# obstacle_reporter

==> obstacle_reporter/layer_met1.png <==
Drawn at 6 px/um. Supply wires on this layer in gray.
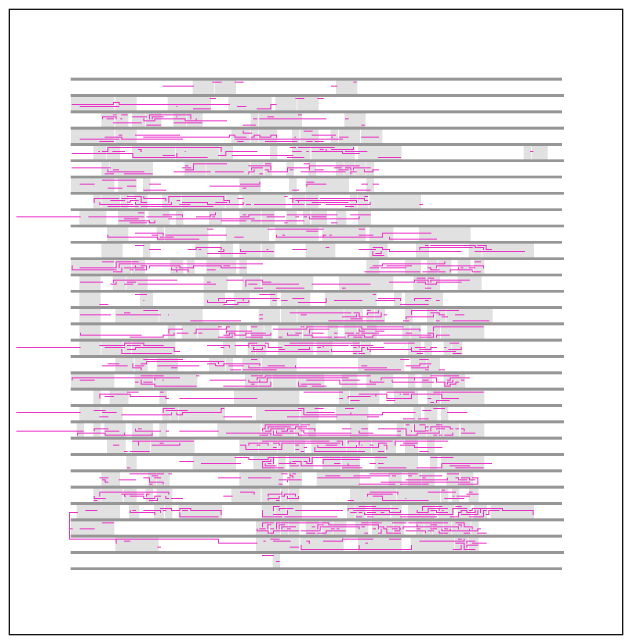

[src/rtl/robot_pkg.sv]
// rtl/robot_pkg.sv - shared types and constants for the obstacle reporting path
package robot_pkg;

    localparam int         OBST_W           = 3;
    localparam logic [7:0] FRAME_HEADER_DEF = 8'hA5;

    typedef enum logic [1:0] {
        IDLE     = 2'd0,
        SEND_HDR = 2'd1,
        SEND_PAY = 2'd2
    } tx_state_t;

    typedef logic [OBST_W-1:0] obst_t;

endpackage

[src/rtl/obstacle_debounce.sv]
// rtl/obstacle_debounce.sv - run-length debounce of the strobed obstacle code
//
// Ports:
//   clk, reset      system clock, synchronous active-high reset
//   obst_valid      1-cycle strobe qualifying obst
//   obst            raw obstacle code
//   obst_stable     last accepted code
//   stable_valid    sticky flag, set by the first acceptance
//   accept_change   1-cycle pulse when obst_stable takes a new (or first) value
module obstacle_debounce
    import robot_pkg::*;
#(
    parameter int STABLE_COUNT = 3
) (
    input  logic  clk,
    input  logic  reset,
    input  logic  obst_valid,
    input  obst_t obst,
    output obst_t obst_stable,
    output logic  stable_valid,
    output logic  accept_change
);

    localparam int            RUN_W = $clog2(STABLE_COUNT + 1);
    localparam logic [RUN_W-1:0] RUN_MAX = RUN_W'(STABLE_COUNT);
    localparam logic [RUN_W-1:0] RUN_ONE = RUN_W'(1);

    obst_t            cand, cand_next;
    logic [RUN_W-1:0] run, run_next;

    // run saturates at STABLE_COUNT so a long steady input never wraps
    always_comb begin
        cand_next = cand;
        run_next  = run;
        if (obst_valid) begin
            if (obst == cand) begin
                run_next = (run >= RUN_MAX) ? RUN_MAX : run + 1'b1;
            end else begin
                cand_next = obst;
                run_next  = RUN_ONE;
            end
        end
    end

    // Once saturated, re-evaluating is harmless: cand already equals obst_stable.
    assign accept_change = obst_valid && (run_next == RUN_MAX) &&
                           (!stable_valid || (cand_next != obst_stable));

    always_ff @(posedge clk) begin
        if (reset) begin
            cand         <= '0;
            run          <= '0;
            obst_stable  <= '0;
            stable_valid <= 1'b0;
        end else begin
            cand <= cand_next;
            run  <= run_next;
            if (accept_change) begin
                obst_stable  <= cand_next;
                stable_valid <= 1'b1;
            end
        end
    end

endmodule

[src/rtl/obstacle_reporter.sv]
// rtl/obstacle_reporter.sv - frames debounced obstacle codes onto the comm-link TX handshake
//
// Ports:
//   clk, reset        system clock, synchronous active-high reset
//   start_comm        reporting enable; new frames start only while high
//   obst              obstacle code, sampled when ultrasonic_valid=1
//   ultrasonic_valid  1-cycle strobe qualifying obst
//   tx_ready          transmitter accepts tx_data this cycle
//   tx_valid          tx_data holds a valid byte
//   tx_data           frame byte: header, then {seq[3:0],1'b0,code[2:0]}
//   obst_stable       current debounced code
//   stable_valid      sticky, set once a first code has been accepted
module obstacle_reporter
    import robot_pkg::*;
#(
    parameter int         STABLE_COUNT     = 3,
    parameter int         HEARTBEAT_CYCLES = 5_000_000,
    parameter logic [7:0] FRAME_HEADER     = FRAME_HEADER_DEF
) (
    input  logic       clk,
    input  logic       reset,
    input  logic       start_comm,
    input  obst_t      obst,
    input  logic       ultrasonic_valid,
    input  logic       tx_ready,
    output logic       tx_valid,
    output logic [7:0] tx_data,
    output obst_t      obst_stable,
    output logic       stable_valid
);

    localparam int            HB_W    = $clog2(HEARTBEAT_CYCLES);
    localparam logic [HB_W-1:0] HB_LAST = HB_W'(HEARTBEAT_CYCLES - 1);

    tx_state_t       state, state_next;
    logic            tx_valid_next;
    logic [7:0]      tx_data_next;
    logic [7:0]      payload, payload_next;
    logic [3:0]      seq, seq_next;
    logic [HB_W-1:0] hb_cnt, hb_next;
    logic            pending, pending_next;
    logic            frame_start;
    logic            accept_change;
    logic            handshake;

    obstacle_debounce #(
        .STABLE_COUNT (STABLE_COUNT)
    ) u_debounce (
        .clk           (clk),
        .reset         (reset),
        .obst_valid    (ultrasonic_valid),
        .obst          (obst),
        .obst_stable   (obst_stable),
        .stable_valid  (stable_valid),
        .accept_change (accept_change)
    );

    assign handshake = tx_valid && tx_ready;

    always_comb begin
        state_next    = state;
        tx_valid_next = tx_valid;
        tx_data_next  = tx_data;
        payload_next  = payload;
        seq_next      = seq;
        hb_next       = hb_cnt;
        frame_start   = 1'b0;

        case (state)
            IDLE: begin
                if (start_comm && stable_valid && (pending || hb_cnt == HB_LAST)) begin
                    // payload is frozen here so later code changes cannot tear the frame
                    frame_start   = 1'b1;
                    payload_next  = {seq, 1'b0, obst_stable};
                    tx_data_next  = FRAME_HEADER;
                    tx_valid_next = 1'b1;
                    hb_next       = '0;
                    state_next    = SEND_HDR;
                end else if (start_comm) begin
                    if (hb_cnt != HB_LAST) begin
                        hb_next = hb_cnt + 1'b1;
                    end
                end else begin
                    hb_next = '0;
                end
            end
            SEND_HDR: begin
                if (handshake) begin
                    tx_data_next = payload;
                    state_next   = SEND_PAY;
                end
            end
            SEND_PAY: begin
                if (handshake) begin
                    tx_valid_next = 1'b0;
                    seq_next      = seq + 4'd1;
                    state_next    = IDLE;
                end
            end
            default: begin
                tx_valid_next = 1'b0;
                state_next    = IDLE;
            end
        endcase

        // a change accepted on the same edge a frame starts is newer than the snapshot
        pending_next = accept_change ? 1'b1 : (frame_start ? 1'b0 : pending);
    end

    always_ff @(posedge clk) begin
        if (reset) begin
            state    <= IDLE;
            tx_valid <= 1'b0;
            tx_data  <= '0;
            payload  <= '0;
            seq      <= '0;
            hb_cnt   <= '0;
            pending  <= 1'b0;
        end else begin
            state    <= state_next;
            tx_valid <= tx_valid_next;
            tx_data  <= tx_data_next;
            payload  <= payload_next;
            seq      <= seq_next;
            hb_cnt   <= hb_next;
            pending  <= pending_next;
        end
    end

endmodule

[config.mk]
export PLATFORM = sky130hd
export DESIGN_NAME = obstacle_reporter
export DESIGN_NICKNAME = d
export VERILOG_FILES = /design/src/rtl/robot_pkg.sv /design/src/rtl/obstacle_debounce.sv /design/src/rtl/obstacle_reporter.sv
export SDC_FILE = /design/constraint.sdc
export NUM_CORES = 1
export LEC_CHECK = 0
export CAP_MARGIN = 10
export CORE_AREA = 10 10 92 94
export DETAILED_ROUTE_END_ITERATION = 7
export DIE_AREA = 0 0 102 104
export GPL_TIMING_DRIVEN = 0
export PLACE_DENSITY = 0.58
export SYNTH_ARGS = -nofsm -noshare
export SYNTH_HDL_FRONTEND = slang
export SYNTH_SLANG_ARGS = --single-unit
[constraint.sdc]
create_clock -name clk -period 2 [get_ports clk]
set_input_delay 0.5 -clock clk [delete_from_list [all_inputs] [get_ports clk]]
set_output_delay 0.5 -clock clk [all_outputs]
set_load 0.01 [all_outputs]
# reg_file_param

--- src/rtl/reg_file_param.sv ---
// Parametrised register file: DEPTH x WIDTH flop storage, one synchronous write
// port, two registered read ports with optional write bypass and hardwired r0.
module reg_file_param #(
  parameter int WIDTH    = 8,
  parameter int DEPTH    = 8,
  parameter int AW       = 3,
  parameter int BYPASS   = 1,
  parameter int ZERO_REG = 0
) (
  input  logic             clk,
  input  logic             reset,
  input  logic             wr_en,
  input  logic [AW-1:0]    wr_addr,
  input  logic [WIDTH-1:0] wr_data,
  input  logic             rd_en,
  input  logic [AW-1:0]    rd_addr1,
  input  logic [AW-1:0]    rd_addr2,
  output logic [WIDTH-1:0] rd_data1,
  output logic [WIDTH-1:0] rd_data2,
  output logic             rd_valid
);

  logic [WIDTH-1:0] r_mem [DEPTH];
  logic [WIDTH-1:0] r_rd_data [2];
  logic             r_rd_valid;

  logic [DEPTH-1:0] w_wr_sel;
  logic [AW-1:0]    w_rd_addr [2];
  logic [WIDTH-1:0] w_rd_next [2];

  assign w_rd_addr[0] = rd_addr1;
  assign w_rd_addr[1] = rd_addr2;

  // Per-register write decode; r0 is never selected when it is hardwired to zero.
  for (genvar gi = 0; gi < DEPTH; gi++) begin : g_wr_sel
    if (ZERO_REG != 0 && gi == 0) begin : g_zero
      assign w_wr_sel[gi] = 1'b0;
    end else begin : g_norm
      assign w_wr_sel[gi] = wr_en && (wr_addr == AW'(gi));
    end
  end

  // Read mux per port: bypass takes the in-flight write, zero register wins over everything.
  for (genvar gi = 0; gi < 2; gi++) begin : g_rd_port
    always_comb begin
      w_rd_next[gi] = r_mem[w_rd_addr[gi]];
      if (BYPASS != 0 && wr_en && (w_rd_addr[gi] == wr_addr)) begin
        w_rd_next[gi] = wr_data;
      end
      if (ZERO_REG != 0 && (w_rd_addr[gi] == '0)) begin
        w_rd_next[gi] = '0;
      end
    end
  end

  always_ff @(posedge clk) begin
    if (reset) begin
      for (int i = 0; i < DEPTH; i++) begin
        r_mem[i] <= '0;
      end
    end else begin
      for (int i = 0; i < DEPTH; i++) begin
        if (w_wr_sel[i]) begin
          r_mem[i] <= wr_data;
        end
      end
    end
  end

  always_ff @(posedge clk) begin
    if (reset) begin
      r_rd_data[0] <= '0;
      r_rd_data[1] <= '0;
      r_rd_valid   <= 1'b0;
    end else begin
      r_rd_valid <= rd_en;
      if (rd_en) begin
        r_rd_data[0] <= w_rd_next[0];
        r_rd_data[1] <= w_rd_next[1];
      end
    end
  end

  assign rd_data1 = r_rd_data[0];
  assign rd_data2 = r_rd_data[1];
  assign rd_valid = r_rd_valid;

endmodule

--- config.mk ---
export PLATFORM = sky130hd
export DESIGN_NAME = reg_file_param
export DESIGN_NICKNAME = d
export VERILOG_FILES = /design/src/rtl/reg_file_param.sv
export SDC_FILE = /design/constraint.sdc
export NUM_CORES = 1
export LEC_CHECK = 0
export CORE_MARGIN = 5
export CORE_UTILIZATION = 62
export CTS_CLUSTER_DIAMETER = 120
export DETAILED_ROUTE_END_ITERATION = 10
export PLACE_DENSITY_LB_ADDON = 0.08
export SLEW_MARGIN = 20
export SYNTH_ARGS = -nofsm -noshare
export SYNTH_HDL_FRONTEND = slang
export SYNTH_SLANG_ARGS = --single-unit
--- constraint.sdc ---
create_clock -name clk -period 4.1 [get_ports clk]
set_input_delay 1.23 -clock clk [delete_from_list [all_inputs] [get_ports clk]]
set_output_delay 1.23 -clock clk [all_outputs]
set_load 0.02 [all_outputs]
# alu_arbiter

### config.mk
export PLATFORM = sky130hd
export DESIGN_NAME = alu_arbiter
export DESIGN_NICKNAME = d
export VERILOG_FILES = /design/src/rtl/alu_pkg.sv /design/src/rtl/rr_arbiter.sv /design/src/rtl/alu_arbiter.sv
export SDC_FILE = /design/constraint.sdc
export NUM_CORES = 1
export LEC_CHECK = 0
export CORE_MARGIN = 5
export CORE_UTILIZATION = 35
export DETAILED_ROUTE_END_ITERATION = 10
export HOLD_SLACK_MARGIN = 0.15
export PLACE_DENSITY_LB_ADDON = 0.25
export SYNTH_ARGS = -nofsm -noshare
export SYNTH_HDL_FRONTEND = slang
export SYNTH_SLANG_ARGS = --single-unit
export TNS_END_PERCENT = 100
### constraint.sdc
create_clock -name clk -period 2.54 [get_ports clk]
set_clock_uncertainty 0.1 [all_clocks]
set_input_delay 0.254 -clock clk [delete_from_list [all_inputs] [get_ports clk]]
set_output_delay 0.254 -clock clk [all_outputs]
set_load 0.02 [all_outputs]
### src/rtl/alu_pkg.sv
// Shared ALU definitions: opcode encodings, flag bit positions and opcode legality.
package alu_pkg;

    localparam logic [3:0] OP_ADD = 4'b0000;
    localparam logic [3:0] OP_SUB = 4'b0001;
    localparam logic [3:0] OP_AND = 4'b0010;
    localparam logic [3:0] OP_OR  = 4'b0011;
    localparam logic [3:0] OP_XOR = 4'b0100;
    localparam logic [3:0] OP_NOT = 4'b0101;
    localparam logic [3:0] OP_SHL = 4'b0110;
    localparam logic [3:0] OP_SHR = 4'b0111;
    localparam logic [3:0] OP_ASR = 4'b1010;

    localparam int FLG_Z  = 3;
    localparam int FLG_C  = 2;
    localparam int FLG_NF = 1;
    localparam int FLG_V  = 0;

    function automatic logic op_legal(input logic [3:0] op);
        case (op)
            OP_ADD, OP_SUB, OP_AND, OP_OR, OP_XOR,
            OP_NOT, OP_SHL, OP_SHR, OP_ASR: return 1'b1;
            default:                        return 1'b0;
        endcase
    endfunction

endpackage

### src/rtl/rr_arbiter.sv
// Combinational round-robin arbiter: one-hot grant to the first active request at or above prio.
module rr_arbiter #(
    parameter int NREQ = 2,
    parameter int IDW  = 1
) (
    input  logic [NREQ-1:0] req_i,
    input  logic [IDW-1:0]  prio_i,
    output logic [NREQ-1:0] gnt_o,
    output logic [IDW-1:0]  gnt_id_o,
    output logic            gnt_vld_o
);

    logic [IDW-1:0] idx_s;

    // Scan upward from prio, wrapping modulo NREQ, and keep the first hit.
    always_comb begin
        gnt_o     = '0;
        gnt_id_o  = '0;
        gnt_vld_o = 1'b0;
        idx_s     = '0;
        for (int i = 0; i < NREQ; i++) begin
            idx_s = IDW'((int'(prio_i) + i) % NREQ);
            if (!gnt_vld_o && req_i[idx_s]) begin
                gnt_o[idx_s] = 1'b1;
                gnt_id_o     = idx_s;
                gnt_vld_o    = 1'b1;
            end else begin
                gnt_vld_o = gnt_vld_o;
            end
        end
    end

endmodule

### src/rtl/alu_arbiter.sv
// Shares one ALU between NREQ requesters with round-robin issue and a latency-matched tag pipe.
// Define ALU_ARB_OPCHECK_EN to turn illegal opcodes into bubbles answered with rsp_err.
module alu_arbiter
    import alu_pkg::*;
#(
    parameter int N    = 16,
    parameter int NREQ = 2,
    parameter int LAT  = 1,
    parameter int IDW  = (NREQ > 1) ? $clog2(NREQ) : 1
) (
    input  logic              clk,
    input  logic              rst,
    input  logic              en,
    input  logic [NREQ-1:0]   req_valid,
    output logic [NREQ-1:0]   req_ready,
    input  logic [NREQ*N-1:0] req_a,
    input  logic [NREQ*N-1:0] req_b,
    input  logic [NREQ*4-1:0] req_op,
    output logic [N-1:0]      alu_a,
    output logic [N-1:0]      alu_b,
    output logic [3:0]        alu_op,
    input  logic [N-1:0]      alu_result,
    input  logic [3:0]        alu_flags,
    output logic              rsp_valid,
    output logic [IDW-1:0]    rsp_id,
    output logic [N-1:0]      rsp_result,
    output logic [3:0]        rsp_flags,
    output logic              rsp_err
);

    logic [NREQ-1:0] req_eff_s;
    logic [IDW-1:0]  gnt_id_s;
    logic            hs_s;
    logic [N-1:0]    sel_a_s, sel_b_s;
    logic [3:0]      sel_op_s;
    logic            illegal_s;
    logic            load_s;
    logic [IDW-1:0]  prio_q, prio_d;
    logic [N-1:0]    a_q, a_d, b_q, b_d;
    logic [3:0]      op_q, op_d;
    logic [LAT:0]    vld_q, err_q;
    logic [IDW-1:0]  id_q [LAT+1];

    // Grants are suppressed while issue is disabled or reset is held.
    assign req_eff_s = req_valid & {NREQ{en & rst}};

    rr_arbiter #(.NREQ(NREQ), .IDW(IDW)) u_rr (
        .req_i     (req_eff_s),
        .prio_i    (prio_q),
        .gnt_o     (req_ready),
        .gnt_id_o  (gnt_id_s),
        .gnt_vld_o (hs_s)
    );

    assign sel_a_s  = req_a[int'(gnt_id_s)*N +: N];
    assign sel_b_s  = req_b[int'(gnt_id_s)*N +: N];
    assign sel_op_s = req_op[int'(gnt_id_s)*4 +: 4];

`ifdef ALU_ARB_OPCHECK_EN
    assign illegal_s = hs_s & ~op_legal(sel_op_s);
`else
    assign illegal_s = 1'b0;
`endif
    assign load_s = hs_s & ~illegal_s;

    // Next-state for issue registers and round-robin pointer.
    always_comb begin
        a_d    = a_q;
        b_d    = b_q;
        op_d   = op_q;
        prio_d = prio_q;
        if (load_s) begin
            a_d  = sel_a_s;
            b_d  = sel_b_s;
            op_d = sel_op_s;
        end else begin
            op_d = op_q;
        end
        if (hs_s) begin
            prio_d = (gnt_id_s == IDW'(NREQ-1)) ? '0 : gnt_id_s + IDW'(1);
        end else begin
            prio_d = prio_q;
        end
    end

    // Issue registers, pointer and tag pipe; the tag pipe never stalls.
    always_ff @(posedge clk or negedge rst) begin
        if (!rst) begin
            a_q    <= '0;
            b_q    <= '0;
            op_q   <= 4'b0000;
            prio_q <= '0;
            vld_q  <= '0;
            err_q  <= '0;
            for (int k = 0; k <= LAT; k++) id_q[k] <= '0;
        end else begin
            a_q    <= a_d;
            b_q    <= b_d;
            op_q   <= op_d;
            prio_q <= prio_d;
            vld_q  <= {vld_q[LAT-1:0], hs_s};
            err_q  <= {err_q[LAT-1:0], illegal_s};
            id_q[0] <= gnt_id_s;
            for (int k = 1; k <= LAT; k++) id_q[k] <= id_q[k-1];
        end
    end

    assign alu_a     = a_q;
    assign alu_b     = b_q;
    assign alu_op    = op_q;
    assign rsp_valid = vld_q[LAT];
    assign rsp_id    = id_q[LAT];
    assign rsp_err   = vld_q[LAT] & err_q[LAT];

    // Response payload: ALU data for good ops, zeros for errored ops and idle cycles.
    always_comb begin
        rsp_result = '0;
        rsp_flags  = 4'b0000;
        if (vld_q[LAT] && !err_q[LAT]) begin
            rsp_result = alu_result;
            rsp_flags  = alu_flags;
        end else begin
            rsp_result = '0;
            rsp_flags  = 4'b0000;
        end
    end

endmodule
# writeback_stage

`src/rtl/core_pkg.sv`:
```
// Shared RV32I core constants and encodings used by the writeback stage.
package core_pkg;

  localparam int unsigned XLEN       = 32;
  localparam int unsigned REG_ADDR_W = 5;

  // Writeback source select
  typedef enum logic [1:0] {
    WB_SEL_ALU  = 2'b00,
    WB_SEL_LOAD = 2'b01,
    WB_SEL_PC4  = 2'b10,
    WB_SEL_RSVD = 2'b11
  } wb_sel_e;

  // Load funct3 encodings
  typedef enum logic [2:0] {
    F3_LB  = 3'b000,
    F3_LH  = 3'b001,
    F3_LW  = 3'b010,
    F3_LBU = 3'b100,
    F3_LHU = 3'b101
  } funct3_e;

endpackage

```
`src/rtl/load_align.sv`:
```
// Load data alignment: picks the byte/half/word addressed by the byte
// offset, sign- or zero-extends it, and flags misaligned half/word loads.
module load_align
  import core_pkg::*;
(
  input  logic [XLEN-1:0] data,
  input  logic [1:0]      offset,
  input  logic [2:0]      funct3,
  output logic [XLEN-1:0] result,
  output logic            misaligned
);

  logic [7:0]  byte_v;
  logic [15:0] half_v;

  // Extract lane, then extend according to load type
  always_comb begin
    case (offset)
      2'd0:    byte_v = data[7:0];
      2'd1:    byte_v = data[15:8];
      2'd2:    byte_v = data[23:16];
      default: byte_v = data[31:24];
    endcase
    half_v = offset[1] ? data[31:16] : data[15:0];

    result     = '0;
    misaligned = 1'b0;
    case (funct3)
      F3_LB:   result = {{24{byte_v[7]}}, byte_v};
      F3_LBU:  result = {24'h0, byte_v};
      F3_LH: begin
        result     = {{16{half_v[15]}}, half_v};
        misaligned = offset[0];
      end
      F3_LHU: begin
        result     = {16'h0, half_v};
        misaligned = offset[0];
      end
      F3_LW: begin
        result     = data;
        misaligned = |offset;
      end
      default: result = '0;
    endcase
  end

endmodule

```
`src/rtl/writeback_stage.sv`:
```
// MEM/WB pipeline register: aligns load data, selects the writeback source
// and drives the register-file write port one cycle after capture.
// Optional build macro WB_INSTRET_EN adds a 64-bit retired-instruction counter.
module writeback_stage #(
  parameter int unsigned XLEN       = core_pkg::XLEN,
  parameter int unsigned REG_ADDR_W = core_pkg::REG_ADDR_W
) (
  input  logic                  clk,
  input  logic                  rst,
  input  logic                  stall,
  input  logic                  flush,
  input  logic                  mem_valid,
  input  logic                  mem_reg_write,
  input  logic [REG_ADDR_W-1:0] mem_rd,
  input  logic [1:0]            mem_wb_sel,
  input  logic [2:0]            mem_funct3,
  input  logic [XLEN-1:0]       mem_alu_result,
  input  logic [XLEN-1:0]       mem_pc_plus4,
  input  logic [XLEN-1:0]       mem_load_data,
  output logic                  wb_valid,
  output logic [REG_ADDR_W-1:0] wb_rd,
  output logic [XLEN-1:0]       wb_rd_data,
  output logic                  wb_reg_write,
  output logic                  wb_misaligned
`ifdef WB_INSTRET_EN
  ,
  output logic [63:0]           instret
`endif
);

  import core_pkg::*;

  logic [XLEN-1:0] load_result;
  logic            load_mis;
  logic            misaligned;
  logic [XLEN-1:0] next_data;
  logic            next_reg_write;

  load_align u_load_align (
    .data       (mem_load_data),
    .offset     (mem_alu_result[1:0]),
    .funct3     (mem_funct3),
    .result     (load_result),
    .misaligned (load_mis)
  );

  // Source mux and write-enable qualification for the incoming instruction
  always_comb begin
    misaligned = (mem_wb_sel == WB_SEL_LOAD) && load_mis;
    case (mem_wb_sel)
      WB_SEL_ALU:  next_data = mem_alu_result;
      WB_SEL_LOAD: next_data = load_result;
      WB_SEL_PC4:  next_data = mem_pc_plus4;
      default:     next_data = '0;
    endcase
    next_reg_write = mem_valid && mem_reg_write && (mem_rd != '0) &&
                     !misaligned && (mem_wb_sel != WB_SEL_RSVD);
  end

  // Stage registers: rst > flush > stall > capture
  always_ff @(posedge clk) begin
    if (rst || flush) begin
      wb_valid      <= 1'b0;
      wb_rd         <= '0;
      wb_rd_data    <= '0;
      wb_reg_write  <= 1'b0;
      wb_misaligned <= 1'b0;
    end else if (!stall) begin
      wb_valid      <= mem_valid;
      wb_rd         <= mem_rd;
      wb_rd_data    <= next_data;
      wb_reg_write  <= next_reg_write;
      wb_misaligned <= mem_valid && misaligned;
    end
  end

`ifdef WB_INSTRET_EN
  // Count instructions that retire cleanly into WB; wraps naturally at 2^64
  always_ff @(posedge clk) begin
    if (rst) begin
      instret <= '0;
    end else if (!flush && !stall && mem_valid && !misaligned) begin
      instret <= instret + 64'd1;
    end
  end
`endif

endmodule

```
`config.mk`:
```
export PLATFORM = sky130hd
export DESIGN_NAME = writeback_stage
export DESIGN_NICKNAME = d
export VERILOG_FILES = /design/src/rtl/core_pkg.sv /design/src/rtl/load_align.sv /design/src/rtl/writeback_stage.sv
export SDC_FILE = /design/constraint.sdc
export NUM_CORES = 1
export LEC_CHECK = 0
export CELL_PAD_IN_SITES_DETAIL_PLACEMENT = 2
export CELL_PAD_IN_SITES_GLOBAL_PLACEMENT = 2
export CORE_MARGIN = 2
export CORE_UTILIZATION = 18
export DETAILED_ROUTE_END_ITERATION = 7
export GPL_TIMING_DRIVEN = 0
export PLACE_DENSITY_LB_ADDON = 0.1
export SLEW_MARGIN = 40
export SYNTH_ARGS = -nofsm -noshare
export SYNTH_HDL_FRONTEND = slang
export SYNTH_SLANG_ARGS = --single-unit
export TNS_END_PERCENT = 10
```
`constraint.sdc`:
```
create_clock -name clk -period 1.6 [get_ports clk]
set_input_delay 0.32 -clock clk [delete_from_list [all_inputs] [get_ports clk]]
set_output_delay 0.32 -clock clk [all_outputs]
set_load 0.05 [all_outputs]
```
# tlu_trigger_fifo

$ cat src/rtl/tlu_trigger_fifo.sv
// tlu_trigger_fifo: DEPTH-entry first-word-fall-through trigger buffer between
// the TLU serial-to-parallel receiver and the readout arbiter, all in BUS_CLK.
// The presented word is the oldest stored entry. It is shown as {1'b1, zero-extended payload}.
// FILL_LEVEL counts every stored word, including the presented one.
// Optional feature macro: TLU_FIFO_LOST_COUNT_EN. When it is defined, the
// saturating LOST_COUNT counter and CLEAR_LOST are built. When it is undefined,
// LOST_COUNT is tied to 0 and full-buffer drops are silent.
module tlu_trigger_fifo #(
  parameter int DATA_WIDTH      = 31,
  parameter int DEPTH           = 16,
  parameter int NEAR_FULL_LEVEL = 14
) (
  input  logic                    BUS_CLK,
  input  logic                    BUS_RST_N,
  input  logic [DATA_WIDTH-1:0]   IN_DATA,
  input  logic                    IN_VALID,
  output logic                    IN_ACCEPTED,
  input  logic                    FIFO_READ,
  output logic                    FIFO_EMPTY,
  output logic [31:0]             FIFO_DATA,
  output logic                    FIFO_NEAR_FULL,
  output logic [$clog2(DEPTH):0]  FILL_LEVEL,
  input  logic                    CLEAR_LOST,
  output logic [7:0]              LOST_COUNT
);

  localparam int AW = $clog2(DEPTH);
  localparam int CW = AW + 1;

  typedef enum logic {
    ST_EMPTY = 1'b0,
    ST_VALID = 1'b1
  } state_t;

  state_t                  state_q, state_d;
  logic [AW-1:0]           wr_ptr_q, wr_ptr_d;
  logic [AW-1:0]           rd_ptr_q, rd_ptr_d;
  logic [CW-1:0]           count_q, count_d;
  logic                    accepted_q, accepted_d;
  logic                    near_full_q, near_full_d;
  logic [DATA_WIDTH-1:0]   mem_q [DEPTH];

  logic                    rd_fire;
  logic                    wr_fire;
  logic                    drop;
  logic                    full;
  logic [30:0]             payload;

  // A read only counts while a word is presented. A read in the same cycle
  // frees a slot, so a write into a full buffer is still accepted.
  assign full    = (count_q == CW'(DEPTH));
  assign rd_fire = FIFO_READ && (state_q == ST_VALID);
  assign wr_fire = IN_VALID && (!full || rd_fire);
  assign drop    = IN_VALID && !wr_fire;

  // Output state register: EMPTY vs VALID presented word
  always_ff @(posedge BUS_CLK) begin
    if (!BUS_RST_N) begin
      state_q <= ST_EMPTY;
    end else begin
      state_q <= state_d;
    end
  end

  // Next-state: a write fills an empty output; the last word leaving without a refill empties it
  always_comb begin
    state_d = state_q;
    case (state_q)
      ST_EMPTY: begin
        if (wr_fire) begin
          state_d = ST_VALID;
        end
      end
      ST_VALID: begin
        if (rd_fire && (count_q == CW'(1)) && !wr_fire) begin
          state_d = ST_EMPTY;
        end
      end
      default: state_d = ST_EMPTY;
    endcase
  end

  // Output decode: presented word is the oldest entry, forced to 0 when empty
  always_comb begin
    payload                 = '0;
    payload[DATA_WIDTH-1:0] = mem_q[rd_ptr_q];
    FIFO_EMPTY              = (state_q == ST_EMPTY);
    FIFO_DATA               = '0;
    if (state_q == ST_VALID) begin
      FIFO_DATA = {1'b1, payload};
    end
  end

  // Pointer, occupancy and flag next-state
  always_comb begin
    wr_ptr_d   = wr_ptr_q;
    rd_ptr_d   = rd_ptr_q;
    count_d    = count_q;
    accepted_d = wr_fire;
    if (wr_fire) begin
      wr_ptr_d = wr_ptr_q + 1'b1;
    end
    if (rd_fire) begin
      rd_ptr_d = rd_ptr_q + 1'b1;
    end
    case ({wr_fire, rd_fire})
      2'b10:   count_d = count_q + 1'b1;
      2'b01:   count_d = count_q - 1'b1;
      default: count_d = count_q;
    endcase
    // Computed from the next occupancy, so the registered flag lines up with FILL_LEVEL
    near_full_d = (count_d >= CW'(NEAR_FULL_LEVEL));
  end

  // Control registers; reset discards all stored words by rewinding the pointers
  always_ff @(posedge BUS_CLK) begin
    if (!BUS_RST_N) begin
      wr_ptr_q    <= '0;
      rd_ptr_q    <= '0;
      count_q     <= '0;
      accepted_q  <= 1'b0;
      near_full_q <= 1'b0;
    end else begin
      wr_ptr_q    <= wr_ptr_d;
      rd_ptr_q    <= rd_ptr_d;
      count_q     <= count_d;
      accepted_q  <= accepted_d;
      near_full_q <= near_full_d;
    end
  end

  // Storage array; it holds data only, so it is not reset
  always_ff @(posedge BUS_CLK) begin
    if (wr_fire) begin
      mem_q[wr_ptr_q] <= IN_DATA;
    end
  end

  assign IN_ACCEPTED    = accepted_q;
  assign FILL_LEVEL     = count_q;
  assign FIFO_NEAR_FULL = near_full_q;

`ifdef TLU_FIFO_LOST_COUNT_EN
  logic [7:0] lost_q, lost_d;

  // Lost-trigger count: clear wins over a same-cycle drop, and the count saturates at 255
  always_comb begin
    lost_d = lost_q;
    if (CLEAR_LOST) begin
      lost_d = '0;
    end else if (drop && (lost_q != 8'hFF)) begin
      lost_d = lost_q + 1'b1;
    end
  end

  // Lost-trigger counter register
  always_ff @(posedge BUS_CLK) begin
    if (!BUS_RST_N) begin
      lost_q <= '0;
    end else begin
      lost_q <= lost_d;
    end
  end

  assign LOST_COUNT = lost_q;
`else
  // Counter not built: drops are silent and the clear input has no effect
  logic unused_lost;
  assign unused_lost = CLEAR_LOST ^ drop;
  assign LOST_COUNT  = 8'd0;
`endif

endmodule

$ cat config.mk
export PLATFORM = sky130hd
export DESIGN_NAME = tlu_trigger_fifo
export DESIGN_NICKNAME = d
export VERILOG_FILES = /design/src/rtl/tlu_trigger_fifo.sv
export SDC_FILE = /design/constraint.sdc
export NUM_CORES = 1
export LEC_CHECK = 0
export CORE_AREA = 5 5 238 240
export DETAILED_ROUTE_END_ITERATION = 16
export DIE_AREA = 0 0 243 245
export HOLD_SLACK_MARGIN = 0.03
export PLACE_DENSITY = 0.54
export RECOVER_POWER = 25
export SLEW_MARGIN = 5
export SYNTH_ARGS = -nofsm -noshare
export SYNTH_HDL_FRONTEND = slang
export SYNTH_SLANG_ARGS = --single-unit
$ cat constraint.sdc
create_clock -name BUS_CLK -period 8.3 [get_ports BUS_CLK]
set_clock_uncertainty 0.1 [all_clocks]
set_input_delay 2.075 -clock BUS_CLK [delete_from_list [all_inputs] [get_ports BUS_CLK]]
set_output_delay 2.075 -clock BUS_CLK [all_outputs]
set_load 0.01 [all_outputs]
==> alu_arbiter/wires.png <==
Drawn at 6 px/um. Two of the layers only.
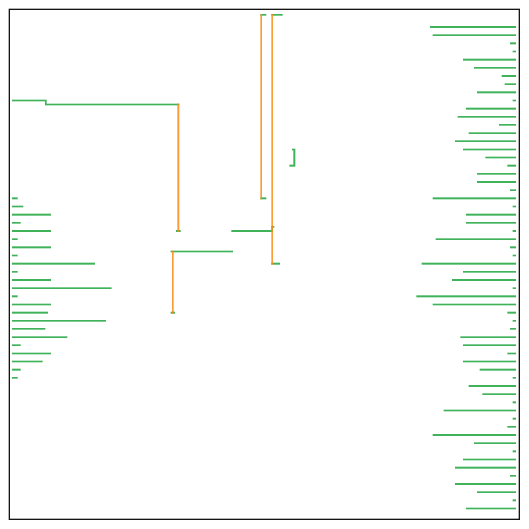
[metal 4] orange | wire length: 103 um
[metal 3] green | wire length: 523 um
Via Count: 1,912
DRT Wirelength: 6740 um
Tot GR Track Use: 0.180

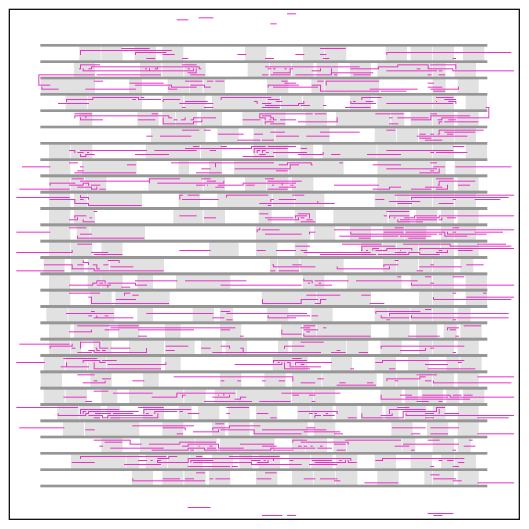
(alu_arbiter/layer_met1.png)
Drawn at 6 px/um. Supply wires on this layer in gray.
main direction: horizontal
wire length on this layer: 2,730 um
longest straight run: 29.9 um
GRT met1 Usage: 0.212

==> results.sh, alu_arbiter <==
# flow metrics
export IMPL_cts_repair_resized=0
export IMPL_comb_area_frac=0.222
export IMPL_preCtsSetupSlack_ns=0.336
export IMPL_worst_slack_ns=0.193
export IMPL_rrSetupSlack_ns=1.09
export IMPL_drt_first_iter_violations=107
export IMPL_cp_buffers_inverters=3
export IMPL_nets=410
export IMPL_fill_cells=451
export IMPL_place_area_sq_mm=0.00354
export IMPL_ys_flop_type="dfrtp_1"
export IMPL_worstPathMaxFanout=16
export IMPL_r2r_cells=4
export IMPL_nClkBuffers=5
export IMPL_syn_area_sq_mm=0.00196
export IMPL_fp_row_count=27
export IMPL_final_nonclk_buf_share=0.445
export IMPL_flop_count=41
export IMPL_yosys_stat_area_sq_mm=0.00196
export IMPL_status="finished clean"
export IMPL_setup_tns_ns=0
export IMPL_ys_sh_adder=0
export IMPL_met2WireLength_um=3380
export IMPL_post_cts_buffers=0
export IMPL_yosys_warnings=0
export IMPL_avgSynthCellArea_sq_um=12.5
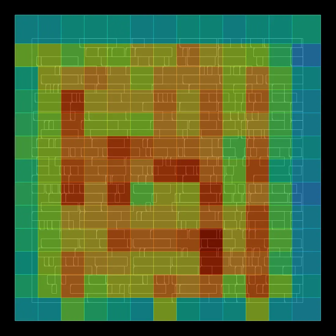
(reg_file_param/congestion.png)
Wirelength per Cell: 21.7 um
M3 GR Usage: 0.0479
met2 Resource Use GR: 0.320
final core utilization: 0.727

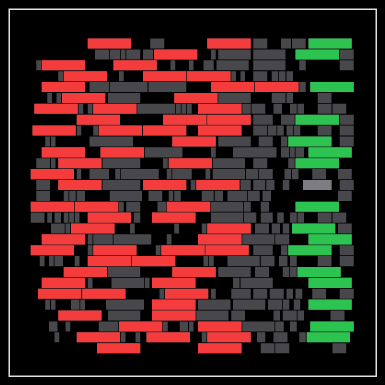
(reg_file_param/flops_by_reg.png)
Drawn at 4 px/um.
[r_rd_data] green | sequential cells: 16
[r_mem] red | sequential cells: 64
Seq group: 1000 uW
register area: 0.00242 sq mm
sequential share of cell area: 0.522

==> results.sh, reg_file_param <==
# flow metrics
export IMPL_remaining_drc_errors=0
export IMPL_design_area_sq_mm=0.00464
export IMPL_setup_tns_ns=0
export IMPL_core_area_sq_mm=0.00639
export IMPL_drt_first_iter_violations=234
export IMPL_finClkSkew_ns=0.00571
export IMPL_cts_repair_resized=0
export IMPL_grt_use_total=0.214
export IMPL_min_to="r_rd_data[0][10]"
export IMPL_top_usage_layer="met2"
export IMPL_pwr_share_comb=0.138
export IMPL_drt_met1_wl_um=3630
export IMPL_worstMarginPinSlew_ns=0.635
export IMPL_slowest_stage="clkdlybuf4s50_1"
export IMPL_p_clk_uw=611
export IMPL_tritoncts="yes"
export IMPL_final_nonclk_buf_share=0.0878
export IMPL_antenna_cells=0
export IMPL_ys_sh_xor=0.0128
export IMPL_combGateArea_sq_mm=0.00148
export IMPL_flop_count=81
export IMPL_htreeDepth=3
export IMPL_synth_cellmix_simpleShare=0.0814
export IMPL_nets=328
export IMPL_hold_path_class="reg -> reg"
export IMPL_comb_area_frac=0.319
export IMPL_placed_cells=373
export IMPL_antenna_found_initial=0
export IMPL_worst_slack_ns=0.943
export IMPL_switching_power_uw=435
export IMPL_largest_register="r_mem"
export IMPL_gp_congestion=0.809
export IMPL_pg_comb_uw=259
export IMPL_hold_viol=0
export IMPL_fmax_mhz=317
export IMPL_status="finished clean"
export IMPL_num_nonclk_inverters=10
export IMPL_largest_cell_class="registers"
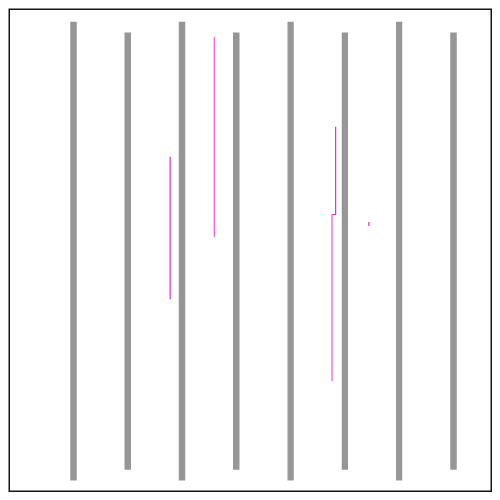
(writeback_stage/layer_met4.png)
Drawn at 4 px/um. Supply wires on this layer in gray.
share of all routed wire: 1.2%
nets with wire on the layer: 3
Via Count: 2,805
DRT Wirelength: 12,300 um

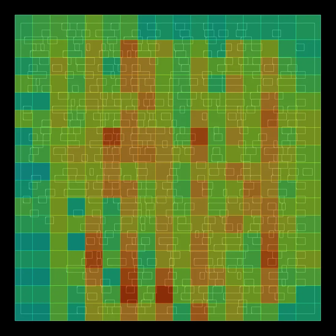
(writeback_stage/congestion.png)
Most Used Layer, Global Route: met2
Tot GR Track Use: 0.173
final core utilization: 0.347

==> results.sh, writeback_stage <==
# flow metrics
export IMPL_status="finished clean"
export IMPL_antenna_cells=0
export IMPL_reg_top3="wb_rd_data x32, wb_rd x5"
export IMPL_grt_pass1_wl_um=18800
export IMPL_tritoncts="yes"
export IMPL_r2r_start="wb_rd_data[25]"
export IMPL_place_area_sq_mm=0.00414
export IMPL_ant_nets=0
export IMPL_r2r_cells=3
export IMPL_cts_buffers=5
export IMPL_synth_stat_cells=247
export IMPL_min_path_cells=2
export IMPL_dr_pass1_iters=5
export IMPL_internal_power_uw=2080
export IMPL_worstPathMaxFanout=10
export IMPL_dp_hpwl_um=9570
export IMPL_cp_buffers_inverters=4
export IMPL_layout_top_cells="clkdlybuf4s50_1, dlygate4sd2_1, dfxtp_1, mux2i_1, nand2_1"
export IMPL_io_pins=152
export IMPL_switching_power_uw=855
export IMPL_critPathLaunch="mem_funct3[0]"
export IMPL_leakage_uw=0.00204
export IMPL_finalCritPeriodShare=0.989
export IMPL_preCtsSetupSlack_ns=-0.756
export IMPL_fill_cells=1435
export IMPL_crit_chain="dlygate4sd2_1, clkbuf_4, or3b_4, buf_4, nor2_4, buf_8, a211o_1"
export IMPL_clock_latency_late_pin_ns=0.30
export IMPL_finClkSkew_ns=0
export IMPL_power_frac_clock=0.369
export IMPL_relSlewSlack=0.638
export IMPL_power_leader="the clock network"
export IMPL_post_cts_buffers=16
export IMPL_met3_usage=0.0352
export IMPL_synthTopCellsByArea="dfxtp_1, mux2i_1, a211o_1, mux2_2, nand2_1"
export IMPL_remaining_drc_errors=0
export IMPL_power_frac_seq=0.353
export IMPL_crit_required_ns=1.84
export IMPL_die_h_um=120
export IMPL_timing_rr_end="wb_rd_data[25]"
export IMPL_top_cell_area_share=0.330
export IMPL_hold_path_class="in -> reg"
export IMPL_lay_top_count="clkdlybuf4s50_1"
export IMPL_rsz0062_at_grt="yes"
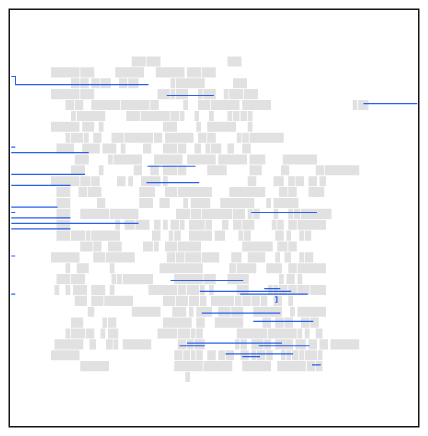
(obstacle_reporter/layer_met3.png)
Drawn at 4 px/um.
share of all routed wire: 6.4%
nets with wire on the layer: 26
main direction: horizontal
longest straight run: 33.1 um
wire length on this layer: 389 um
DRT Wirelength: 6030 um
Via Count: 2,206
M3 GR Usage: 0.0346

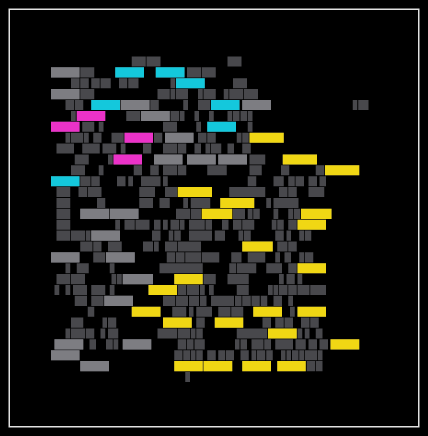
(obstacle_reporter/flops_by_reg.png)
Drawn at 4 px/um.
[hb_cnt] yellow | sequential cells: 23
[tx_data] cyan | sequential cells: 7
[seq] magenta | sequential cells: 4
not colored: 20
Seq group: 1100 uW
register area: 0.00110 sq mm
sequential share of cell area: 0.351
final core utilization: 0.472

About obstacle_reporter/layer_met1.png:
nets with wire on the layer: 321
main direction: horizontal
wire length on this layer: 2,840 um
GRT met1 Usage: 0.152

==> results.sh, obstacle_reporter <==
# flow metrics
export IMPL_die_h_um=104
export IMPL_ctsHoldBuffers=0
export IMPL_pg_comb_uw=119
export IMPL_startpoint_type="register"
export IMPL_lay_top_count="dfxtp_1"
export IMPL_place_area_sq_mm=0.00289
export IMPL_power_leader="registers"
export IMPL_met2WireLength_um=2790
export IMPL_rsz0062_at_grt="yes"
export IMPL_largest_register_ffs=23
export IMPL_power_frac_clock=0.380
export IMPL_ys_seq_elements=54
export IMPL_fmax_mhz=516
export IMPL_io_buffers=18
export IMPL_p_per_area_mw_per_mm2=623
export IMPL_finalCriticalPeriod_ns=1.94
export IMPL_worstPathMaxFanout=10
export IMPL_highest_layer="met4"
export IMPL_setup_tns_ns=0
export IMPL_nMultiInputCombCells=222
export IMPL_min_to="tx_data[0]"
export IMPL_syn_to_final_growth_pct=20.9
export IMPL_power_uw=1960
export IMPL_hold_viol=0
export IMPL_relSlewSlack=0.627
export IMPL_layout_cells_non_filler=411
export IMPL_finalCritPeriodShare=0.969
export IMPL_cap_violations=0
export IMPL_status="finished clean"
export IMPL_critPathLaunch="hb_cnt[0]"
export IMPL_drive_gt1_frac=0.142
export IMPL_htreeDepth=2
export IMPL_p_clk_uw=746
export IMPL_most_common_cell="dfxtp_1"
export IMPL_preCtsSetupSlack_ns=-0.360
export IMPL_worstMarginPinSlew_ns=0.555
export IMPL_clkCellAreaFrac=0.0361
export IMPL_fill_cells=650
export IMPL_r2r_start="hb_cnt[0]"
export IMPL_gp_congestion=0.805
export IMPL_ys_sh_xor=0.0336
export IMPL_flop_count=54
export IMPL_power_frac_seq=0.559
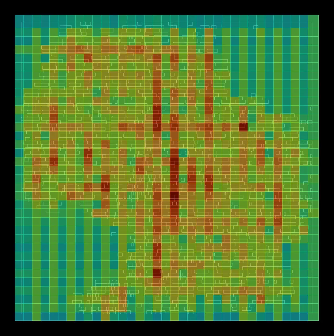
(tlu_trigger_fifo/congestion.png)
Wirelength per Cell: 25.5 um
Tot GR Track Use: 0.149
Most Used Layer, Global Route: met2

==> results.sh, tlu_trigger_fifo <==
# flow metrics
export IMPL_drt_met1_wl_um=19500
export IMPL_drt_total_wl_um=44600
export IMPL_grt_pass1_vias=9943
export IMPL_ys_seq_elements=516
export IMPL_grt_ovfl_total=0
export IMPL_met3WireLength_um=2020
export IMPL_antenna_cells=2
export IMPL_cts_repair_resized=0
export IMPL_met2WireLength_um=22300
export IMPL_status="finished clean"
export IMPL_setup_tns_ns=0
export IMPL_ys_sh_xor=0.00440
export IMPL_cpPeakStageDelay_ns=0.82
export IMPL_r2r_start="FILL_LEVEL[0]"
export IMPL_pwr_share_comb=0.050
export IMPL_comb_area_frac=0.186
export IMPL_power_frac_clock=0.433
export IMPL_die_h_um=245

# sram_result_reader

==> sram_result_reader/congestion.png <==
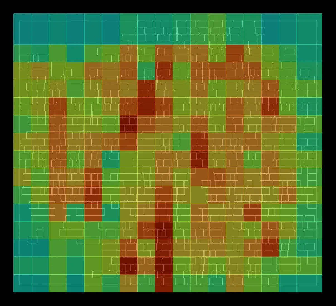

$ cat src/rtl/rd_pkg.sv
// -----------------------------------------------------------------------------
// rd_pkg
// Shared definitions for the SRAM result reader: FSM state encoding and the
// default values of the reader's parameters.
// -----------------------------------------------------------------------------
package rd_pkg;

  // Default index/address width; out_idx and max_idx share the SRAM address width.
  localparam int RD_IDX_W     = 8;
  localparam int RD_DATA_W    = 32;
  localparam int RD_NUM_WORDS = 16;
  localparam int RD_BASE_ADDR = 0;
  localparam int RD_TIMEOUT   = 15;

  typedef enum logic [2:0] {
    ST_IDLE,
    ST_REQ,
    ST_WAIT,
    ST_OUT,
    ST_DONE
  } rd_state_t;

endpackage

$ cat src/rtl/rd_max_tracker.sv
// -----------------------------------------------------------------------------
// rd_max_tracker
// Keeps the largest (unsigned) word seen in a run and the index of its first
// occurrence.
//   clk, rst        : clock, asynchronous active-high reset
//   clr             : zero the tracker (start of a run)
//   upd_en          : a word is being captured this cycle
//   first           : the captured word is word 0 (always loads)
//   upd_data/upd_idx: captured word and its index
//   max_data/max_idx: running maximum and its index
// -----------------------------------------------------------------------------
module rd_max_tracker
  import rd_pkg::*;
#(
  parameter int IDX_W  = RD_IDX_W,
  parameter int DATA_W = RD_DATA_W
) (
  input  logic              clk,
  input  logic              rst,
  input  logic              clr,
  input  logic              upd_en,
  input  logic              first,
  input  logic [DATA_W-1:0] upd_data,
  input  logic [IDX_W-1:0]  upd_idx,
  output logic [DATA_W-1:0] max_data,
  output logic [IDX_W-1:0]  max_idx
);

  always_ff @(posedge clk or posedge rst) begin
    if (rst) begin
      max_data <= '0;
      max_idx  <= '0;
    end else if (clr) begin
      max_data <= '0;
      max_idx  <= '0;
    end else if (upd_en && (first || (upd_data > max_data))) begin
      // Strict compare: a later word equal to the maximum keeps the earlier index.
      max_data <= upd_data;
      max_idx  <= upd_idx;
    end
  end

endmodule

$ cat src/rtl/sram_result_reader.sv
// -----------------------------------------------------------------------------
// sram_result_reader
// After start (ALU_done), owns the SRAM port and reads NUM_WORDS words from
// BASE_ADDR upward, waiting on sram_ry for each. Every word is offered on a
// valid/ready stream; the largest word and its index are tracked, and a
// one-cycle rd_done pulse ends the run. A word that never becomes ready within
// TIMEOUT wait cycles aborts the run with the sticky rd_err flag.
//   clk, rst                 : clock, asynchronous active-high reset
//   start                    : run request (sampled in IDLE only)
//   sram_cs_n/we_n/addr      : SRAM control (we_n is always 1, read-only)
//   sram_ry, sram_rdata      : SRAM ready and same-cycle read data
//   out_data/idx/valid/ready : result word stream
//   rd_busy                  : block owns the SRAM port
//   max_data, max_idx        : largest word of the last run, first index
//   rd_done, rd_err          : end-of-run pulse, sticky timeout flag
// -----------------------------------------------------------------------------
module sram_result_reader
  import rd_pkg::*;
#(
  parameter int ADDR_W    = RD_IDX_W,
  parameter int DATA_W    = RD_DATA_W,
  parameter int NUM_WORDS = RD_NUM_WORDS,
  parameter int BASE_ADDR = RD_BASE_ADDR,
  parameter int TIMEOUT   = RD_TIMEOUT
) (
  input  logic              clk,
  input  logic              rst,
  input  logic              start,
  output logic              sram_cs_n,
  output logic              sram_we_n,
  output logic [ADDR_W-1:0] sram_addr,
  input  logic              sram_ry,
  input  logic [DATA_W-1:0] sram_rdata,
  output logic [DATA_W-1:0] out_data,
  output logic [ADDR_W-1:0] out_idx,
  output logic              out_valid,
  input  logic              out_ready,
  output logic              rd_busy,
  output logic [DATA_W-1:0] max_data,
  output logic [ADDR_W-1:0] max_idx,
  output logic              rd_done,
  output logic              rd_err
);

  localparam int WAIT_W = $clog2(TIMEOUT + 1);
  localparam logic [ADDR_W-1:0] BASE       = ADDR_W'(BASE_ADDR);
  localparam logic [ADDR_W-1:0] LAST_IDX   = ADDR_W'(NUM_WORDS - 1);
  // The counter holds the number of WAIT cycles already spent; the TIMEOUT-th
  // cycle without ry is the one that sees TIMEOUT-1.
  localparam logic [WAIT_W-1:0] WAIT_LIMIT = WAIT_W'(TIMEOUT - 1);

  rd_state_t         state_reg;
  logic [ADDR_W-1:0] idx_reg;
  logic [WAIT_W-1:0] wait_cnt_reg;

  logic run_start;
  logic capture;

  assign run_start = (state_reg == ST_IDLE) && start;
  assign capture   = (state_reg == ST_WAIT) && sram_ry;
  assign sram_we_n = 1'b1;

  rd_max_tracker #(
    .IDX_W  (ADDR_W),
    .DATA_W (DATA_W)
  ) u_max (
    .clk      (clk),
    .rst      (rst),
    .clr      (run_start),
    .upd_en   (capture),
    .first    (idx_reg == '0),
    .upd_data (sram_rdata),
    .upd_idx  (idx_reg),
    .max_data (max_data),
    .max_idx  (max_idx)
  );

  always_ff @(posedge clk or posedge rst) begin
    if (rst) begin
      state_reg    <= ST_IDLE;
      sram_cs_n    <= 1'b1;
      sram_addr    <= BASE;
      idx_reg      <= '0;
      wait_cnt_reg <= '0;
      out_data     <= '0;
      out_idx      <= '0;
      out_valid    <= 1'b0;
      rd_busy      <= 1'b0;
      rd_done      <= 1'b0;
      rd_err       <= 1'b0;
    end else begin
      rd_done <= 1'b0;
      case (state_reg)
        ST_IDLE: begin
          if (start) begin
            state_reg <= ST_REQ;
            sram_addr <= BASE;
            idx_reg   <= '0;
            rd_err    <= 1'b0;
            rd_busy   <= 1'b1;
          end
        end
        ST_REQ: begin
          sram_cs_n    <= 1'b0;
          wait_cnt_reg <= '0;
          state_reg    <= ST_WAIT;
        end
        ST_WAIT: begin
          if (sram_ry) begin
            out_data  <= sram_rdata;
            out_idx   <= idx_reg;
            out_valid <= 1'b1;
            sram_cs_n <= 1'b1;
            state_reg <= ST_OUT;
          end else if (wait_cnt_reg == WAIT_LIMIT) begin
            rd_err    <= 1'b1;
            sram_cs_n <= 1'b1;
            state_reg <= ST_DONE;
          end else begin
            wait_cnt_reg <= wait_cnt_reg + 1'b1;
          end
        end
        ST_OUT: begin
          if (out_ready) begin
            out_valid <= 1'b0;
            if (idx_reg == LAST_IDX) begin
              state_reg <= ST_DONE;
            end else begin
              // Address wraps naturally modulo 2^ADDR_W.
              idx_reg   <= idx_reg + 1'b1;
              sram_addr <= sram_addr + 1'b1;
              state_reg <= ST_REQ;
            end
          end
        end
        ST_DONE: begin
          rd_done   <= 1'b1;
          rd_busy   <= 1'b0;
          state_reg <= ST_IDLE;
        end
        default: state_reg <= ST_IDLE;
      endcase
    end
  end

endmodule
$ cat config.mk
export PLATFORM = sky130hd
export DESIGN_NAME = sram_result_reader
export DESIGN_NICKNAME = d
export VERILOG_FILES = /design/src/rtl/rd_pkg.sv /design/src/rtl/rd_max_tracker.sv /design/src/rtl/sram_result_reader.sv
export SDC_FILE = /design/constraint.sdc
export NUM_CORES = 1
export LEC_CHECK = 0
export CORE_ASPECT_RATIO = 0.9
export CORE_MARGIN = 2
export CORE_UTILIZATION = 45
export DETAILED_ROUTE_END_ITERATION = 6
export PLACE_DENSITY = 0.76
export SLEW_MARGIN = 15
export SYNTH_ARGS = -nofsm -noshare
export SYNTH_HDL_FRONTEND = slang
export SYNTH_SLANG_ARGS = --single-unit
$ cat constraint.sdc
create_clock -name clk -period 3.2 [get_ports clk]
set_clock_uncertainty 0.2 [all_clocks]
set_input_delay 0.32 -clock clk [delete_from_list [all_inputs] [get_ports clk]]
set_output_delay 0.32 -clock clk [all_outputs]
set_load 0.01 [all_outputs]
# btn_event_ctrl

## src/rtl/btn_event_ctrl.sv

```systemverilog
// btn_event_ctrl
//   Turns debounced button levels into timed events (PRESS, RELEASE, LONG,
//   REPEAT). Each button owns one pending slot; a round-robin arbiter moves
//   at most one pending event per cycle into a show-ahead event FIFO that the
//   consumer drains with a valid/ready handshake.
//
// Ports
//   clk        system clock, rising edge
//   rst        synchronous active-high reset
//   btn_in     debounced button levels (1 = pressed), synchronous to clk
//   evt_valid  FIFO head holds an event
//   evt_ready  consumer takes the head when evt_valid & evt_ready
//   evt_id     button index of the head event (0 while evt_valid = 0)
//   evt_code   0 PRESS, 1 RELEASE, 2 LONG, 3 REPEAT (0 while evt_valid = 0)
//   evt_ovf    sticky flag: an event was dropped
//   ovf_clr    single-cycle clear of evt_ovf (a same-cycle drop wins)
module btn_event_ctrl #(
  parameter int N_BTN        = 4,
  parameter int TICK_DIV     = 1_000_000,
  parameter int LONG_TICKS   = 100,
  parameter int REPEAT_TICKS = 20,
  parameter int FIFO_DEPTH   = 4
) (
  input  logic                     clk,
  input  logic                     rst,
  input  logic [N_BTN-1:0]         btn_in,
  output logic                     evt_valid,
  input  logic                     evt_ready,
  output logic [$clog2(N_BTN)-1:0] evt_id,
  output logic [1:0]               evt_code,
  output logic                     evt_ovf,
  input  logic                     ovf_clr
);

  localparam int ID_W   = $clog2(N_BTN);
  localparam int AW     = $clog2(FIFO_DEPTH);
  localparam int TCNT_W = (TICK_DIV > 1) ? $clog2(TICK_DIV) : 1;

  localparam logic [1:0] CODE_PRESS   = 2'd0;
  localparam logic [1:0] CODE_RELEASE = 2'd1;
  localparam logic [1:0] CODE_LONG    = 2'd2;
  localparam logic [1:0] CODE_REPEAT  = 2'd3;

  typedef enum logic [1:0] {S_IDLE, S_PRESSED, S_HELD} state_e;

  logic [TCNT_W-1:0] tcnt_q;
  logic              tick_q;
  logic [N_BTN-1:0]  btn_q;

  state_e            state_q [N_BTN];
  state_e            state_d [N_BTN];
  logic [7:0]        hcnt_q  [N_BTN];
  logic [7:0]        hcnt_d  [N_BTN];

  logic [N_BTN-1:0]  pend_v_q, pend_v_d;
  logic [1:0]        pend_code_q [N_BTN];
  logic [1:0]        pend_code_d [N_BTN];

  logic [ID_W-1:0]   rr_q, rr_d, gnt;
  logic              gnt_found, push, pop, drop;
  logic              ovf_q, ovf_d;

  logic [ID_W+1:0]   mem [FIFO_DEPTH];
  logic [AW-1:0]     wr_q, rd_q;
  logic [AW:0]       cnt_q;

  // Index base+off, wrapped into 0..N_BTN-1 (N_BTN need not be a power of two).
  function automatic logic [ID_W-1:0] wrap_idx(input logic [ID_W-1:0] base, input int off);
    int s;
    s = int'(base) + off;
    if (s >= N_BTN) s = s - N_BTN;
    return ID_W'(s);
  endfunction

  assign evt_valid = (cnt_q != '0);
  assign pop       = evt_valid & evt_ready;
  // Storage is not reset, so the head is masked while the FIFO is empty.
  assign evt_id    = evt_valid ? mem[rd_q][ID_W+1:2] : '0;
  assign evt_code  = evt_valid ? mem[rd_q][1:0]      : '0;
  assign evt_ovf   = ovf_q;

  always_comb begin
    logic       rise, fall, post;
    logic [1:0] code;
    rise      = 1'b0;
    fall      = 1'b0;
    post      = 1'b0;
    code      = CODE_PRESS;
    drop      = 1'b0;
    gnt_found = 1'b0;
    gnt       = '0;
    pend_v_d  = pend_v_q;
    for (int i = 0; i < N_BTN; i++) begin
      state_d[i]     = state_q[i];
      hcnt_d[i]      = hcnt_q[i];
      pend_code_d[i] = pend_code_q[i];
    end

    // Round-robin search starting at rr_q.
    for (int k = 0; k < N_BTN; k++) begin
      if (!gnt_found && pend_v_q[wrap_idx(rr_q, k)]) begin
        gnt_found = 1'b1;
        gnt       = wrap_idx(rr_q, k);
      end
    end
    push = gnt_found && (cnt_q != (AW+1)'(FIFO_DEPTH));
    rr_d = rr_q;
    if (push) begin
      pend_v_d[gnt] = 1'b0;
      rr_d = (gnt == ID_W'(N_BTN-1)) ? '0 : gnt + 1'b1;
    end

    for (int i = 0; i < N_BTN; i++) begin
      rise = btn_in[i] & ~btn_q[i];
      fall = ~btn_in[i] & btn_q[i];
      post = 1'b0;
      code = CODE_PRESS;
      case (state_q[i])
        S_IDLE: begin
          if (rise) begin
            state_d[i] = S_PRESSED;
            hcnt_d[i]  = '0;
            post       = 1'b1;
            code       = CODE_PRESS;
          end
        end
        S_PRESSED: begin
          if (fall) begin
            state_d[i] = S_IDLE;
            post       = 1'b1;
            code       = CODE_RELEASE;
          end else if (tick_q) begin
            if (hcnt_q[i] == 8'(LONG_TICKS-1)) begin
              state_d[i] = S_HELD;
              hcnt_d[i]  = '0;
              post       = 1'b1;
              code       = CODE_LONG;
            end else begin
              hcnt_d[i] = hcnt_q[i] + 8'd1;
            end
          end
        end
        S_HELD: begin
          if (fall) begin
            state_d[i] = S_IDLE;
            post       = 1'b1;
            code       = CODE_RELEASE;
          end else if (tick_q) begin
            if (hcnt_q[i] == 8'(REPEAT_TICKS-1)) begin
              hcnt_d[i] = '0;
              post      = 1'b1;
              code      = CODE_REPEAT;
            end else begin
              hcnt_d[i] = hcnt_q[i] + 8'd1;
            end
          end
        end
        default: state_d[i] = S_IDLE;
      endcase
      // pend_v_d already reflects this cycle's grant, so a slot freed by the
      // arbiter can take the new event immediately.
      if (post) begin
        if (pend_v_d[i]) begin
          drop = 1'b1;
        end else begin
          pend_v_d[i]    = 1'b1;
          pend_code_d[i] = code;
        end
      end
    end

    ovf_d = ovf_q;
    if (ovf_clr) ovf_d = 1'b0;
    if (drop)    ovf_d = 1'b1;
  end

  // Control state.
  always_ff @(posedge clk) begin
    if (rst) begin
      tcnt_q   <= '0;
      tick_q   <= 1'b0;
      btn_q    <= '0;
      pend_v_q <= '0;
      rr_q     <= '0;
      ovf_q    <= 1'b0;
      wr_q     <= '0;
      rd_q     <= '0;
      cnt_q    <= '0;
      for (int i = 0; i < N_BTN; i++) begin
        state_q[i] <= S_IDLE;
        hcnt_q[i]  <= '0;
      end
    end else begin
      if (tcnt_q == TCNT_W'(TICK_DIV-1)) begin
        tcnt_q <= '0;
        tick_q <= 1'b1;
      end else begin
        tcnt_q <= tcnt_q + 1'b1;
        tick_q <= 1'b0;
      end
      btn_q    <= btn_in;
      pend_v_q <= pend_v_d;
      rr_q     <= rr_d;
      ovf_q    <= ovf_d;
      for (int i = 0; i < N_BTN; i++) begin
        state_q[i] <= state_d[i];
        hcnt_q[i]  <= hcnt_d[i];
      end
      if (push) wr_q <= wr_q + 1'b1;
      if (pop)  rd_q <= rd_q + 1'b1;
      case ({push, pop})
        2'b10:   cnt_q <= cnt_q + 1'b1;
        2'b01:   cnt_q <= cnt_q - 1'b1;
        default: cnt_q <= cnt_q;
      endcase
    end
  end

  // Event payload storage; qualified by pend_v_q and cnt_q.
  always_ff @(posedge clk) begin
    pend_code_q <= pend_code_d;
    if (push) mem[wr_q] <= {gnt, pend_code_q[gnt]};
  end

endmodule

```

## config.mk

```make
export PLATFORM = sky130hd
export DESIGN_NAME = btn_event_ctrl
export DESIGN_NICKNAME = d
export VERILOG_FILES = /design/src/rtl/btn_event_ctrl.sv
export SDC_FILE = /design/constraint.sdc
export NUM_CORES = 1
export LEC_CHECK = 0
export ABC_AREA = 1
export CAP_MARGIN = 20
export CORE_MARGIN = 3
export CORE_UTILIZATION = 35
export DETAILED_ROUTE_END_ITERATION = 7
export GPL_TIMING_DRIVEN = 0
export PLACE_DENSITY_LB_ADDON = 0.08
export SETUP_SLACK_MARGIN = 0.4
export SYNTH_ARGS = -nofsm -noshare
export SYNTH_HDL_FRONTEND = slang
export SYNTH_SLANG_ARGS = --single-unit
export TNS_END_PERCENT = 5
```

## constraint.sdc

```tcl
create_clock -name clk -period 4.7 [get_ports clk]
set_input_delay 0.705 -clock clk [delete_from_list [all_inputs] [get_ports clk]]
set_output_delay 0.705 -clock clk [all_outputs]
set_load 0.005 [all_outputs]
```

# keypad_rx_buffer

### config.mk
export PLATFORM = sky130hd
export DESIGN_NAME = keypad_rx_buffer
export DESIGN_NICKNAME = d
export VERILOG_FILES = /design/src/rtl/keypad_rx_buffer.sv
export SDC_FILE = /design/constraint.sdc
export NUM_CORES = 1
export LEC_CHECK = 0
export ABC_AREA = 1
export CELL_PAD_IN_SITES_DETAIL_PLACEMENT = 1
export CELL_PAD_IN_SITES_GLOBAL_PLACEMENT = 1
export CORE_ASPECT_RATIO = 1.1
export CORE_UTILIZATION = 42
export DETAILED_ROUTE_END_ITERATION = 8
export PLACE_DENSITY = 0.74
export REMOVE_ABC_BUFFERS = 1
export SLEW_MARGIN = 30
export SYNTH_ARGS = -nofsm -noshare
export SYNTH_HDL_FRONTEND = slang
export SYNTH_SLANG_ARGS = --single-unit
### constraint.sdc
create_clock -name clk -period 2 [get_ports clk]
set_input_delay 0.2 -clock clk [delete_from_list [all_inputs] [get_ports clk]]
set_output_delay 0.2 -clock clk [all_outputs]
set_load 0.05 [all_outputs]
### src/rtl/keypad_rx_buffer.sv
`default_nettype none
// ============================================================================
//  Module   : keypad_rx_buffer
//  Brief    : Synchronises the scanner press strobe, queues key codes in a
//             small FIFO and raises one fixed-length interrupt per queued key.
//  Revision : 1.0 - initial release
// ============================================================================
module keypad_rx_buffer #(
    parameter int DEPTH    = 4,
    parameter int INTR_LEN = 3,
    parameter int KEY_W    = 4
) (
    input  logic                    clk,
    input  logic                    rst_n,
    input  logic                    press_in,
    input  logic [KEY_W-1:0]        key_in,
    input  logic                    rd_en,
    input  logic                    clr_ovf,
    output logic [KEY_W-1:0]        key_out,
    output logic                    key_valid,
    output logic [$clog2(DEPTH):0]  count,
    output logic                    overflow,
    output logic                    interrupt
);

    localparam int                  c_ADDR_W   = $clog2(DEPTH);
    localparam int                  c_CNT_W    = $clog2(INTR_LEN + 1);
    localparam logic [c_ADDR_W:0]   c_FULL     = (c_ADDR_W + 1)'(DEPTH);
    localparam logic [c_CNT_W-1:0]  c_INTR_CNT = c_CNT_W'(INTR_LEN);
    localparam logic [c_CNT_W-1:0]  c_ONE      = c_CNT_W'(1);

    typedef enum logic [1:0] {
        S_IDLE     = 2'd0,
        S_PULSE    = 2'd1,
        S_WAIT_ACK = 2'd2
    } state_t;

    logic                 r_s1, r_s2, r_prev, r_live, r_armed;
    logic                 w_push, w_pop, w_wr, w_full, w_ovf_evt;
    logic [KEY_W-1:0]     r_mem [DEPTH];
    logic [c_ADDR_W-1:0]  r_wr_ptr, r_rd_ptr;
    logic [c_ADDR_W:0]    r_count;
    logic                 r_ovf;
    state_t               r_state, w_state_nxt;
    logic [c_CNT_W-1:0]   r_cnt, w_cnt_nxt;
    logic                 r_ack, w_ack_nxt;
    logic                 r_intr, w_intr_nxt;

    // Arming waits for a genuine low sample so a press held through reset is ignored.
    always_ff @(posedge clk or negedge rst_n) begin
        if (!rst_n) begin
            r_s1    <= 1'b0;
            r_s2    <= 1'b0;
            r_prev  <= 1'b0;
            r_live  <= 1'b0;
            r_armed <= 1'b0;
        end else begin
            r_s1    <= press_in;
            r_s2    <= r_s1;
            r_prev  <= r_s2;
            r_live  <= 1'b1;
            r_armed <= r_armed | (r_live & ~r_s1);
        end
    end

    assign w_push    = r_armed & r_s2 & ~r_prev;
    assign w_full    = (r_count == c_FULL);
    assign key_valid = (r_count != '0);
    assign w_pop     = rd_en & key_valid;
    assign w_wr      = w_push & (~w_full | w_pop);
    assign w_ovf_evt = w_push & w_full & ~rd_en;

    always_ff @(posedge clk or negedge rst_n) begin
        if (!rst_n) begin
            for (int i = 0; i < DEPTH; i++) begin
                r_mem[i] <= '0;
            end
        end else if (w_wr) begin
            r_mem[r_wr_ptr] <= key_in;
        end
    end

    always_ff @(posedge clk or negedge rst_n) begin
        if (!rst_n) begin
            r_wr_ptr <= '0;
            r_rd_ptr <= '0;
            r_count  <= '0;
            r_ovf    <= 1'b0;
        end else begin
            if (w_wr) begin
                r_wr_ptr <= r_wr_ptr + 1'b1;
            end
            if (w_pop) begin
                r_rd_ptr <= r_rd_ptr + 1'b1;
            end
            case ({w_wr, w_pop})
                2'b10:   r_count <= r_count + 1'b1;
                2'b01:   r_count <= r_count - 1'b1;
                default: r_count <= r_count;
            endcase
            if (w_ovf_evt) begin
                r_ovf <= 1'b1;
            end else if (clr_ovf) begin
                r_ovf <= 1'b0;
            end
        end
    end

    always_ff @(posedge clk or negedge rst_n) begin
        if (!rst_n) begin
            r_state <= S_IDLE;
            r_cnt   <= '0;
            r_ack   <= 1'b0;
            r_intr  <= 1'b0;
        end else begin
            r_state <= w_state_nxt;
            r_cnt   <= w_cnt_nxt;
            r_ack   <= w_ack_nxt;
            r_intr  <= w_intr_nxt;
        end
    end

    // An acknowledge seen during the pulse lets the FSM skip WAIT_ACK.
    always_comb begin
        w_state_nxt = r_state;
        w_cnt_nxt   = r_cnt;
        w_ack_nxt   = r_ack;
        w_intr_nxt  = 1'b0;
        case (r_state)
            S_IDLE: begin
                if (key_valid) begin
                    w_state_nxt = S_PULSE;
                    w_cnt_nxt   = c_INTR_CNT;
                    w_ack_nxt   = 1'b0;
                    w_intr_nxt  = 1'b1;
                end
            end
            S_PULSE: begin
                w_ack_nxt = r_ack | rd_en;
                if (r_cnt == c_ONE) begin
                    w_state_nxt = (r_ack | rd_en) ? S_IDLE : S_WAIT_ACK;
                end else begin
                    w_cnt_nxt  = r_cnt - 1'b1;
                    w_intr_nxt = 1'b1;
                end
            end
            S_WAIT_ACK: begin
                if (rd_en) begin
                    w_state_nxt = S_IDLE;
                end
            end
            default: w_state_nxt = S_IDLE;
        endcase
    end

    assign key_out   = key_valid ? r_mem[r_rd_ptr] : '0;
    assign count     = r_count;
    assign overflow  = r_ovf;
    assign interrupt = r_intr;

endmodule
`default_nettype wire

==> btn_event_ctrl/congestion.png <==
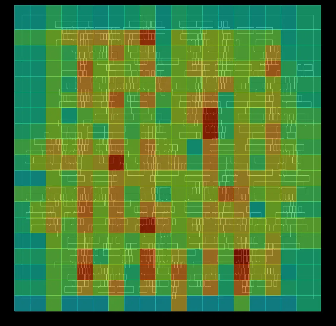
met2 Resource Use GR: 0.242
final core utilization: 0.405
GRT met1 Usage: 0.191

==> results.sh, btn_event_ctrl <==
# flow metrics
export IMPL_whs_ns=0.450
export IMPL_worst_slack_ns=2.05
export IMPL_clock_path_buffers=2
export IMPL_setup_tns_ns=0
export IMPL_final_nonclk_buf_share=0.0277
export IMPL_nets=862
export IMPL_fmax_mhz=377
export IMPL_layout_cells_non_filler=1043
export IMPL_status="finished clean"
export IMPL_largest_register_ffs=32
export IMPL_hold_viol=0
export IMPL_netlist_instances=798
export IMPL_synth_cellmix_simpleShare=0.290
export IMPL_worstMarginPinSlew_ns=0.746
export IMPL_yosys_stat_area_sq_mm=0.00582
export IMPL_drive_gt1_frac=0.0580
export IMPL_crit_required_ns=3.99
export IMPL_cap_violations=0
export IMPL_worstSetupEndpoint="evt_id[1]"
export IMPL_power_uw=3680
export IMPL_io_buffers=13
export IMPL_die_h_um=135
export IMPL_largest_register="hcnt_q"
export IMPL_crit_type="reg -> out"
export IMPL_fill_cells=1664
export IMPL_finClkSkew_ns=0.00464
export IMPL_htreeDepth=3
export IMPL_cts_buffers=9
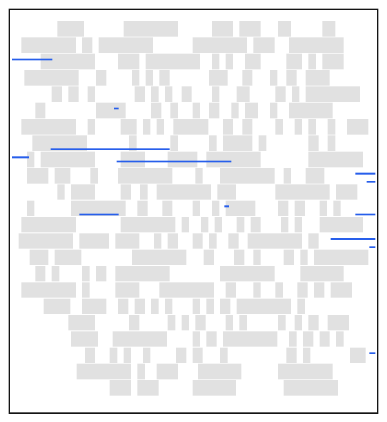
(keypad_rx_buffer/layer_met3.png)
Drawn at 6 px/um.
longest straight run: 19.5 um
main direction: horizontal
share of all routed wire: 2.0%
Via Count: 1,267
M3 GR Usage: 0.0408
DRT Wirelength: 3470 um

==> results.sh, keypad_rx_buffer <==
# flow metrics
export IMPL_status="finished clean"
export IMPL_avgSynthCellArea_sq_um=9.18
export IMPL_use_met1=0.252
export IMPL_r2r_start="count[2]"
export IMPL_crit_cells=5
export IMPL_power_frac_clock=0.131
export IMPL_timing_rr_end="count[2]"
export IMPL_cp_buffers_inverters=1
export IMPL_die_h_um=67.1
export IMPL_num_nonclk_inverters=23
export IMPL_dieWidth_um=61.2
export IMPL_antenna_found_initial=0
export IMPL_p_clk_uw=487
export IMPL_dr_pass1_iters=4
export IMPL_top_area_cell="dfrtp_1"
export IMPL_clock_path_buffers=2
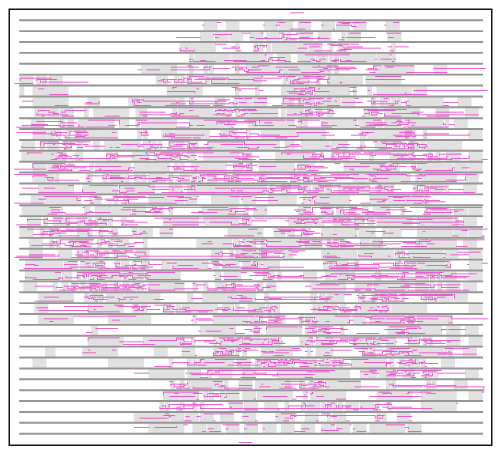
(sram_result_reader/layer_met1.png)
Drawn at 4 px/um. Supply wires on this layer in gray.
longest straight run: 50.8 um
share of all routed wire: 43%
Via Count: 4,862
GRT met1 Usage: 0.296
DRT Wirelength: 14,600 um

Notes on sram_result_reader/congestion.png above:
Wirelength per Cell: 16.7 um
final core utilization: 0.603

==> results.sh, sram_result_reader <==
# flow metrics
export IMPL_clock_path_buffers=2
export IMPL_p_clk_uw=1090
export IMPL_top_cells_by_count="nand2_1, dfrtp_1, o21ai_0"
export IMPL_hold_path_class="in -> async"
export IMPL_vdd_drop_max_mv=0.434
export IMPL_power_leader="combinational logic"
export IMPL_synthTopCellsByArea="dfrtp_1, nand2_1, ha_1, o21ai_0, o41ai_1"
export IMPL_cp_buffers_inverters=2
export IMPL_setup_violations_final=0
export IMPL_reg_top3="out_data x32, u_max.max_data x32"
export IMPL_pwr_share_comb=0.449
export IMPL_timing_rr_end="u_max.max_data[22]"
export IMPL_buffers=141
export IMPL_synth_stat_cells=595
export IMPL_status="finished clean"
export IMPL_met3_usage=0.0554
export IMPL_grt_ovfl_total=0
export IMPL_critical_path_top_delay_family="AND-OR/OR-AND gates"
export IMPL_layout_top_cells="nand2_1, clkdlybuf4s50_1, dfrtp_1, o21ai_0, inv_1"
export IMPL_fp_row_count=38
export IMPL_layout_cells_non_filler=876
export IMPL_fp_util=0.457
export IMPL_worstPathMaxFanout=31
export IMPL_antenna_cells=0
export IMPL_top_usage_layer="met2"
export IMPL_muxShareOfSynthArea=0.00731
export IMPL_grt_pass1_wl_um=23700
export IMPL_rsz0062_at_grt="no"
export IMPL_chipArea_sq_mm=0.0131

==> notes/layouts.md <==
Pictures saved along the way, in no particular order.

Wiring by layer.
image #1
Drawn at 8 px/um. Two of the layers only.
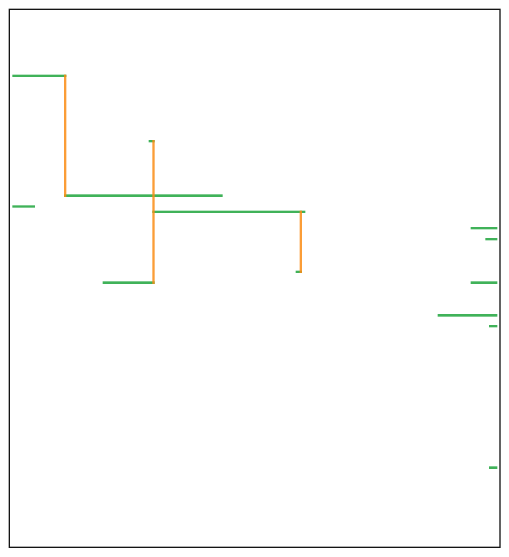
image #2
Drawn at 4 px/um. Two of the layers only.
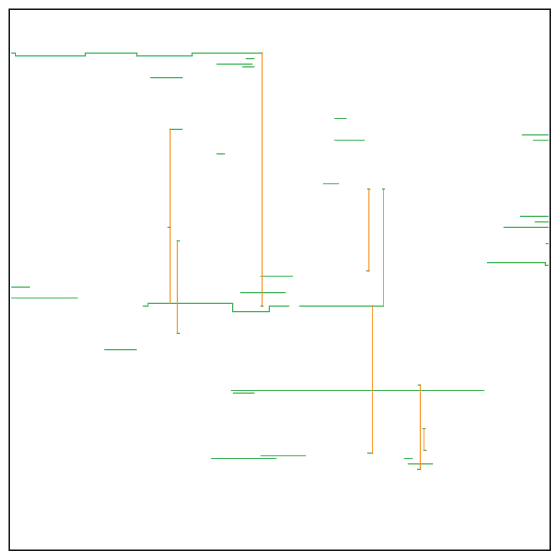
image #3
Drawn at 4 px/um. Two of the layers only.
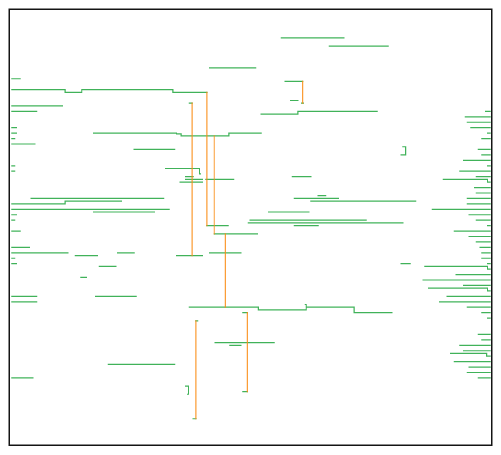
Of these, smallest die: image #1
Image #1 is keypad_rx_buffer.
Image #3 is sram_result_reader.
Image #2 is btn_event_ctrl.

Key to image #2:
[metal 4] orange | wire length: 243 um
[metal 3] green | wire length: 368 um


# mem_access_ctrl

==> mem_access_ctrl/flops_by_reg.png <==
Drawn at 4 px/um.
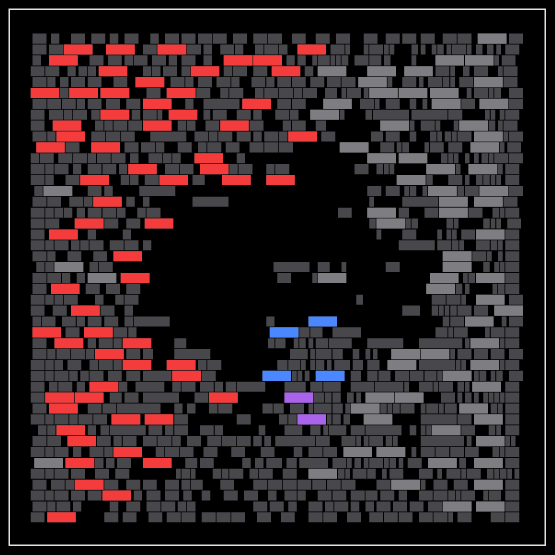

**config.mk**
```make
export PLATFORM = sky130hd
export DESIGN_NAME = mem_access_ctrl
export DESIGN_NICKNAME = d
export VERILOG_FILES = /design/src/rtl/mem_access_ctrl.sv
export SDC_FILE = /design/constraint.sdc
export NUM_CORES = 1
export LEC_CHECK = 0
export CAP_MARGIN = 20
export CORE_MARGIN = 5
export CORE_UTILIZATION = 39
export DETAILED_ROUTE_END_ITERATION = 8
export PLACE_DENSITY = 0.9
export SLEW_MARGIN = 25
export SYNTH_ARGS = -nofsm -noshare
export SYNTH_HDL_FRONTEND = slang
export SYNTH_SLANG_ARGS = --single-unit
```
**constraint.sdc**
```tcl
create_clock -name CLK -period 2.4 [get_ports CLK]
set_input_delay 0.48 -clock CLK [delete_from_list [all_inputs] [get_ports CLK]]
set_output_delay 0.48 -clock CLK [all_outputs]
set_load 0.02 [all_outputs]
```
**src/rtl/mem_access_ctrl.sv**
```systemverilog
// Data-memory initiator: one load/store at a time, word-indexed strobes, one-cycle response.
// Optional MEM_ALIGN_CHECK_EN: byte addresses with nonzero [2:0] complete with an error.
module mem_access_ctrl #(
  parameter int DEPTH_LOG2  = 4,
  parameter int WAIT_STATES = 0
) (
  input  logic                  CLK,
  input  logic                  RESET,
  input  logic                  REQ_VALID,
  output logic                  REQ_READY,
  input  logic                  REQ_WRITE,
  input  logic [63:0]           REQ_ADDR,
  input  logic [63:0]           REQ_WDATA,
  output logic                  RSP_VALID,
  output logic [63:0]           RSP_RDATA,
  output logic                  RSP_ERR,
  output logic                  BUSY,
  output logic                  MEM_READ,
  output logic                  MEM_WRITE,
  output logic [DEPTH_LOG2-1:0] MEM_ADDR_OUT,
  output logic [63:0]           WRITE_DATA,
  input  logic [63:0]           DATA_IN,
  output logic [1:0]            o_dbg_state
);

  // Handshake: a request transfers on a posedge where REQ_VALID && REQ_READY; the
  // requester holds REQ_* stable until then. RSP_VALID is a single-cycle pulse with
  // no backpressure.
  typedef enum logic [1:0] {
    IDLE   = 2'd0,
    ACCESS = 2'd1,
    RESP   = 2'd2
  } state_t;

  localparam logic [3:0] LP_WAIT = 4'(WAIT_STATES);

  state_t                r_state;
  state_t                w_next;
  logic [3:0]            r_cnt;
  logic                  r_write;
  logic [DEPTH_LOG2-1:0] r_mem_addr;
  logic [63:0]           r_wdata;
  logic [63:0]           r_rsp_rdata;
  logic                  r_rsp_err;

  logic                  w_ready;
  logic                  w_accept;
  logic                  w_range_err;
  logic                  w_align_err;
  logic                  w_req_err;
  logic                  w_last;
  logic [2:0]            w_unused_lsb;

  assign w_ready     = (r_state == IDLE) && !RESET;
  assign w_accept    = REQ_VALID && w_ready;
  assign w_range_err = |REQ_ADDR[63:DEPTH_LOG2+3];
`ifdef MEM_ALIGN_CHECK_EN
  assign w_align_err = |REQ_ADDR[2:0];
`else
  assign w_align_err = 1'b0;
`endif
  assign w_unused_lsb = REQ_ADDR[2:0];
  assign w_req_err    = w_range_err | w_align_err;
  assign w_last       = (r_cnt == 4'd0);

  always_ff @(posedge CLK) begin
    if (RESET) r_state <= IDLE;
    else       r_state <= w_next;
  end

  // Strobes are gated by RESET so an abort coinciding with the final store cycle never commits.
  always_comb begin
    w_next    = r_state;
    BUSY      = 1'b0;
    MEM_READ  = 1'b0;
    MEM_WRITE = 1'b0;
    RSP_VALID = 1'b0;
    case (r_state)
      IDLE: begin
        if (w_accept) w_next = w_req_err ? RESP : ACCESS;
      end
      ACCESS: begin
        BUSY      = 1'b1;
        MEM_READ  = !r_write && !RESET;
        MEM_WRITE = r_write && w_last && !RESET;
        if (w_last) w_next = RESP;
      end
      RESP: begin
        BUSY      = 1'b1;
        RSP_VALID = 1'b1;
        w_next    = IDLE;
      end
      default: w_next = IDLE;
    endcase
  end

  always_ff @(posedge CLK) begin
    if (RESET) begin
      r_cnt       <= 4'd0;
      r_write     <= 1'b0;
      r_mem_addr  <= '0;
      r_wdata     <= 64'd0;
      r_rsp_rdata <= 64'd0;
      r_rsp_err   <= 1'b0;
    end else begin
      if (w_accept) begin
        r_write <= REQ_WRITE;
        if (w_req_err) begin
          r_rsp_err   <= 1'b1;
          r_rsp_rdata <= 64'd0;
        end else begin
          r_cnt      <= LP_WAIT;
          r_mem_addr <= REQ_ADDR[DEPTH_LOG2+2:3];
          r_wdata    <= REQ_WDATA;
        end
      end
      if (r_state == ACCESS) begin
        if (!w_last) begin
          r_cnt <= r_cnt - 4'd1;
        end else begin
          r_rsp_rdata <= r_write ? 64'd0 : DATA_IN;
          r_rsp_err   <= 1'b0;
        end
      end
    end
  end

  assign REQ_READY    = w_ready;
  assign RSP_RDATA    = r_rsp_rdata;
  assign RSP_ERR      = r_rsp_err;
  assign MEM_ADDR_OUT = r_mem_addr;
  assign WRITE_DATA   = r_wdata;
  assign o_dbg_state  = r_state;

endmodule

```
# iter_divider_ctrl

<file path="config.mk">
export PLATFORM = sky130hd
export DESIGN_NAME = iter_divider_ctrl
export DESIGN_NICKNAME = d
export VERILOG_FILES = /design/src/rtl/iter_divider_ctrl.sv
export SDC_FILE = /design/constraint.sdc
export NUM_CORES = 1
export LEC_CHECK = 0
export CORE_UTILIZATION = 50
export CTS_CLUSTER_SIZE = 12
export DETAILED_ROUTE_END_ITERATION = 10
export GPL_ROUTABILITY_DRIVEN = 0
export PLACE_DENSITY = 0.76
export SYNTH_ARGS = -nofsm -noshare
export SYNTH_HDL_FRONTEND = slang
export SYNTH_SLANG_ARGS = --single-unit
</file>
<file path="constraint.sdc">
create_clock -name clk -period 5.06 [get_ports clk]
set_input_delay 0.759 -clock clk [delete_from_list [all_inputs] [get_ports clk]]
set_output_delay 0.759 -clock clk [all_outputs]
set_load 0.03 [all_outputs]
</file>
<file path="src/rtl/iter_divider_ctrl.sv">
// ============================================================================
// iter_divider_ctrl : restoring integer divider, one quotient bit per cycle,
//                     signed/unsigned, valid/ready handshakes and abort flush.
// Revision : 1.0
// ============================================================================
`default_nettype none

module iter_divider_ctrl #(
  parameter int DATA_WIDTH = 32,
  parameter int CNT_WIDTH  = $clog2(DATA_WIDTH) + 1
) (
  input  logic                  clk,
  input  logic                  rst_n,
  input  logic                  in_valid,
  output logic                  in_ready,
  input  logic [DATA_WIDTH-1:0] in_a,
  input  logic [DATA_WIDTH-1:0] in_b,
  input  logic                  in_signed,
  input  logic                  in_abort,
  output logic                  out_valid,
  input  logic                  out_ready,
  output logic [DATA_WIDTH-1:0] out_quot,
  output logic [DATA_WIDTH-1:0] out_rem,
  output logic                  out_div_by_zero,
  output logic                  busy
);

  typedef enum logic [1:0] {
    S_IDLE  = 2'd0,
    S_ITER  = 2'd1,
    S_FIXUP = 2'd2,
    S_DONE  = 2'd3
  } state_t;

  localparam logic [CNT_WIDTH-1:0] C_CNT_LOAD = CNT_WIDTH'(DATA_WIDTH);
  localparam logic [CNT_WIDTH-1:0] C_CNT_ONE  = CNT_WIDTH'(1);

  state_t                r_state, w_state_nxt;
  logic [DATA_WIDTH-1:0] r_rem, w_rem_nxt;
  logic [DATA_WIDTH-1:0] r_quot, w_quot_nxt;
  logic [DATA_WIDTH-1:0] r_div, w_div_nxt;
  logic                  r_neg_q, w_neg_q_nxt;
  logic                  r_neg_r, w_neg_r_nxt;
  logic [CNT_WIDTH-1:0]  r_cnt, w_cnt_nxt;
  logic [DATA_WIDTH-1:0] w_out_quot_nxt, w_out_rem_nxt;
  logic                  w_out_dbz_nxt;

  logic                  w_accept;
  logic                  w_a_neg, w_b_neg;
  logic [DATA_WIDTH-1:0] w_a_mag, w_b_mag;
  logic [DATA_WIDTH:0]   w_rem_sh;
  logic [DATA_WIDTH:0]   w_trial;
  logic                  w_borrow;

  assign in_ready  = (r_state == S_IDLE) && !in_abort;
  assign out_valid = (r_state == S_DONE);
  assign busy      = (r_state == S_ITER) || (r_state == S_FIXUP);
  assign w_accept  = in_valid && in_ready;

  assign w_a_neg = in_signed & in_a[DATA_WIDTH-1];
  assign w_b_neg = in_signed & in_b[DATA_WIDTH-1];
  assign w_a_mag = w_a_neg ? ({DATA_WIDTH{1'b0}} - in_a) : in_a;
  assign w_b_mag = w_b_neg ? ({DATA_WIDTH{1'b0}} - in_b) : in_b;

  // The shifted remainder can exceed DATA_WIDTH bits; when its top bit is set
  // the subtraction can never borrow, otherwise bit DATA_WIDTH of the
  // difference is the borrow.
  assign w_rem_sh = {r_rem, r_quot[DATA_WIDTH-1]};
  assign w_trial  = w_rem_sh - {1'b0, r_div};
  assign w_borrow = ~w_rem_sh[DATA_WIDTH] & w_trial[DATA_WIDTH];

  always_ff @(posedge clk or negedge rst_n) begin
    if (!rst_n) begin
      r_state <= S_IDLE;
    end else begin
      r_state <= w_state_nxt;
    end
  end

  always_comb begin
    w_state_nxt    = r_state;
    w_rem_nxt      = r_rem;
    w_quot_nxt     = r_quot;
    w_div_nxt      = r_div;
    w_neg_q_nxt    = r_neg_q;
    w_neg_r_nxt    = r_neg_r;
    w_cnt_nxt      = r_cnt;
    w_out_quot_nxt = out_quot;
    w_out_rem_nxt  = out_rem;
    w_out_dbz_nxt  = out_div_by_zero;

    if (in_abort) begin
      w_state_nxt = S_IDLE;
    end else begin
      case (r_state)
        S_IDLE: begin
          if (w_accept) begin
            w_neg_q_nxt = w_a_neg ^ w_b_neg;
            w_neg_r_nxt = w_a_neg;
            w_div_nxt   = w_b_mag;
            if (in_b == '0) begin
              w_out_quot_nxt = '1;
              w_out_rem_nxt  = in_a;
              w_out_dbz_nxt  = 1'b1;
              w_state_nxt    = S_DONE;
            end else begin
              w_rem_nxt   = '0;
              w_quot_nxt  = w_a_mag;
              w_cnt_nxt   = C_CNT_LOAD;
              w_state_nxt = S_ITER;
            end
          end
        end
        S_ITER: begin
          w_quot_nxt = {r_quot[DATA_WIDTH-2:0], ~w_borrow};
          w_rem_nxt  = w_borrow ? w_rem_sh[DATA_WIDTH-1:0] : w_trial[DATA_WIDTH-1:0];
          w_cnt_nxt  = r_cnt - C_CNT_ONE;
          if (r_cnt == C_CNT_ONE) begin
            w_state_nxt = S_FIXUP;
          end
        end
        S_FIXUP: begin
          w_out_quot_nxt = r_neg_q ? ({DATA_WIDTH{1'b0}} - r_quot) : r_quot;
          w_out_rem_nxt  = r_neg_r ? ({DATA_WIDTH{1'b0}} - r_rem) : r_rem;
          w_out_dbz_nxt  = 1'b0;
          w_state_nxt    = S_DONE;
        end
        S_DONE: begin
          if (out_ready) begin
            w_state_nxt = S_IDLE;
          end
        end
        default: begin
          w_state_nxt = S_IDLE;
        end
      endcase
    end
  end

  always_ff @(posedge clk or negedge rst_n) begin
    if (!rst_n) begin
      r_rem           <= '0;
      r_quot          <= '0;
      r_div           <= '0;
      r_neg_q         <= 1'b0;
      r_neg_r         <= 1'b0;
      r_cnt           <= '0;
      out_quot        <= '0;
      out_rem         <= '0;
      out_div_by_zero <= 1'b0;
    end else begin
      r_rem           <= w_rem_nxt;
      r_quot          <= w_quot_nxt;
      r_div           <= w_div_nxt;
      r_neg_q         <= w_neg_q_nxt;
      r_neg_r         <= w_neg_r_nxt;
      r_cnt           <= w_cnt_nxt;
      out_quot        <= w_out_quot_nxt;
      out_rem         <= w_out_rem_nxt;
      out_div_by_zero <= w_out_dbz_nxt;
    end
  end

endmodule

`default_nettype wire

</file>
# audio_codec_cfg_sequencer

[src/rtl/audio_codec_cfg_sequencer.sv]
// rtl/audio_codec_cfg_sequencer.sv - I2C master that loads the WM8731 init table and runtime volume writes
//
// Purpose:
//   Drives the codec's two-wire configuration bus (SCLK push-pull, SDAT
//   open-drain). A start pulse writes an 8-word init table; once that has
//   been acknowledged, headphone-volume words are accepted over a
//   valid/ready handshake. NACKed words are resent up to MAX_RETRY times
//   before the sticky error flag is raised.
//
// Ports:
//   clk          system clock
//   reset        synchronous, active-high reset
//   start        1-cycle pulse, (re)runs the init table from entry 0 when idle
//   vol_valid    runtime volume request valid
//   vol_data     headphone volume (7'h79 = 0 dB)
//   vol_ready    volume request can be accepted this cycle
//   i2c_sclk     SCLK output
//   i2c_sdat_oe  1 = pull SDAT low, 0 = release
//   i2c_sdat_in  SDAT pad readback
//   busy         a transaction or the init sequence is in progress
//   init_done    all init words acknowledged (sticky until reset/start)
//   err          a word failed MAX_RETRY+1 times (sticky until reset/start)

module audio_codec_cfg_sequencer #(
  parameter int unsigned CLK_HZ    = 50_000_000,
  parameter int unsigned I2C_HZ    = 100_000,
  parameter logic [6:0]  DEV_ADDR  = 7'h1A,
  parameter int unsigned MAX_RETRY = 3
) (
  input  logic       clk,
  input  logic       reset,
  input  logic       start,
  input  logic       vol_valid,
  input  logic [6:0] vol_data,
  output logic       vol_ready,
  output logic       i2c_sclk,
  output logic       i2c_sdat_oe,
  input  logic       i2c_sdat_in,
  output logic       busy,
  output logic       init_done,
  output logic       err
);

  // Cycles per quarter bit; the quarter counter needs QUARTER >= 2 because
  // the LOAD cycle is folded into the first quarter of the START condition.
  localparam int unsigned QUARTER = CLK_HZ / (4 * I2C_HZ);
  localparam int unsigned QW      = (QUARTER > 1) ? $clog2(QUARTER) : 1;
  localparam int unsigned RW      = (MAX_RETRY > 0) ? $clog2(MAX_RETRY + 1) : 1;

  localparam logic [2:0] S_IDLE  = 3'd0;
  localparam logic [2:0] S_LOAD  = 3'd1;
  localparam logic [2:0] S_START = 3'd2;
  localparam logic [2:0] S_BYTE  = 3'd3;
  localparam logic [2:0] S_ACK   = 3'd4;
  localparam logic [2:0] S_STOP  = 3'd5;
  localparam logic [2:0] S_GAP   = 3'd6;
  localparam logic [2:0] S_NEXT  = 3'd7;

  // Init table entries, {reg[6:0], data[8:0]}.
  function automatic logic [15:0] init_word(input logic [2:0] i);
    case (i)
      3'd0:    init_word = 16'h1E00;  // reset
      3'd1:    init_word = 16'h0C00;  // power down control: all on
      3'd2:    init_word = 16'h0810;  // analog path: DAC select
      3'd3:    init_word = 16'h0A00;  // digital path: unmute DAC
      3'd4:    init_word = 16'h0E02;  // interface: I2S, slave, 16 bit
      3'd5:    init_word = 16'h1000;  // sampling: 48 kHz normal mode
      3'd6:    init_word = 16'h0579;  // headphone volume 0 dB
      default: init_word = 16'h1201;  // activate
    endcase
  endfunction

  logic [2:0]    state;
  logic [QW-1:0] qcnt;
  logic [1:0]    qph;
  logic [2:0]    bitn;
  logic [1:0]    byten;
  logic [15:0]   word;
  logic [6:0]    vol_hold;
  logic [2:0]    idx;
  logic [RW-1:0] retry;
  logic          nacked;
  logic          init_mode;

  logic          tick;
  logic          last_q;
  logic          accept;
  logic          retry_ok;
  logic          more_words;

  logic [2:0]    nxt_state;
  logic [1:0]    nxt_qph;
  logic [2:0]    nxt_bitn;
  logic [1:0]    nxt_byten;
  logic [7:0]    nxt_byte;
  logic          nxt_bit;
  logic          nxt_sclk;
  logic          nxt_oe;

  assign tick       = (qcnt == QW'(QUARTER - 1));
  assign vol_ready  = (state == S_IDLE) && init_done && !err;
  assign busy       = (state != S_IDLE);
  assign accept     = vol_valid && vol_ready;
  assign retry_ok   = (retry < RW'(MAX_RETRY));
  assign more_words = init_mode && (idx != 3'd7);

  // GAP is three quarters and NEXT is the fourth bus-idle quarter, so the
  // retry/advance decision lands on the last tick of the 120-quarter word
  // slot and back-to-back words leave no dead cycles.
  assign last_q = (state == S_NEXT) ||
                  ((state == S_GAP) ? (qph == 2'd2) : (qph == 2'd3));

  always_comb begin
    nxt_state = state;
    nxt_qph   = qph;
    nxt_bitn  = bitn;
    nxt_byten = byten;
    case (state)
      S_IDLE: begin
        if (start || accept) begin
          nxt_state = S_LOAD;
        end
      end
      S_LOAD: begin
        nxt_state = S_START;
        nxt_qph   = 2'd0;
      end
      default: begin
        if (tick) begin
          if (!last_q) begin
            nxt_qph = qph + 2'd1;
          end else begin
            nxt_qph = 2'd0;
            case (state)
              S_START: begin
                nxt_state = S_BYTE;
                nxt_bitn  = 3'd0;
                nxt_byten = 2'd0;
              end
              S_BYTE: begin
                if (bitn == 3'd7) begin
                  nxt_state = S_ACK;
                end else begin
                  nxt_bitn = bitn + 3'd1;
                end
              end
              S_ACK: begin
                // A NACK on any byte abandons the rest of the word.
                if (nacked || (byten == 2'd2)) begin
                  nxt_state = S_STOP;
                end else begin
                  nxt_state = S_BYTE;
                  nxt_bitn  = 3'd0;
                  nxt_byten = byten + 2'd1;
                end
              end
              S_STOP:  nxt_state = S_GAP;
              S_GAP:   nxt_state = S_NEXT;
              S_NEXT:  nxt_state = (nacked ? retry_ok : more_words) ? S_START : S_IDLE;
              default: nxt_state = S_IDLE;
            endcase
          end
        end
      end
    endcase
  end

  // Pad levels for the quarter being entered; registered so SCLK/SDAT
  // never glitch and every bus change happens on a quarter boundary.
  always_comb begin
    case (nxt_byten)
      2'd0:    nxt_byte = {DEV_ADDR, 1'b0};
      2'd1:    nxt_byte = word[15:8];
      default: nxt_byte = word[7:0];
    endcase
    nxt_bit  = nxt_byte[3'd7 - nxt_bitn];
    nxt_sclk = 1'b1;
    nxt_oe   = 1'b0;
    case (nxt_state)
      S_START: begin
        // q0 idle, q1 SDA falls under high SCL, q3 SCL drops.
        nxt_sclk = (nxt_qph != 2'd3);
        nxt_oe   = (nxt_qph != 2'd0);
      end
      S_BYTE: begin
        nxt_sclk = (nxt_qph == 2'd1) || (nxt_qph == 2'd2);
        nxt_oe   = !nxt_bit;
      end
      S_ACK: begin
        nxt_sclk = (nxt_qph == 2'd1) || (nxt_qph == 2'd2);
        nxt_oe   = 1'b0;
      end
      S_STOP: begin
        // q0 SDA low under low SCL, q1 SCL rises, q2 SDA released.
        nxt_sclk = (nxt_qph != 2'd0);
        nxt_oe   = (nxt_qph < 2'd2);
      end
      default: begin
        nxt_sclk = 1'b1;
        nxt_oe   = 1'b0;
      end
    endcase
  end

  always_ff @(posedge clk) begin
    if (reset) begin
      state       <= S_IDLE;
      qcnt        <= '0;
      qph         <= 2'd0;
      bitn        <= 3'd0;
      byten       <= 2'd0;
      word        <= 16'h0000;
      vol_hold    <= 7'h00;
      idx         <= 3'd0;
      retry       <= '0;
      nacked      <= 1'b0;
      init_mode   <= 1'b0;
      init_done   <= 1'b0;
      err         <= 1'b0;
      i2c_sclk    <= 1'b1;
      i2c_sdat_oe <= 1'b0;
    end else begin
      state       <= nxt_state;
      qph         <= nxt_qph;
      bitn        <= nxt_bitn;
      byten       <= nxt_byten;
      i2c_sclk    <= nxt_sclk;
      i2c_sdat_oe <= nxt_oe;

      // LOAD counts as the first cycle of START q0, keeping each word slot
      // at exactly 120 quarters measured from LOAD.
      if (state == S_IDLE) begin
        qcnt <= '0;
      end else if (state == S_LOAD) begin
        qcnt <= QW'(1);
      end else if (tick) begin
        qcnt <= '0;
      end else begin
        qcnt <= qcnt + QW'(1);
      end

      case (state)
        S_IDLE: begin
          if (start) begin
            init_mode <= 1'b1;
            idx       <= 3'd0;
            retry     <= '0;
            err       <= 1'b0;
            init_done <= 1'b0;
          end else if (accept) begin
            init_mode <= 1'b0;
            retry     <= '0;
            vol_hold  <= vol_data;
          end
        end
        S_LOAD: begin
          word   <= init_mode ? init_word(idx) : {7'h02, 1'b1, 1'b0, vol_hold};
          nacked <= 1'b0;
        end
        S_ACK: begin
          if (tick && (qph == 2'd2)) begin
            nacked <= i2c_sdat_in;
          end
        end
        S_NEXT: begin
          if (tick) begin
            if (nacked) begin
              if (retry_ok) begin
                retry <= retry + RW'(1);
              end else begin
                err <= 1'b1;
              end
            end else begin
              retry <= '0;
              if (more_words) begin
                idx  <= idx + 3'd1;
                word <= init_word(idx + 3'd1);
              end else if (init_mode) begin
                init_done <= 1'b1;
              end
            end
            nacked <= 1'b0;
          end
        end
        default: begin
        end
      endcase
    end
  end

endmodule

[config.mk]
export PLATFORM = sky130hd
export DESIGN_NAME = audio_codec_cfg_sequencer
export DESIGN_NICKNAME = d
export VERILOG_FILES = /design/src/rtl/audio_codec_cfg_sequencer.sv
export SDC_FILE = /design/constraint.sdc
export NUM_CORES = 1
export LEC_CHECK = 0
export ABC_AREA = 1
export CAP_MARGIN = 15
export CORE_MARGIN = 2
export CORE_UTILIZATION = 55
export DETAILED_ROUTE_END_ITERATION = 10
export GPL_TIMING_DRIVEN = 0
export HOLD_SLACK_MARGIN = 0.08
export PLACE_DENSITY = 0.72
export SETUP_SLACK_MARGIN = 0.1
export SYNTH_ARGS = -nofsm -noshare
export SYNTH_HDL_FRONTEND = slang
export SYNTH_SLANG_ARGS = --single-unit
[constraint.sdc]
create_clock -name clk -period 2.6 [get_ports clk]
set_input_delay 0.52 -clock clk [delete_from_list [all_inputs] [get_ports clk]]
set_output_delay 0.52 -clock clk [all_outputs]
set_load 0.01 [all_outputs]
# ospfb_run_ctrl

## src/rtl/ospfb_run_ctrl_pkg.sv

```systemverilog
// Shared types for the OSPFB run-control sequencer: state encoding and
// fault_cause bit positions.
package ospfb_ctrl_pkg;

   typedef enum logic [2:0] {
      ST_IDLE  = 3'd0,
      ST_FLUSH = 3'd1,
      ST_FILL  = 3'd2,
      ST_RUN   = 3'd3,
      ST_FAULT = 3'd4
   } ospfb_run_state_t;

   localparam int CAUSE_W           = 5;
   localparam int CAUSE_TLAST_UNEXP = 0;
   localparam int CAUSE_TLAST_MISS  = 1;
   localparam int CAUSE_CHAN_HALT   = 2;
   localparam int CAUSE_FILL_TMO    = 3;
   localparam int CAUSE_RSVD        = 4;

endpackage

```

## src/rtl/sat_event_counter.sv

```systemverilog
// Saturating event counter: counts inc strobes, sticks at all-ones,
// cleared by rst or clr (clr wins over a coincident inc).
module sat_event_counter #(
   parameter int CNT_WID = 16
) (
   input  logic               clk,
   input  logic               rst,
   input  logic               inc,
   input  logic               clr,
   output logic [CNT_WID-1:0] cnt
);

   always_ff @(posedge clk) begin
      if (rst || clr)
         cnt <= '0;
      else if (inc && (cnt != '1))
         cnt <= cnt + CNT_WID'(1);
   end

endmodule

```

## src/rtl/ospfb_run_ctrl.sv

```systemverilog
// Run-control sequencer for the OSPFB datapath: flush, pre-fill, run, and
// latch fatal FFT events as faults while counting frame/overflow strobes.
module ospfb_run_ctrl
   import ospfb_ctrl_pkg::*;
#(
   parameter int FIFO_DEPTH       = 512,
   parameter int DATA_COUNT_WIDTH = $clog2(FIFO_DEPTH),
   parameter int FILL_THRESH      = FIFO_DEPTH/2,
   parameter int RST_CYCLES       = 16,
   parameter int FILL_TIMEOUT     = 65535,
   parameter int CNT_WID          = 16
) (
   input  logic                        clk,
   input  logic                        rst,
   input  logic                        start,
   input  logic                        stop,
   input  logic                        clear_faults,
   input  logic [DATA_COUNT_WIDTH-1:0] rd_count,
   input  logic                        event_frame_started,
   input  logic                        event_tlast_unexpected,
   input  logic                        event_tlast_missing,
   input  logic                        event_fft_overflow,
   input  logic                        event_data_in_channel_halt,
   output logic                        ospfb_rst,
   output logic                        ospfb_en,
   output logic [2:0]                  state,
   output logic                        fault,
   output logic [CAUSE_W-1:0]          fault_cause,
   output logic [CNT_WID-1:0]          frame_cnt,
   output logic [CNT_WID-1:0]          overflow_cnt
);

   localparam int FLUSH_W = $clog2(RST_CYCLES + 1);
   localparam int TMR_W   = $clog2(FILL_TIMEOUT + 1);

   ospfb_run_state_t     state_q;
   ospfb_run_state_t     state_d;
   logic [FLUSH_W-1:0]   flush_cnt_q;
   logic [TMR_W-1:0]     fill_tmr_q;
   logic [CAUSE_W-1:0]   cause_set;
   logic                 fatal_evt;
   logic                 fill_ready;
   logic                 fill_expired;
   logic                 in_run;

   assign fatal_evt    = event_tlast_unexpected | event_tlast_missing |
                         event_data_in_channel_halt;
   assign fill_ready   = {1'b0, rd_count} >= (DATA_COUNT_WIDTH+1)'(FILL_THRESH);
   assign fill_expired = (fill_tmr_q == '0);
   assign in_run       = (state_q == ST_RUN);
   assign state        = state_q;

   // Next-state: timeout/fatal beat stop, stop beats fill-ready and start.
   always_comb begin
      state_d   = state_q;
      cause_set = '0;
      unique case (state_q)
         ST_IDLE: begin
            if (start)
               state_d = ST_FLUSH;
         end
         ST_FLUSH: begin
            if (stop)
               state_d = ST_IDLE;
            else if (flush_cnt_q == '0)
               state_d = ST_FILL;
         end
         ST_FILL: begin
            if (fill_expired && !fill_ready) begin
               state_d                   = ST_FAULT;
               cause_set[CAUSE_FILL_TMO] = 1'b1;
            end else if (stop)
               state_d = ST_IDLE;
            else if (fill_ready)
               state_d = ST_RUN;
         end
         ST_RUN: begin
            if (fatal_evt) begin
               state_d                      = ST_FAULT;
               cause_set[CAUSE_TLAST_UNEXP] = event_tlast_unexpected;
               cause_set[CAUSE_TLAST_MISS]  = event_tlast_missing;
               cause_set[CAUSE_CHAN_HALT]   = event_data_in_channel_halt;
            end else if (stop)
               state_d = ST_IDLE;
         end
         ST_FAULT: begin
            if (clear_faults)
               state_d = ST_IDLE;
         end
         default: state_d = ST_IDLE;
      endcase
   end

   // Outputs are decoded from the next state so they line up with state.
   always_ff @(posedge clk) begin
      if (rst) begin
         state_q     <= ST_IDLE;
         ospfb_rst   <= 1'b1;
         ospfb_en    <= 1'b0;
         fault       <= 1'b0;
         fault_cause <= '0;
      end else begin
         state_q     <= state_d;
         ospfb_rst   <= (state_d == ST_IDLE) || (state_d == ST_FLUSH) ||
                        (state_d == ST_FAULT);
         ospfb_en    <= (state_d == ST_RUN);
         fault       <= (state_d == ST_FAULT);
         fault_cause <= clear_faults ? '0 : (fault_cause | cause_set);
      end
   end

   // Timers preload while outside their state, so entry always starts full.
   always_ff @(posedge clk) begin
      flush_cnt_q <= (state_q != ST_FLUSH) ? FLUSH_W'(RST_CYCLES - 1)
                                           : flush_cnt_q - FLUSH_W'(1);
      fill_tmr_q  <= (state_q != ST_FILL)  ? TMR_W'(FILL_TIMEOUT - 1)
                                           : fill_tmr_q - TMR_W'(1);
   end

   sat_event_counter #(.CNT_WID(CNT_WID)) u_frame_cnt (
      .clk (clk),
      .rst (rst),
      .inc (in_run && event_frame_started),
      .clr (clear_faults),
      .cnt (frame_cnt)
   );

   sat_event_counter #(.CNT_WID(CNT_WID)) u_overflow_cnt (
      .clk (clk),
      .rst (rst),
      .inc (in_run && event_fft_overflow),
      .clr (clear_faults),
      .cnt (overflow_cnt)
   );

endmodule
```

## config.mk

```make
export PLATFORM = sky130hd
export DESIGN_NAME = ospfb_run_ctrl
export DESIGN_NICKNAME = d
export VERILOG_FILES = /design/src/rtl/ospfb_run_ctrl_pkg.sv /design/src/rtl/sat_event_counter.sv /design/src/rtl/ospfb_run_ctrl.sv
export SDC_FILE = /design/constraint.sdc
export NUM_CORES = 1
export LEC_CHECK = 0
export CORE_UTILIZATION = 35
export DETAILED_ROUTE_END_ITERATION = 8
export DONT_BUFFER_PORTS = 1
export PLACE_DENSITY = 0.58
export SYNTH_ARGS = -nofsm -noshare
export SYNTH_HDL_FRONTEND = slang
export SYNTH_SLANG_ARGS = --single-unit
```

## constraint.sdc

```tcl
create_clock -name clk -period 3.25 [get_ports clk]
set_clock_uncertainty 0.1 [all_clocks]
set_input_delay 0.65 -clock clk [delete_from_list [all_inputs] [get_ports clk]]
set_output_delay 0.65 -clock clk [all_outputs]
set_load 0.02 [all_outputs]
```


==> gallery <==
Metal 1.
picture 1
Drawn at 4 px/um. Supply wires on this layer in gray.
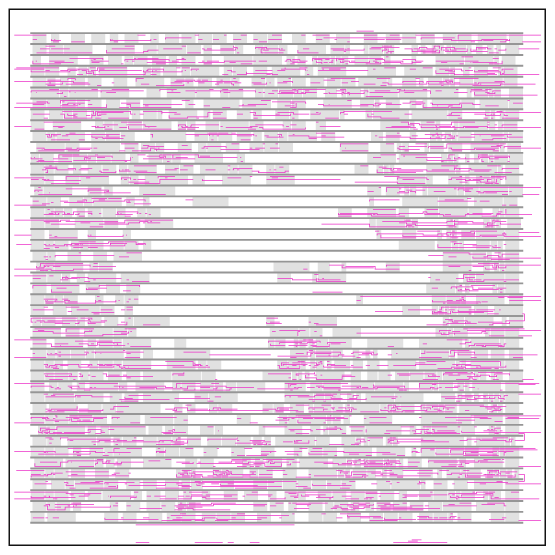
picture 2
Drawn at 8 px/um. Supply wires on this layer in gray.
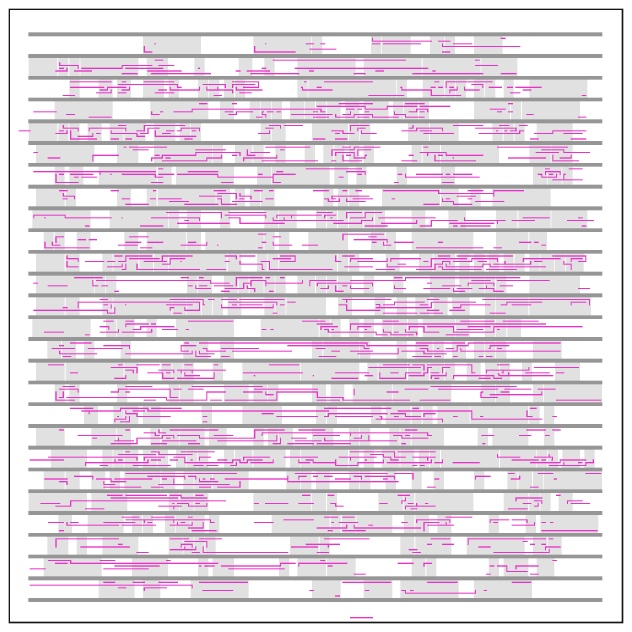
picture 3
Drawn at 4 px/um. Supply wires on this layer in gray.
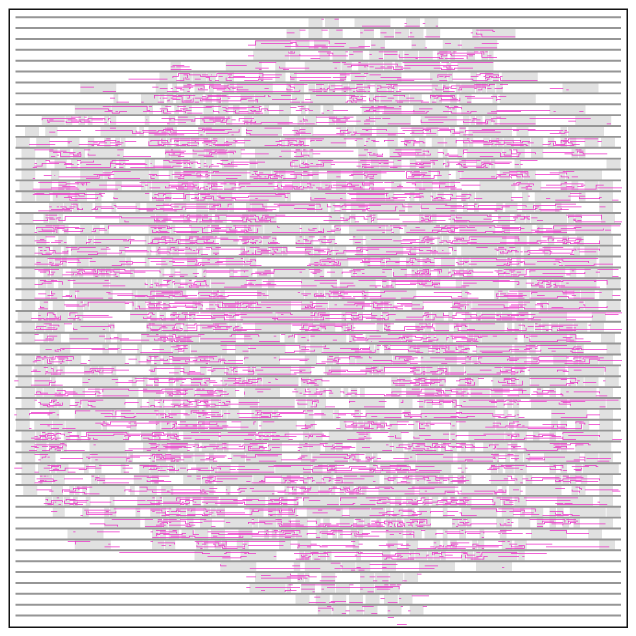
picture 4
Drawn at 6 px/um. Supply wires on this layer in gray.
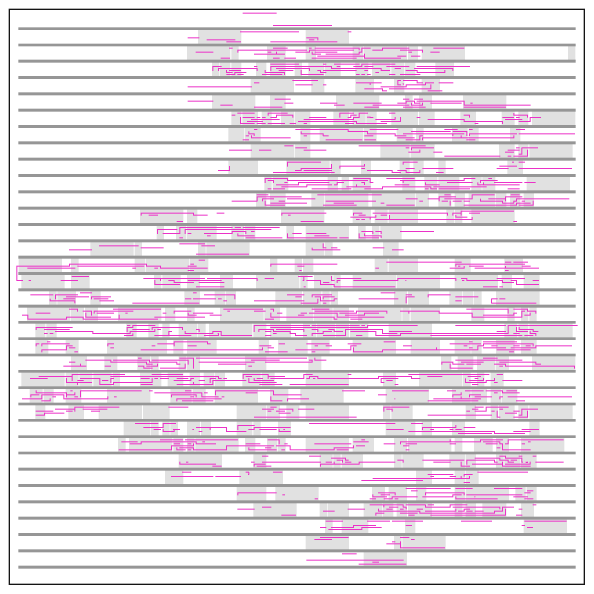
For ospfb_run_ctrl, see picture 4.
For mem_access_ctrl, see picture 1.
For iter_divider_ctrl, see picture 3.
For audio_codec_cfg_sequencer, see picture 2.

==> iter_divider_ctrl/layer_met3.png <==
Drawn at 2 px/um.
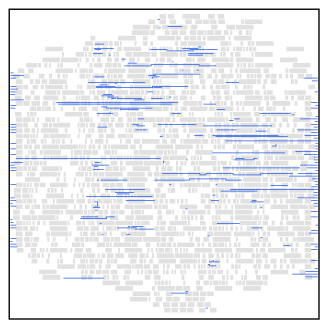
nets with wire on the layer: 170
share of all routed wire: 5.6%
wire length on this layer: 1,610 um
longest straight run: 72.2 um
DRT Wirelength: 28,700 um
M3 GR Usage: 0.0443
Via Count: 10,400

==> results.sh, iter_divider_ctrl <==
# flow metrics
export IMPL_tritoncts="yes"
export IMPL_netlist_instances=1395
export IMPL_p_sw_frac=0.439
export IMPL_power_leader="combinational logic"
export IMPL_ant_nets=0
export IMPL_top_cells_by_count="o21ai_0, nand2_1, dfrtp_1"
export IMPL_synthTopLogicFamily="AND-OR/OR-AND gates"
export IMPL_p_clk_uw=1290
export IMPL_seq_area_frac_synth=0.370
export IMPL_synth_stat_cells=1395
export IMPL_drt_met1_wl_um=13000
export IMPL_comb_area_frac=0.497
export IMPL_edf_count=0
export IMPL_rrSetupSlack_ns=1.15
export IMPL_worstSetupEndpoint="out_rem[15]"
export IMPL_worstSetupEndpointType="register"
export IMPL_largest_cell_class="combinational gates"
export IMPL_status="finished clean"
export IMPL_yosys_warnings=0
export IMPL_r2r_cells=13
export IMPL_ys_flop_type="dfrtp_1"
export IMPL_syn_to_final_growth_pct=18.6
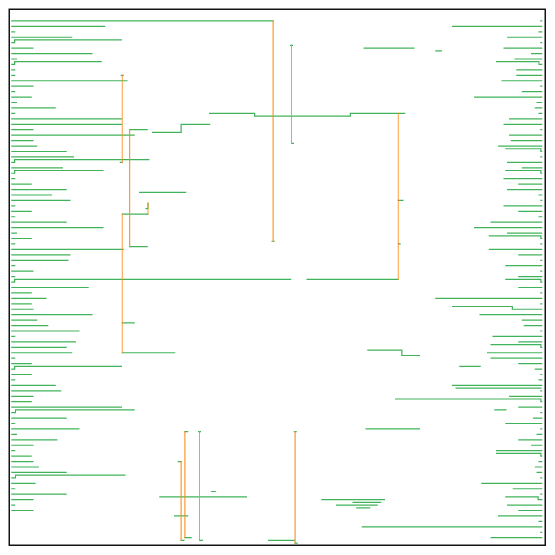
(mem_access_ctrl/wires.png)
Drawn at 4 px/um. Two of the layers only.
[metal 4] orange | wire length: 311 um
[metal 3] green | wire length: 2,060 um
Tot GR Track Use: 0.203
DRT Wirelength: 18,800 um
Via Count: 5,639
Wirelength per Cell: 15.9 um

## Picture notes: mem_access_ctrl/flops_by_reg.png
[r_cnt] blue | sequential cells: 4
[o_dbg_state] purple | sequential cells: 2
[WRITE_DATA] red | sequential cells: 64
Seq group: 2330 uW
final core utilization: 0.667

==> results.sh, mem_access_ctrl <==
# flow metrics
export IMPL_status="finished clean"
export IMPL_use_met1=0.231
export IMPL_synthAoiAreaFrac=0.0741
export IMPL_root_buffer="clkbuf_16"
export IMPL_rrSetupSlack_ns=0.40
export IMPL_switching_power_uw=1190
export IMPL_vdd_drop_max_mv=0.465
export IMPL_drive_gt1_frac=0.0665
export IMPL_layout_cells_non_filler=1181
export IMPL_placed_cells=1149
export IMPL_worstMarginPinSlew_ns=0.847
export IMPL_core_area_sq_mm=0.0151
export IMPL_top_cell_area_share=0.470
export IMPL_cap_violations=0
export IMPL_relSlewSlack=0.435
export IMPL_ys_flop_type="dfxtp_1"
export IMPL_fmax_mhz=441
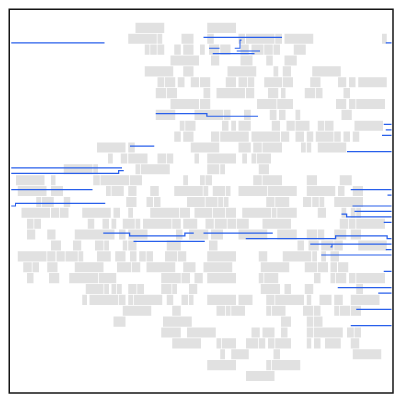
(ospfb_run_ctrl/layer_met3.png)
Drawn at 4 px/um.
share of all routed wire: 6.0%
longest straight run: 27.4 um
M3 GR Usage: 0.0582
DRT Wirelength: 7130 um
Via Count: 2,600

==> results.sh, ospfb_run_ctrl <==
# flow metrics
export IMPL_power_leader="registers"
export IMPL_root_buffer="clkbuf_8"
export IMPL_ctsHoldBuffers=0
export IMPL_largest_cell_class="combinational gates"
export IMPL_p_sw_frac=0.226
export IMPL_layout_top_cells="dfxtp_1, nand2_1, a21oi_1, nand3_1, or3_1"
export IMPL_grt_pass1_wl_um=11300
export IMPL_startpoint_type="register"
export IMPL_post_cts_buffers=0
export IMPL_highest_layer="met4"
export IMPL_avgSynthCellArea_sq_um=8.76
export IMPL_warnings=36
export IMPL_internal_power_uw=1120
export IMPL_status="finished clean"
export IMPL_netlist_instances=350
export IMPL_fmax_mhz=422
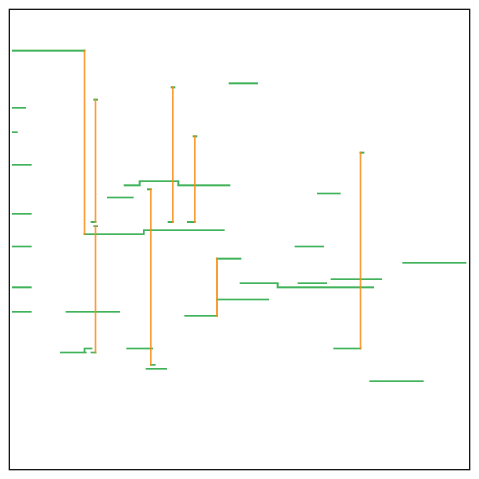
(audio_codec_cfg_sequencer/wires.png)
Drawn at 6 px/um. Two of the layers only.
[metal 4] orange | wire length: 180 um
[metal 3] green | wire length: 194 um
Wirelength per Cell: 12.5 um
Tot GR Track Use: 0.234
Via Count: 2,735

==> results.sh, audio_codec_cfg_sequencer <==
# flow metrics
export IMPL_fp_util=0.569
export IMPL_yosys_warnings=0
export IMPL_nClkBuffers=5
export IMPL_leakage_uw=0.00144
export IMPL_netlist_instances=420
export IMPL_top_cell_area_share=0.326
export IMPL_ant_nets=0
export IMPL_status="finished clean"
export IMPL_most_common_cell="nand2_1"
export IMPL_use_met2=0.412
export IMPL_p_sw_frac=0.309
export IMPL_drive_gt1_frac=0.101
export IMPL_crit_cells=6
export IMPL_grt_pass1_wl_um=11300
export IMPL_top_usage_layer="met2"
export IMPL_core_area_sq_mm=0.00507
export IMPL_hold_path_class="reg -> reg"
export IMPL_p_seq_uw=798
export IMPL_power_leader="registers"
export IMPL_grt_pass1_vias=2605
export IMPL_timing_rr_end="i2c_sclk"
export IMPL_seq_share=0.289
export IMPL_finalCriticalPeriod_ns=2.22
export IMPL_buffers=27
export IMPL_worstPathMaxFanout=8
export IMPL_register_area_sq_um=941
export IMPL_preCtsSetupSlack_ns=0.407
export IMPL_grt_ovfl_total=0
export IMPL_worstMarginPinSlew_ns=0.648
export IMPL_fill_cells=496
export IMPL_synthTopCellsByArea="dfxtp_1, nand2_1, ha_1, nor2_1, inv_1"
export IMPL_met3WireLength_um=193
export IMPL_top_cells_by_count="nand2_1, nor2_1, inv_1"


## Gallery

Sequential cells colored by netlist name.
(a)
Drawn at 4 px/um.
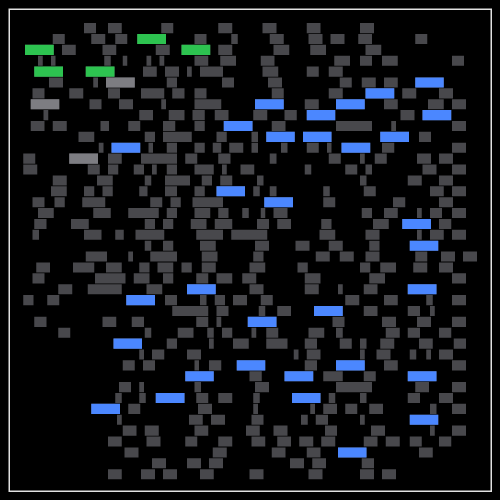
(b)
Drawn at 4 px/um.
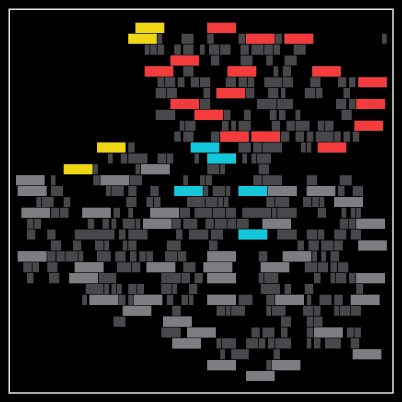
(c)
Drawn at 8 px/um.
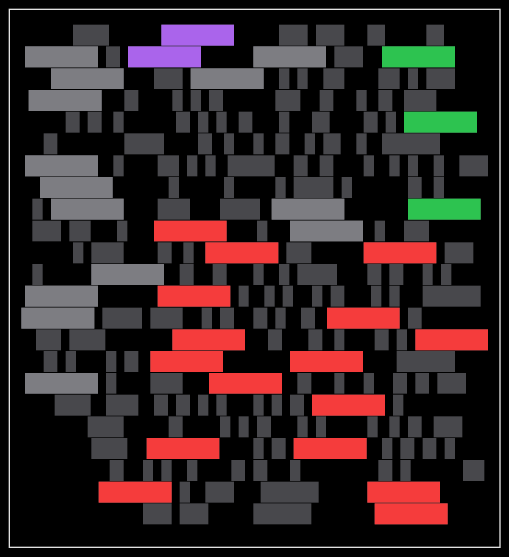
(d)
Drawn at 4 px/um.
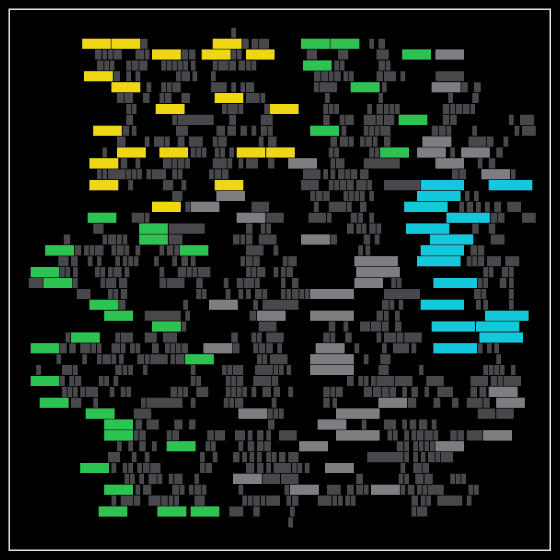
(e)
Drawn at 2 px/um.
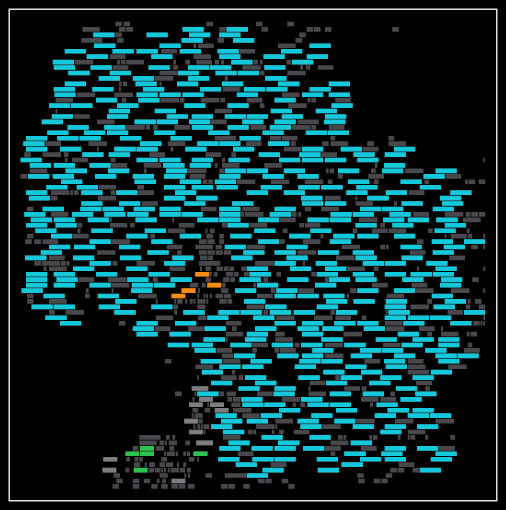
(f)
Drawn at 6 px/um.
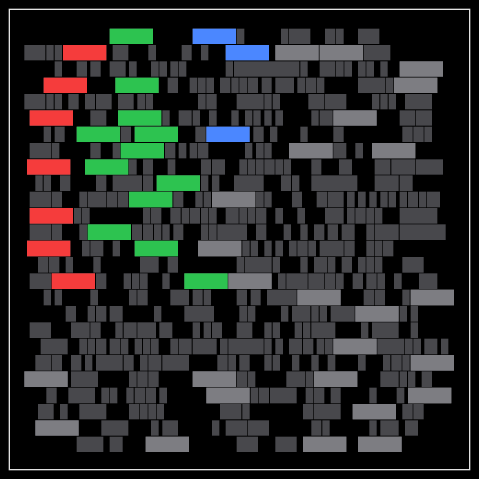
(d): btn_event_ctrl
(b): ospfb_run_ctrl
(e): tlu_trigger_fifo
(a): writeback_stage
(c): keypad_rx_buffer
(f): audio_codec_cfg_sequencer

Key to (c):
[r_mem] red | sequential cells: 16
[r_state] purple | sequential cells: 2
[count] green | sequential cells: 3
not colored: 14


==> notes/layouts.md <==
Pictures saved along the way, in no particular order.

Metal 3.
Plate I
Drawn at 3 px/um.
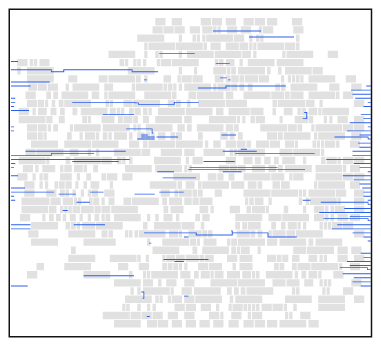
Plate II
Drawn at 4 px/um.
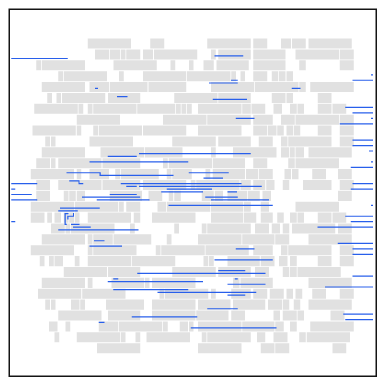
Plate III
Drawn at 4 px/um.
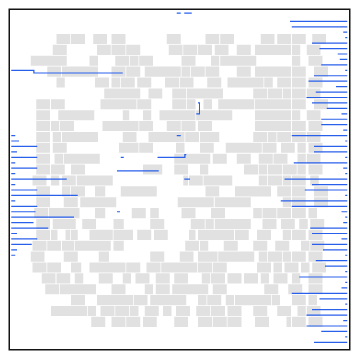
reg_file_param -> Plate II
sram_result_reader -> Plate I
alu_arbiter -> Plate III
Of these, largest die: Plate I
Of these, smallest die: Plate III

Power and IR drop assume default switching activity.
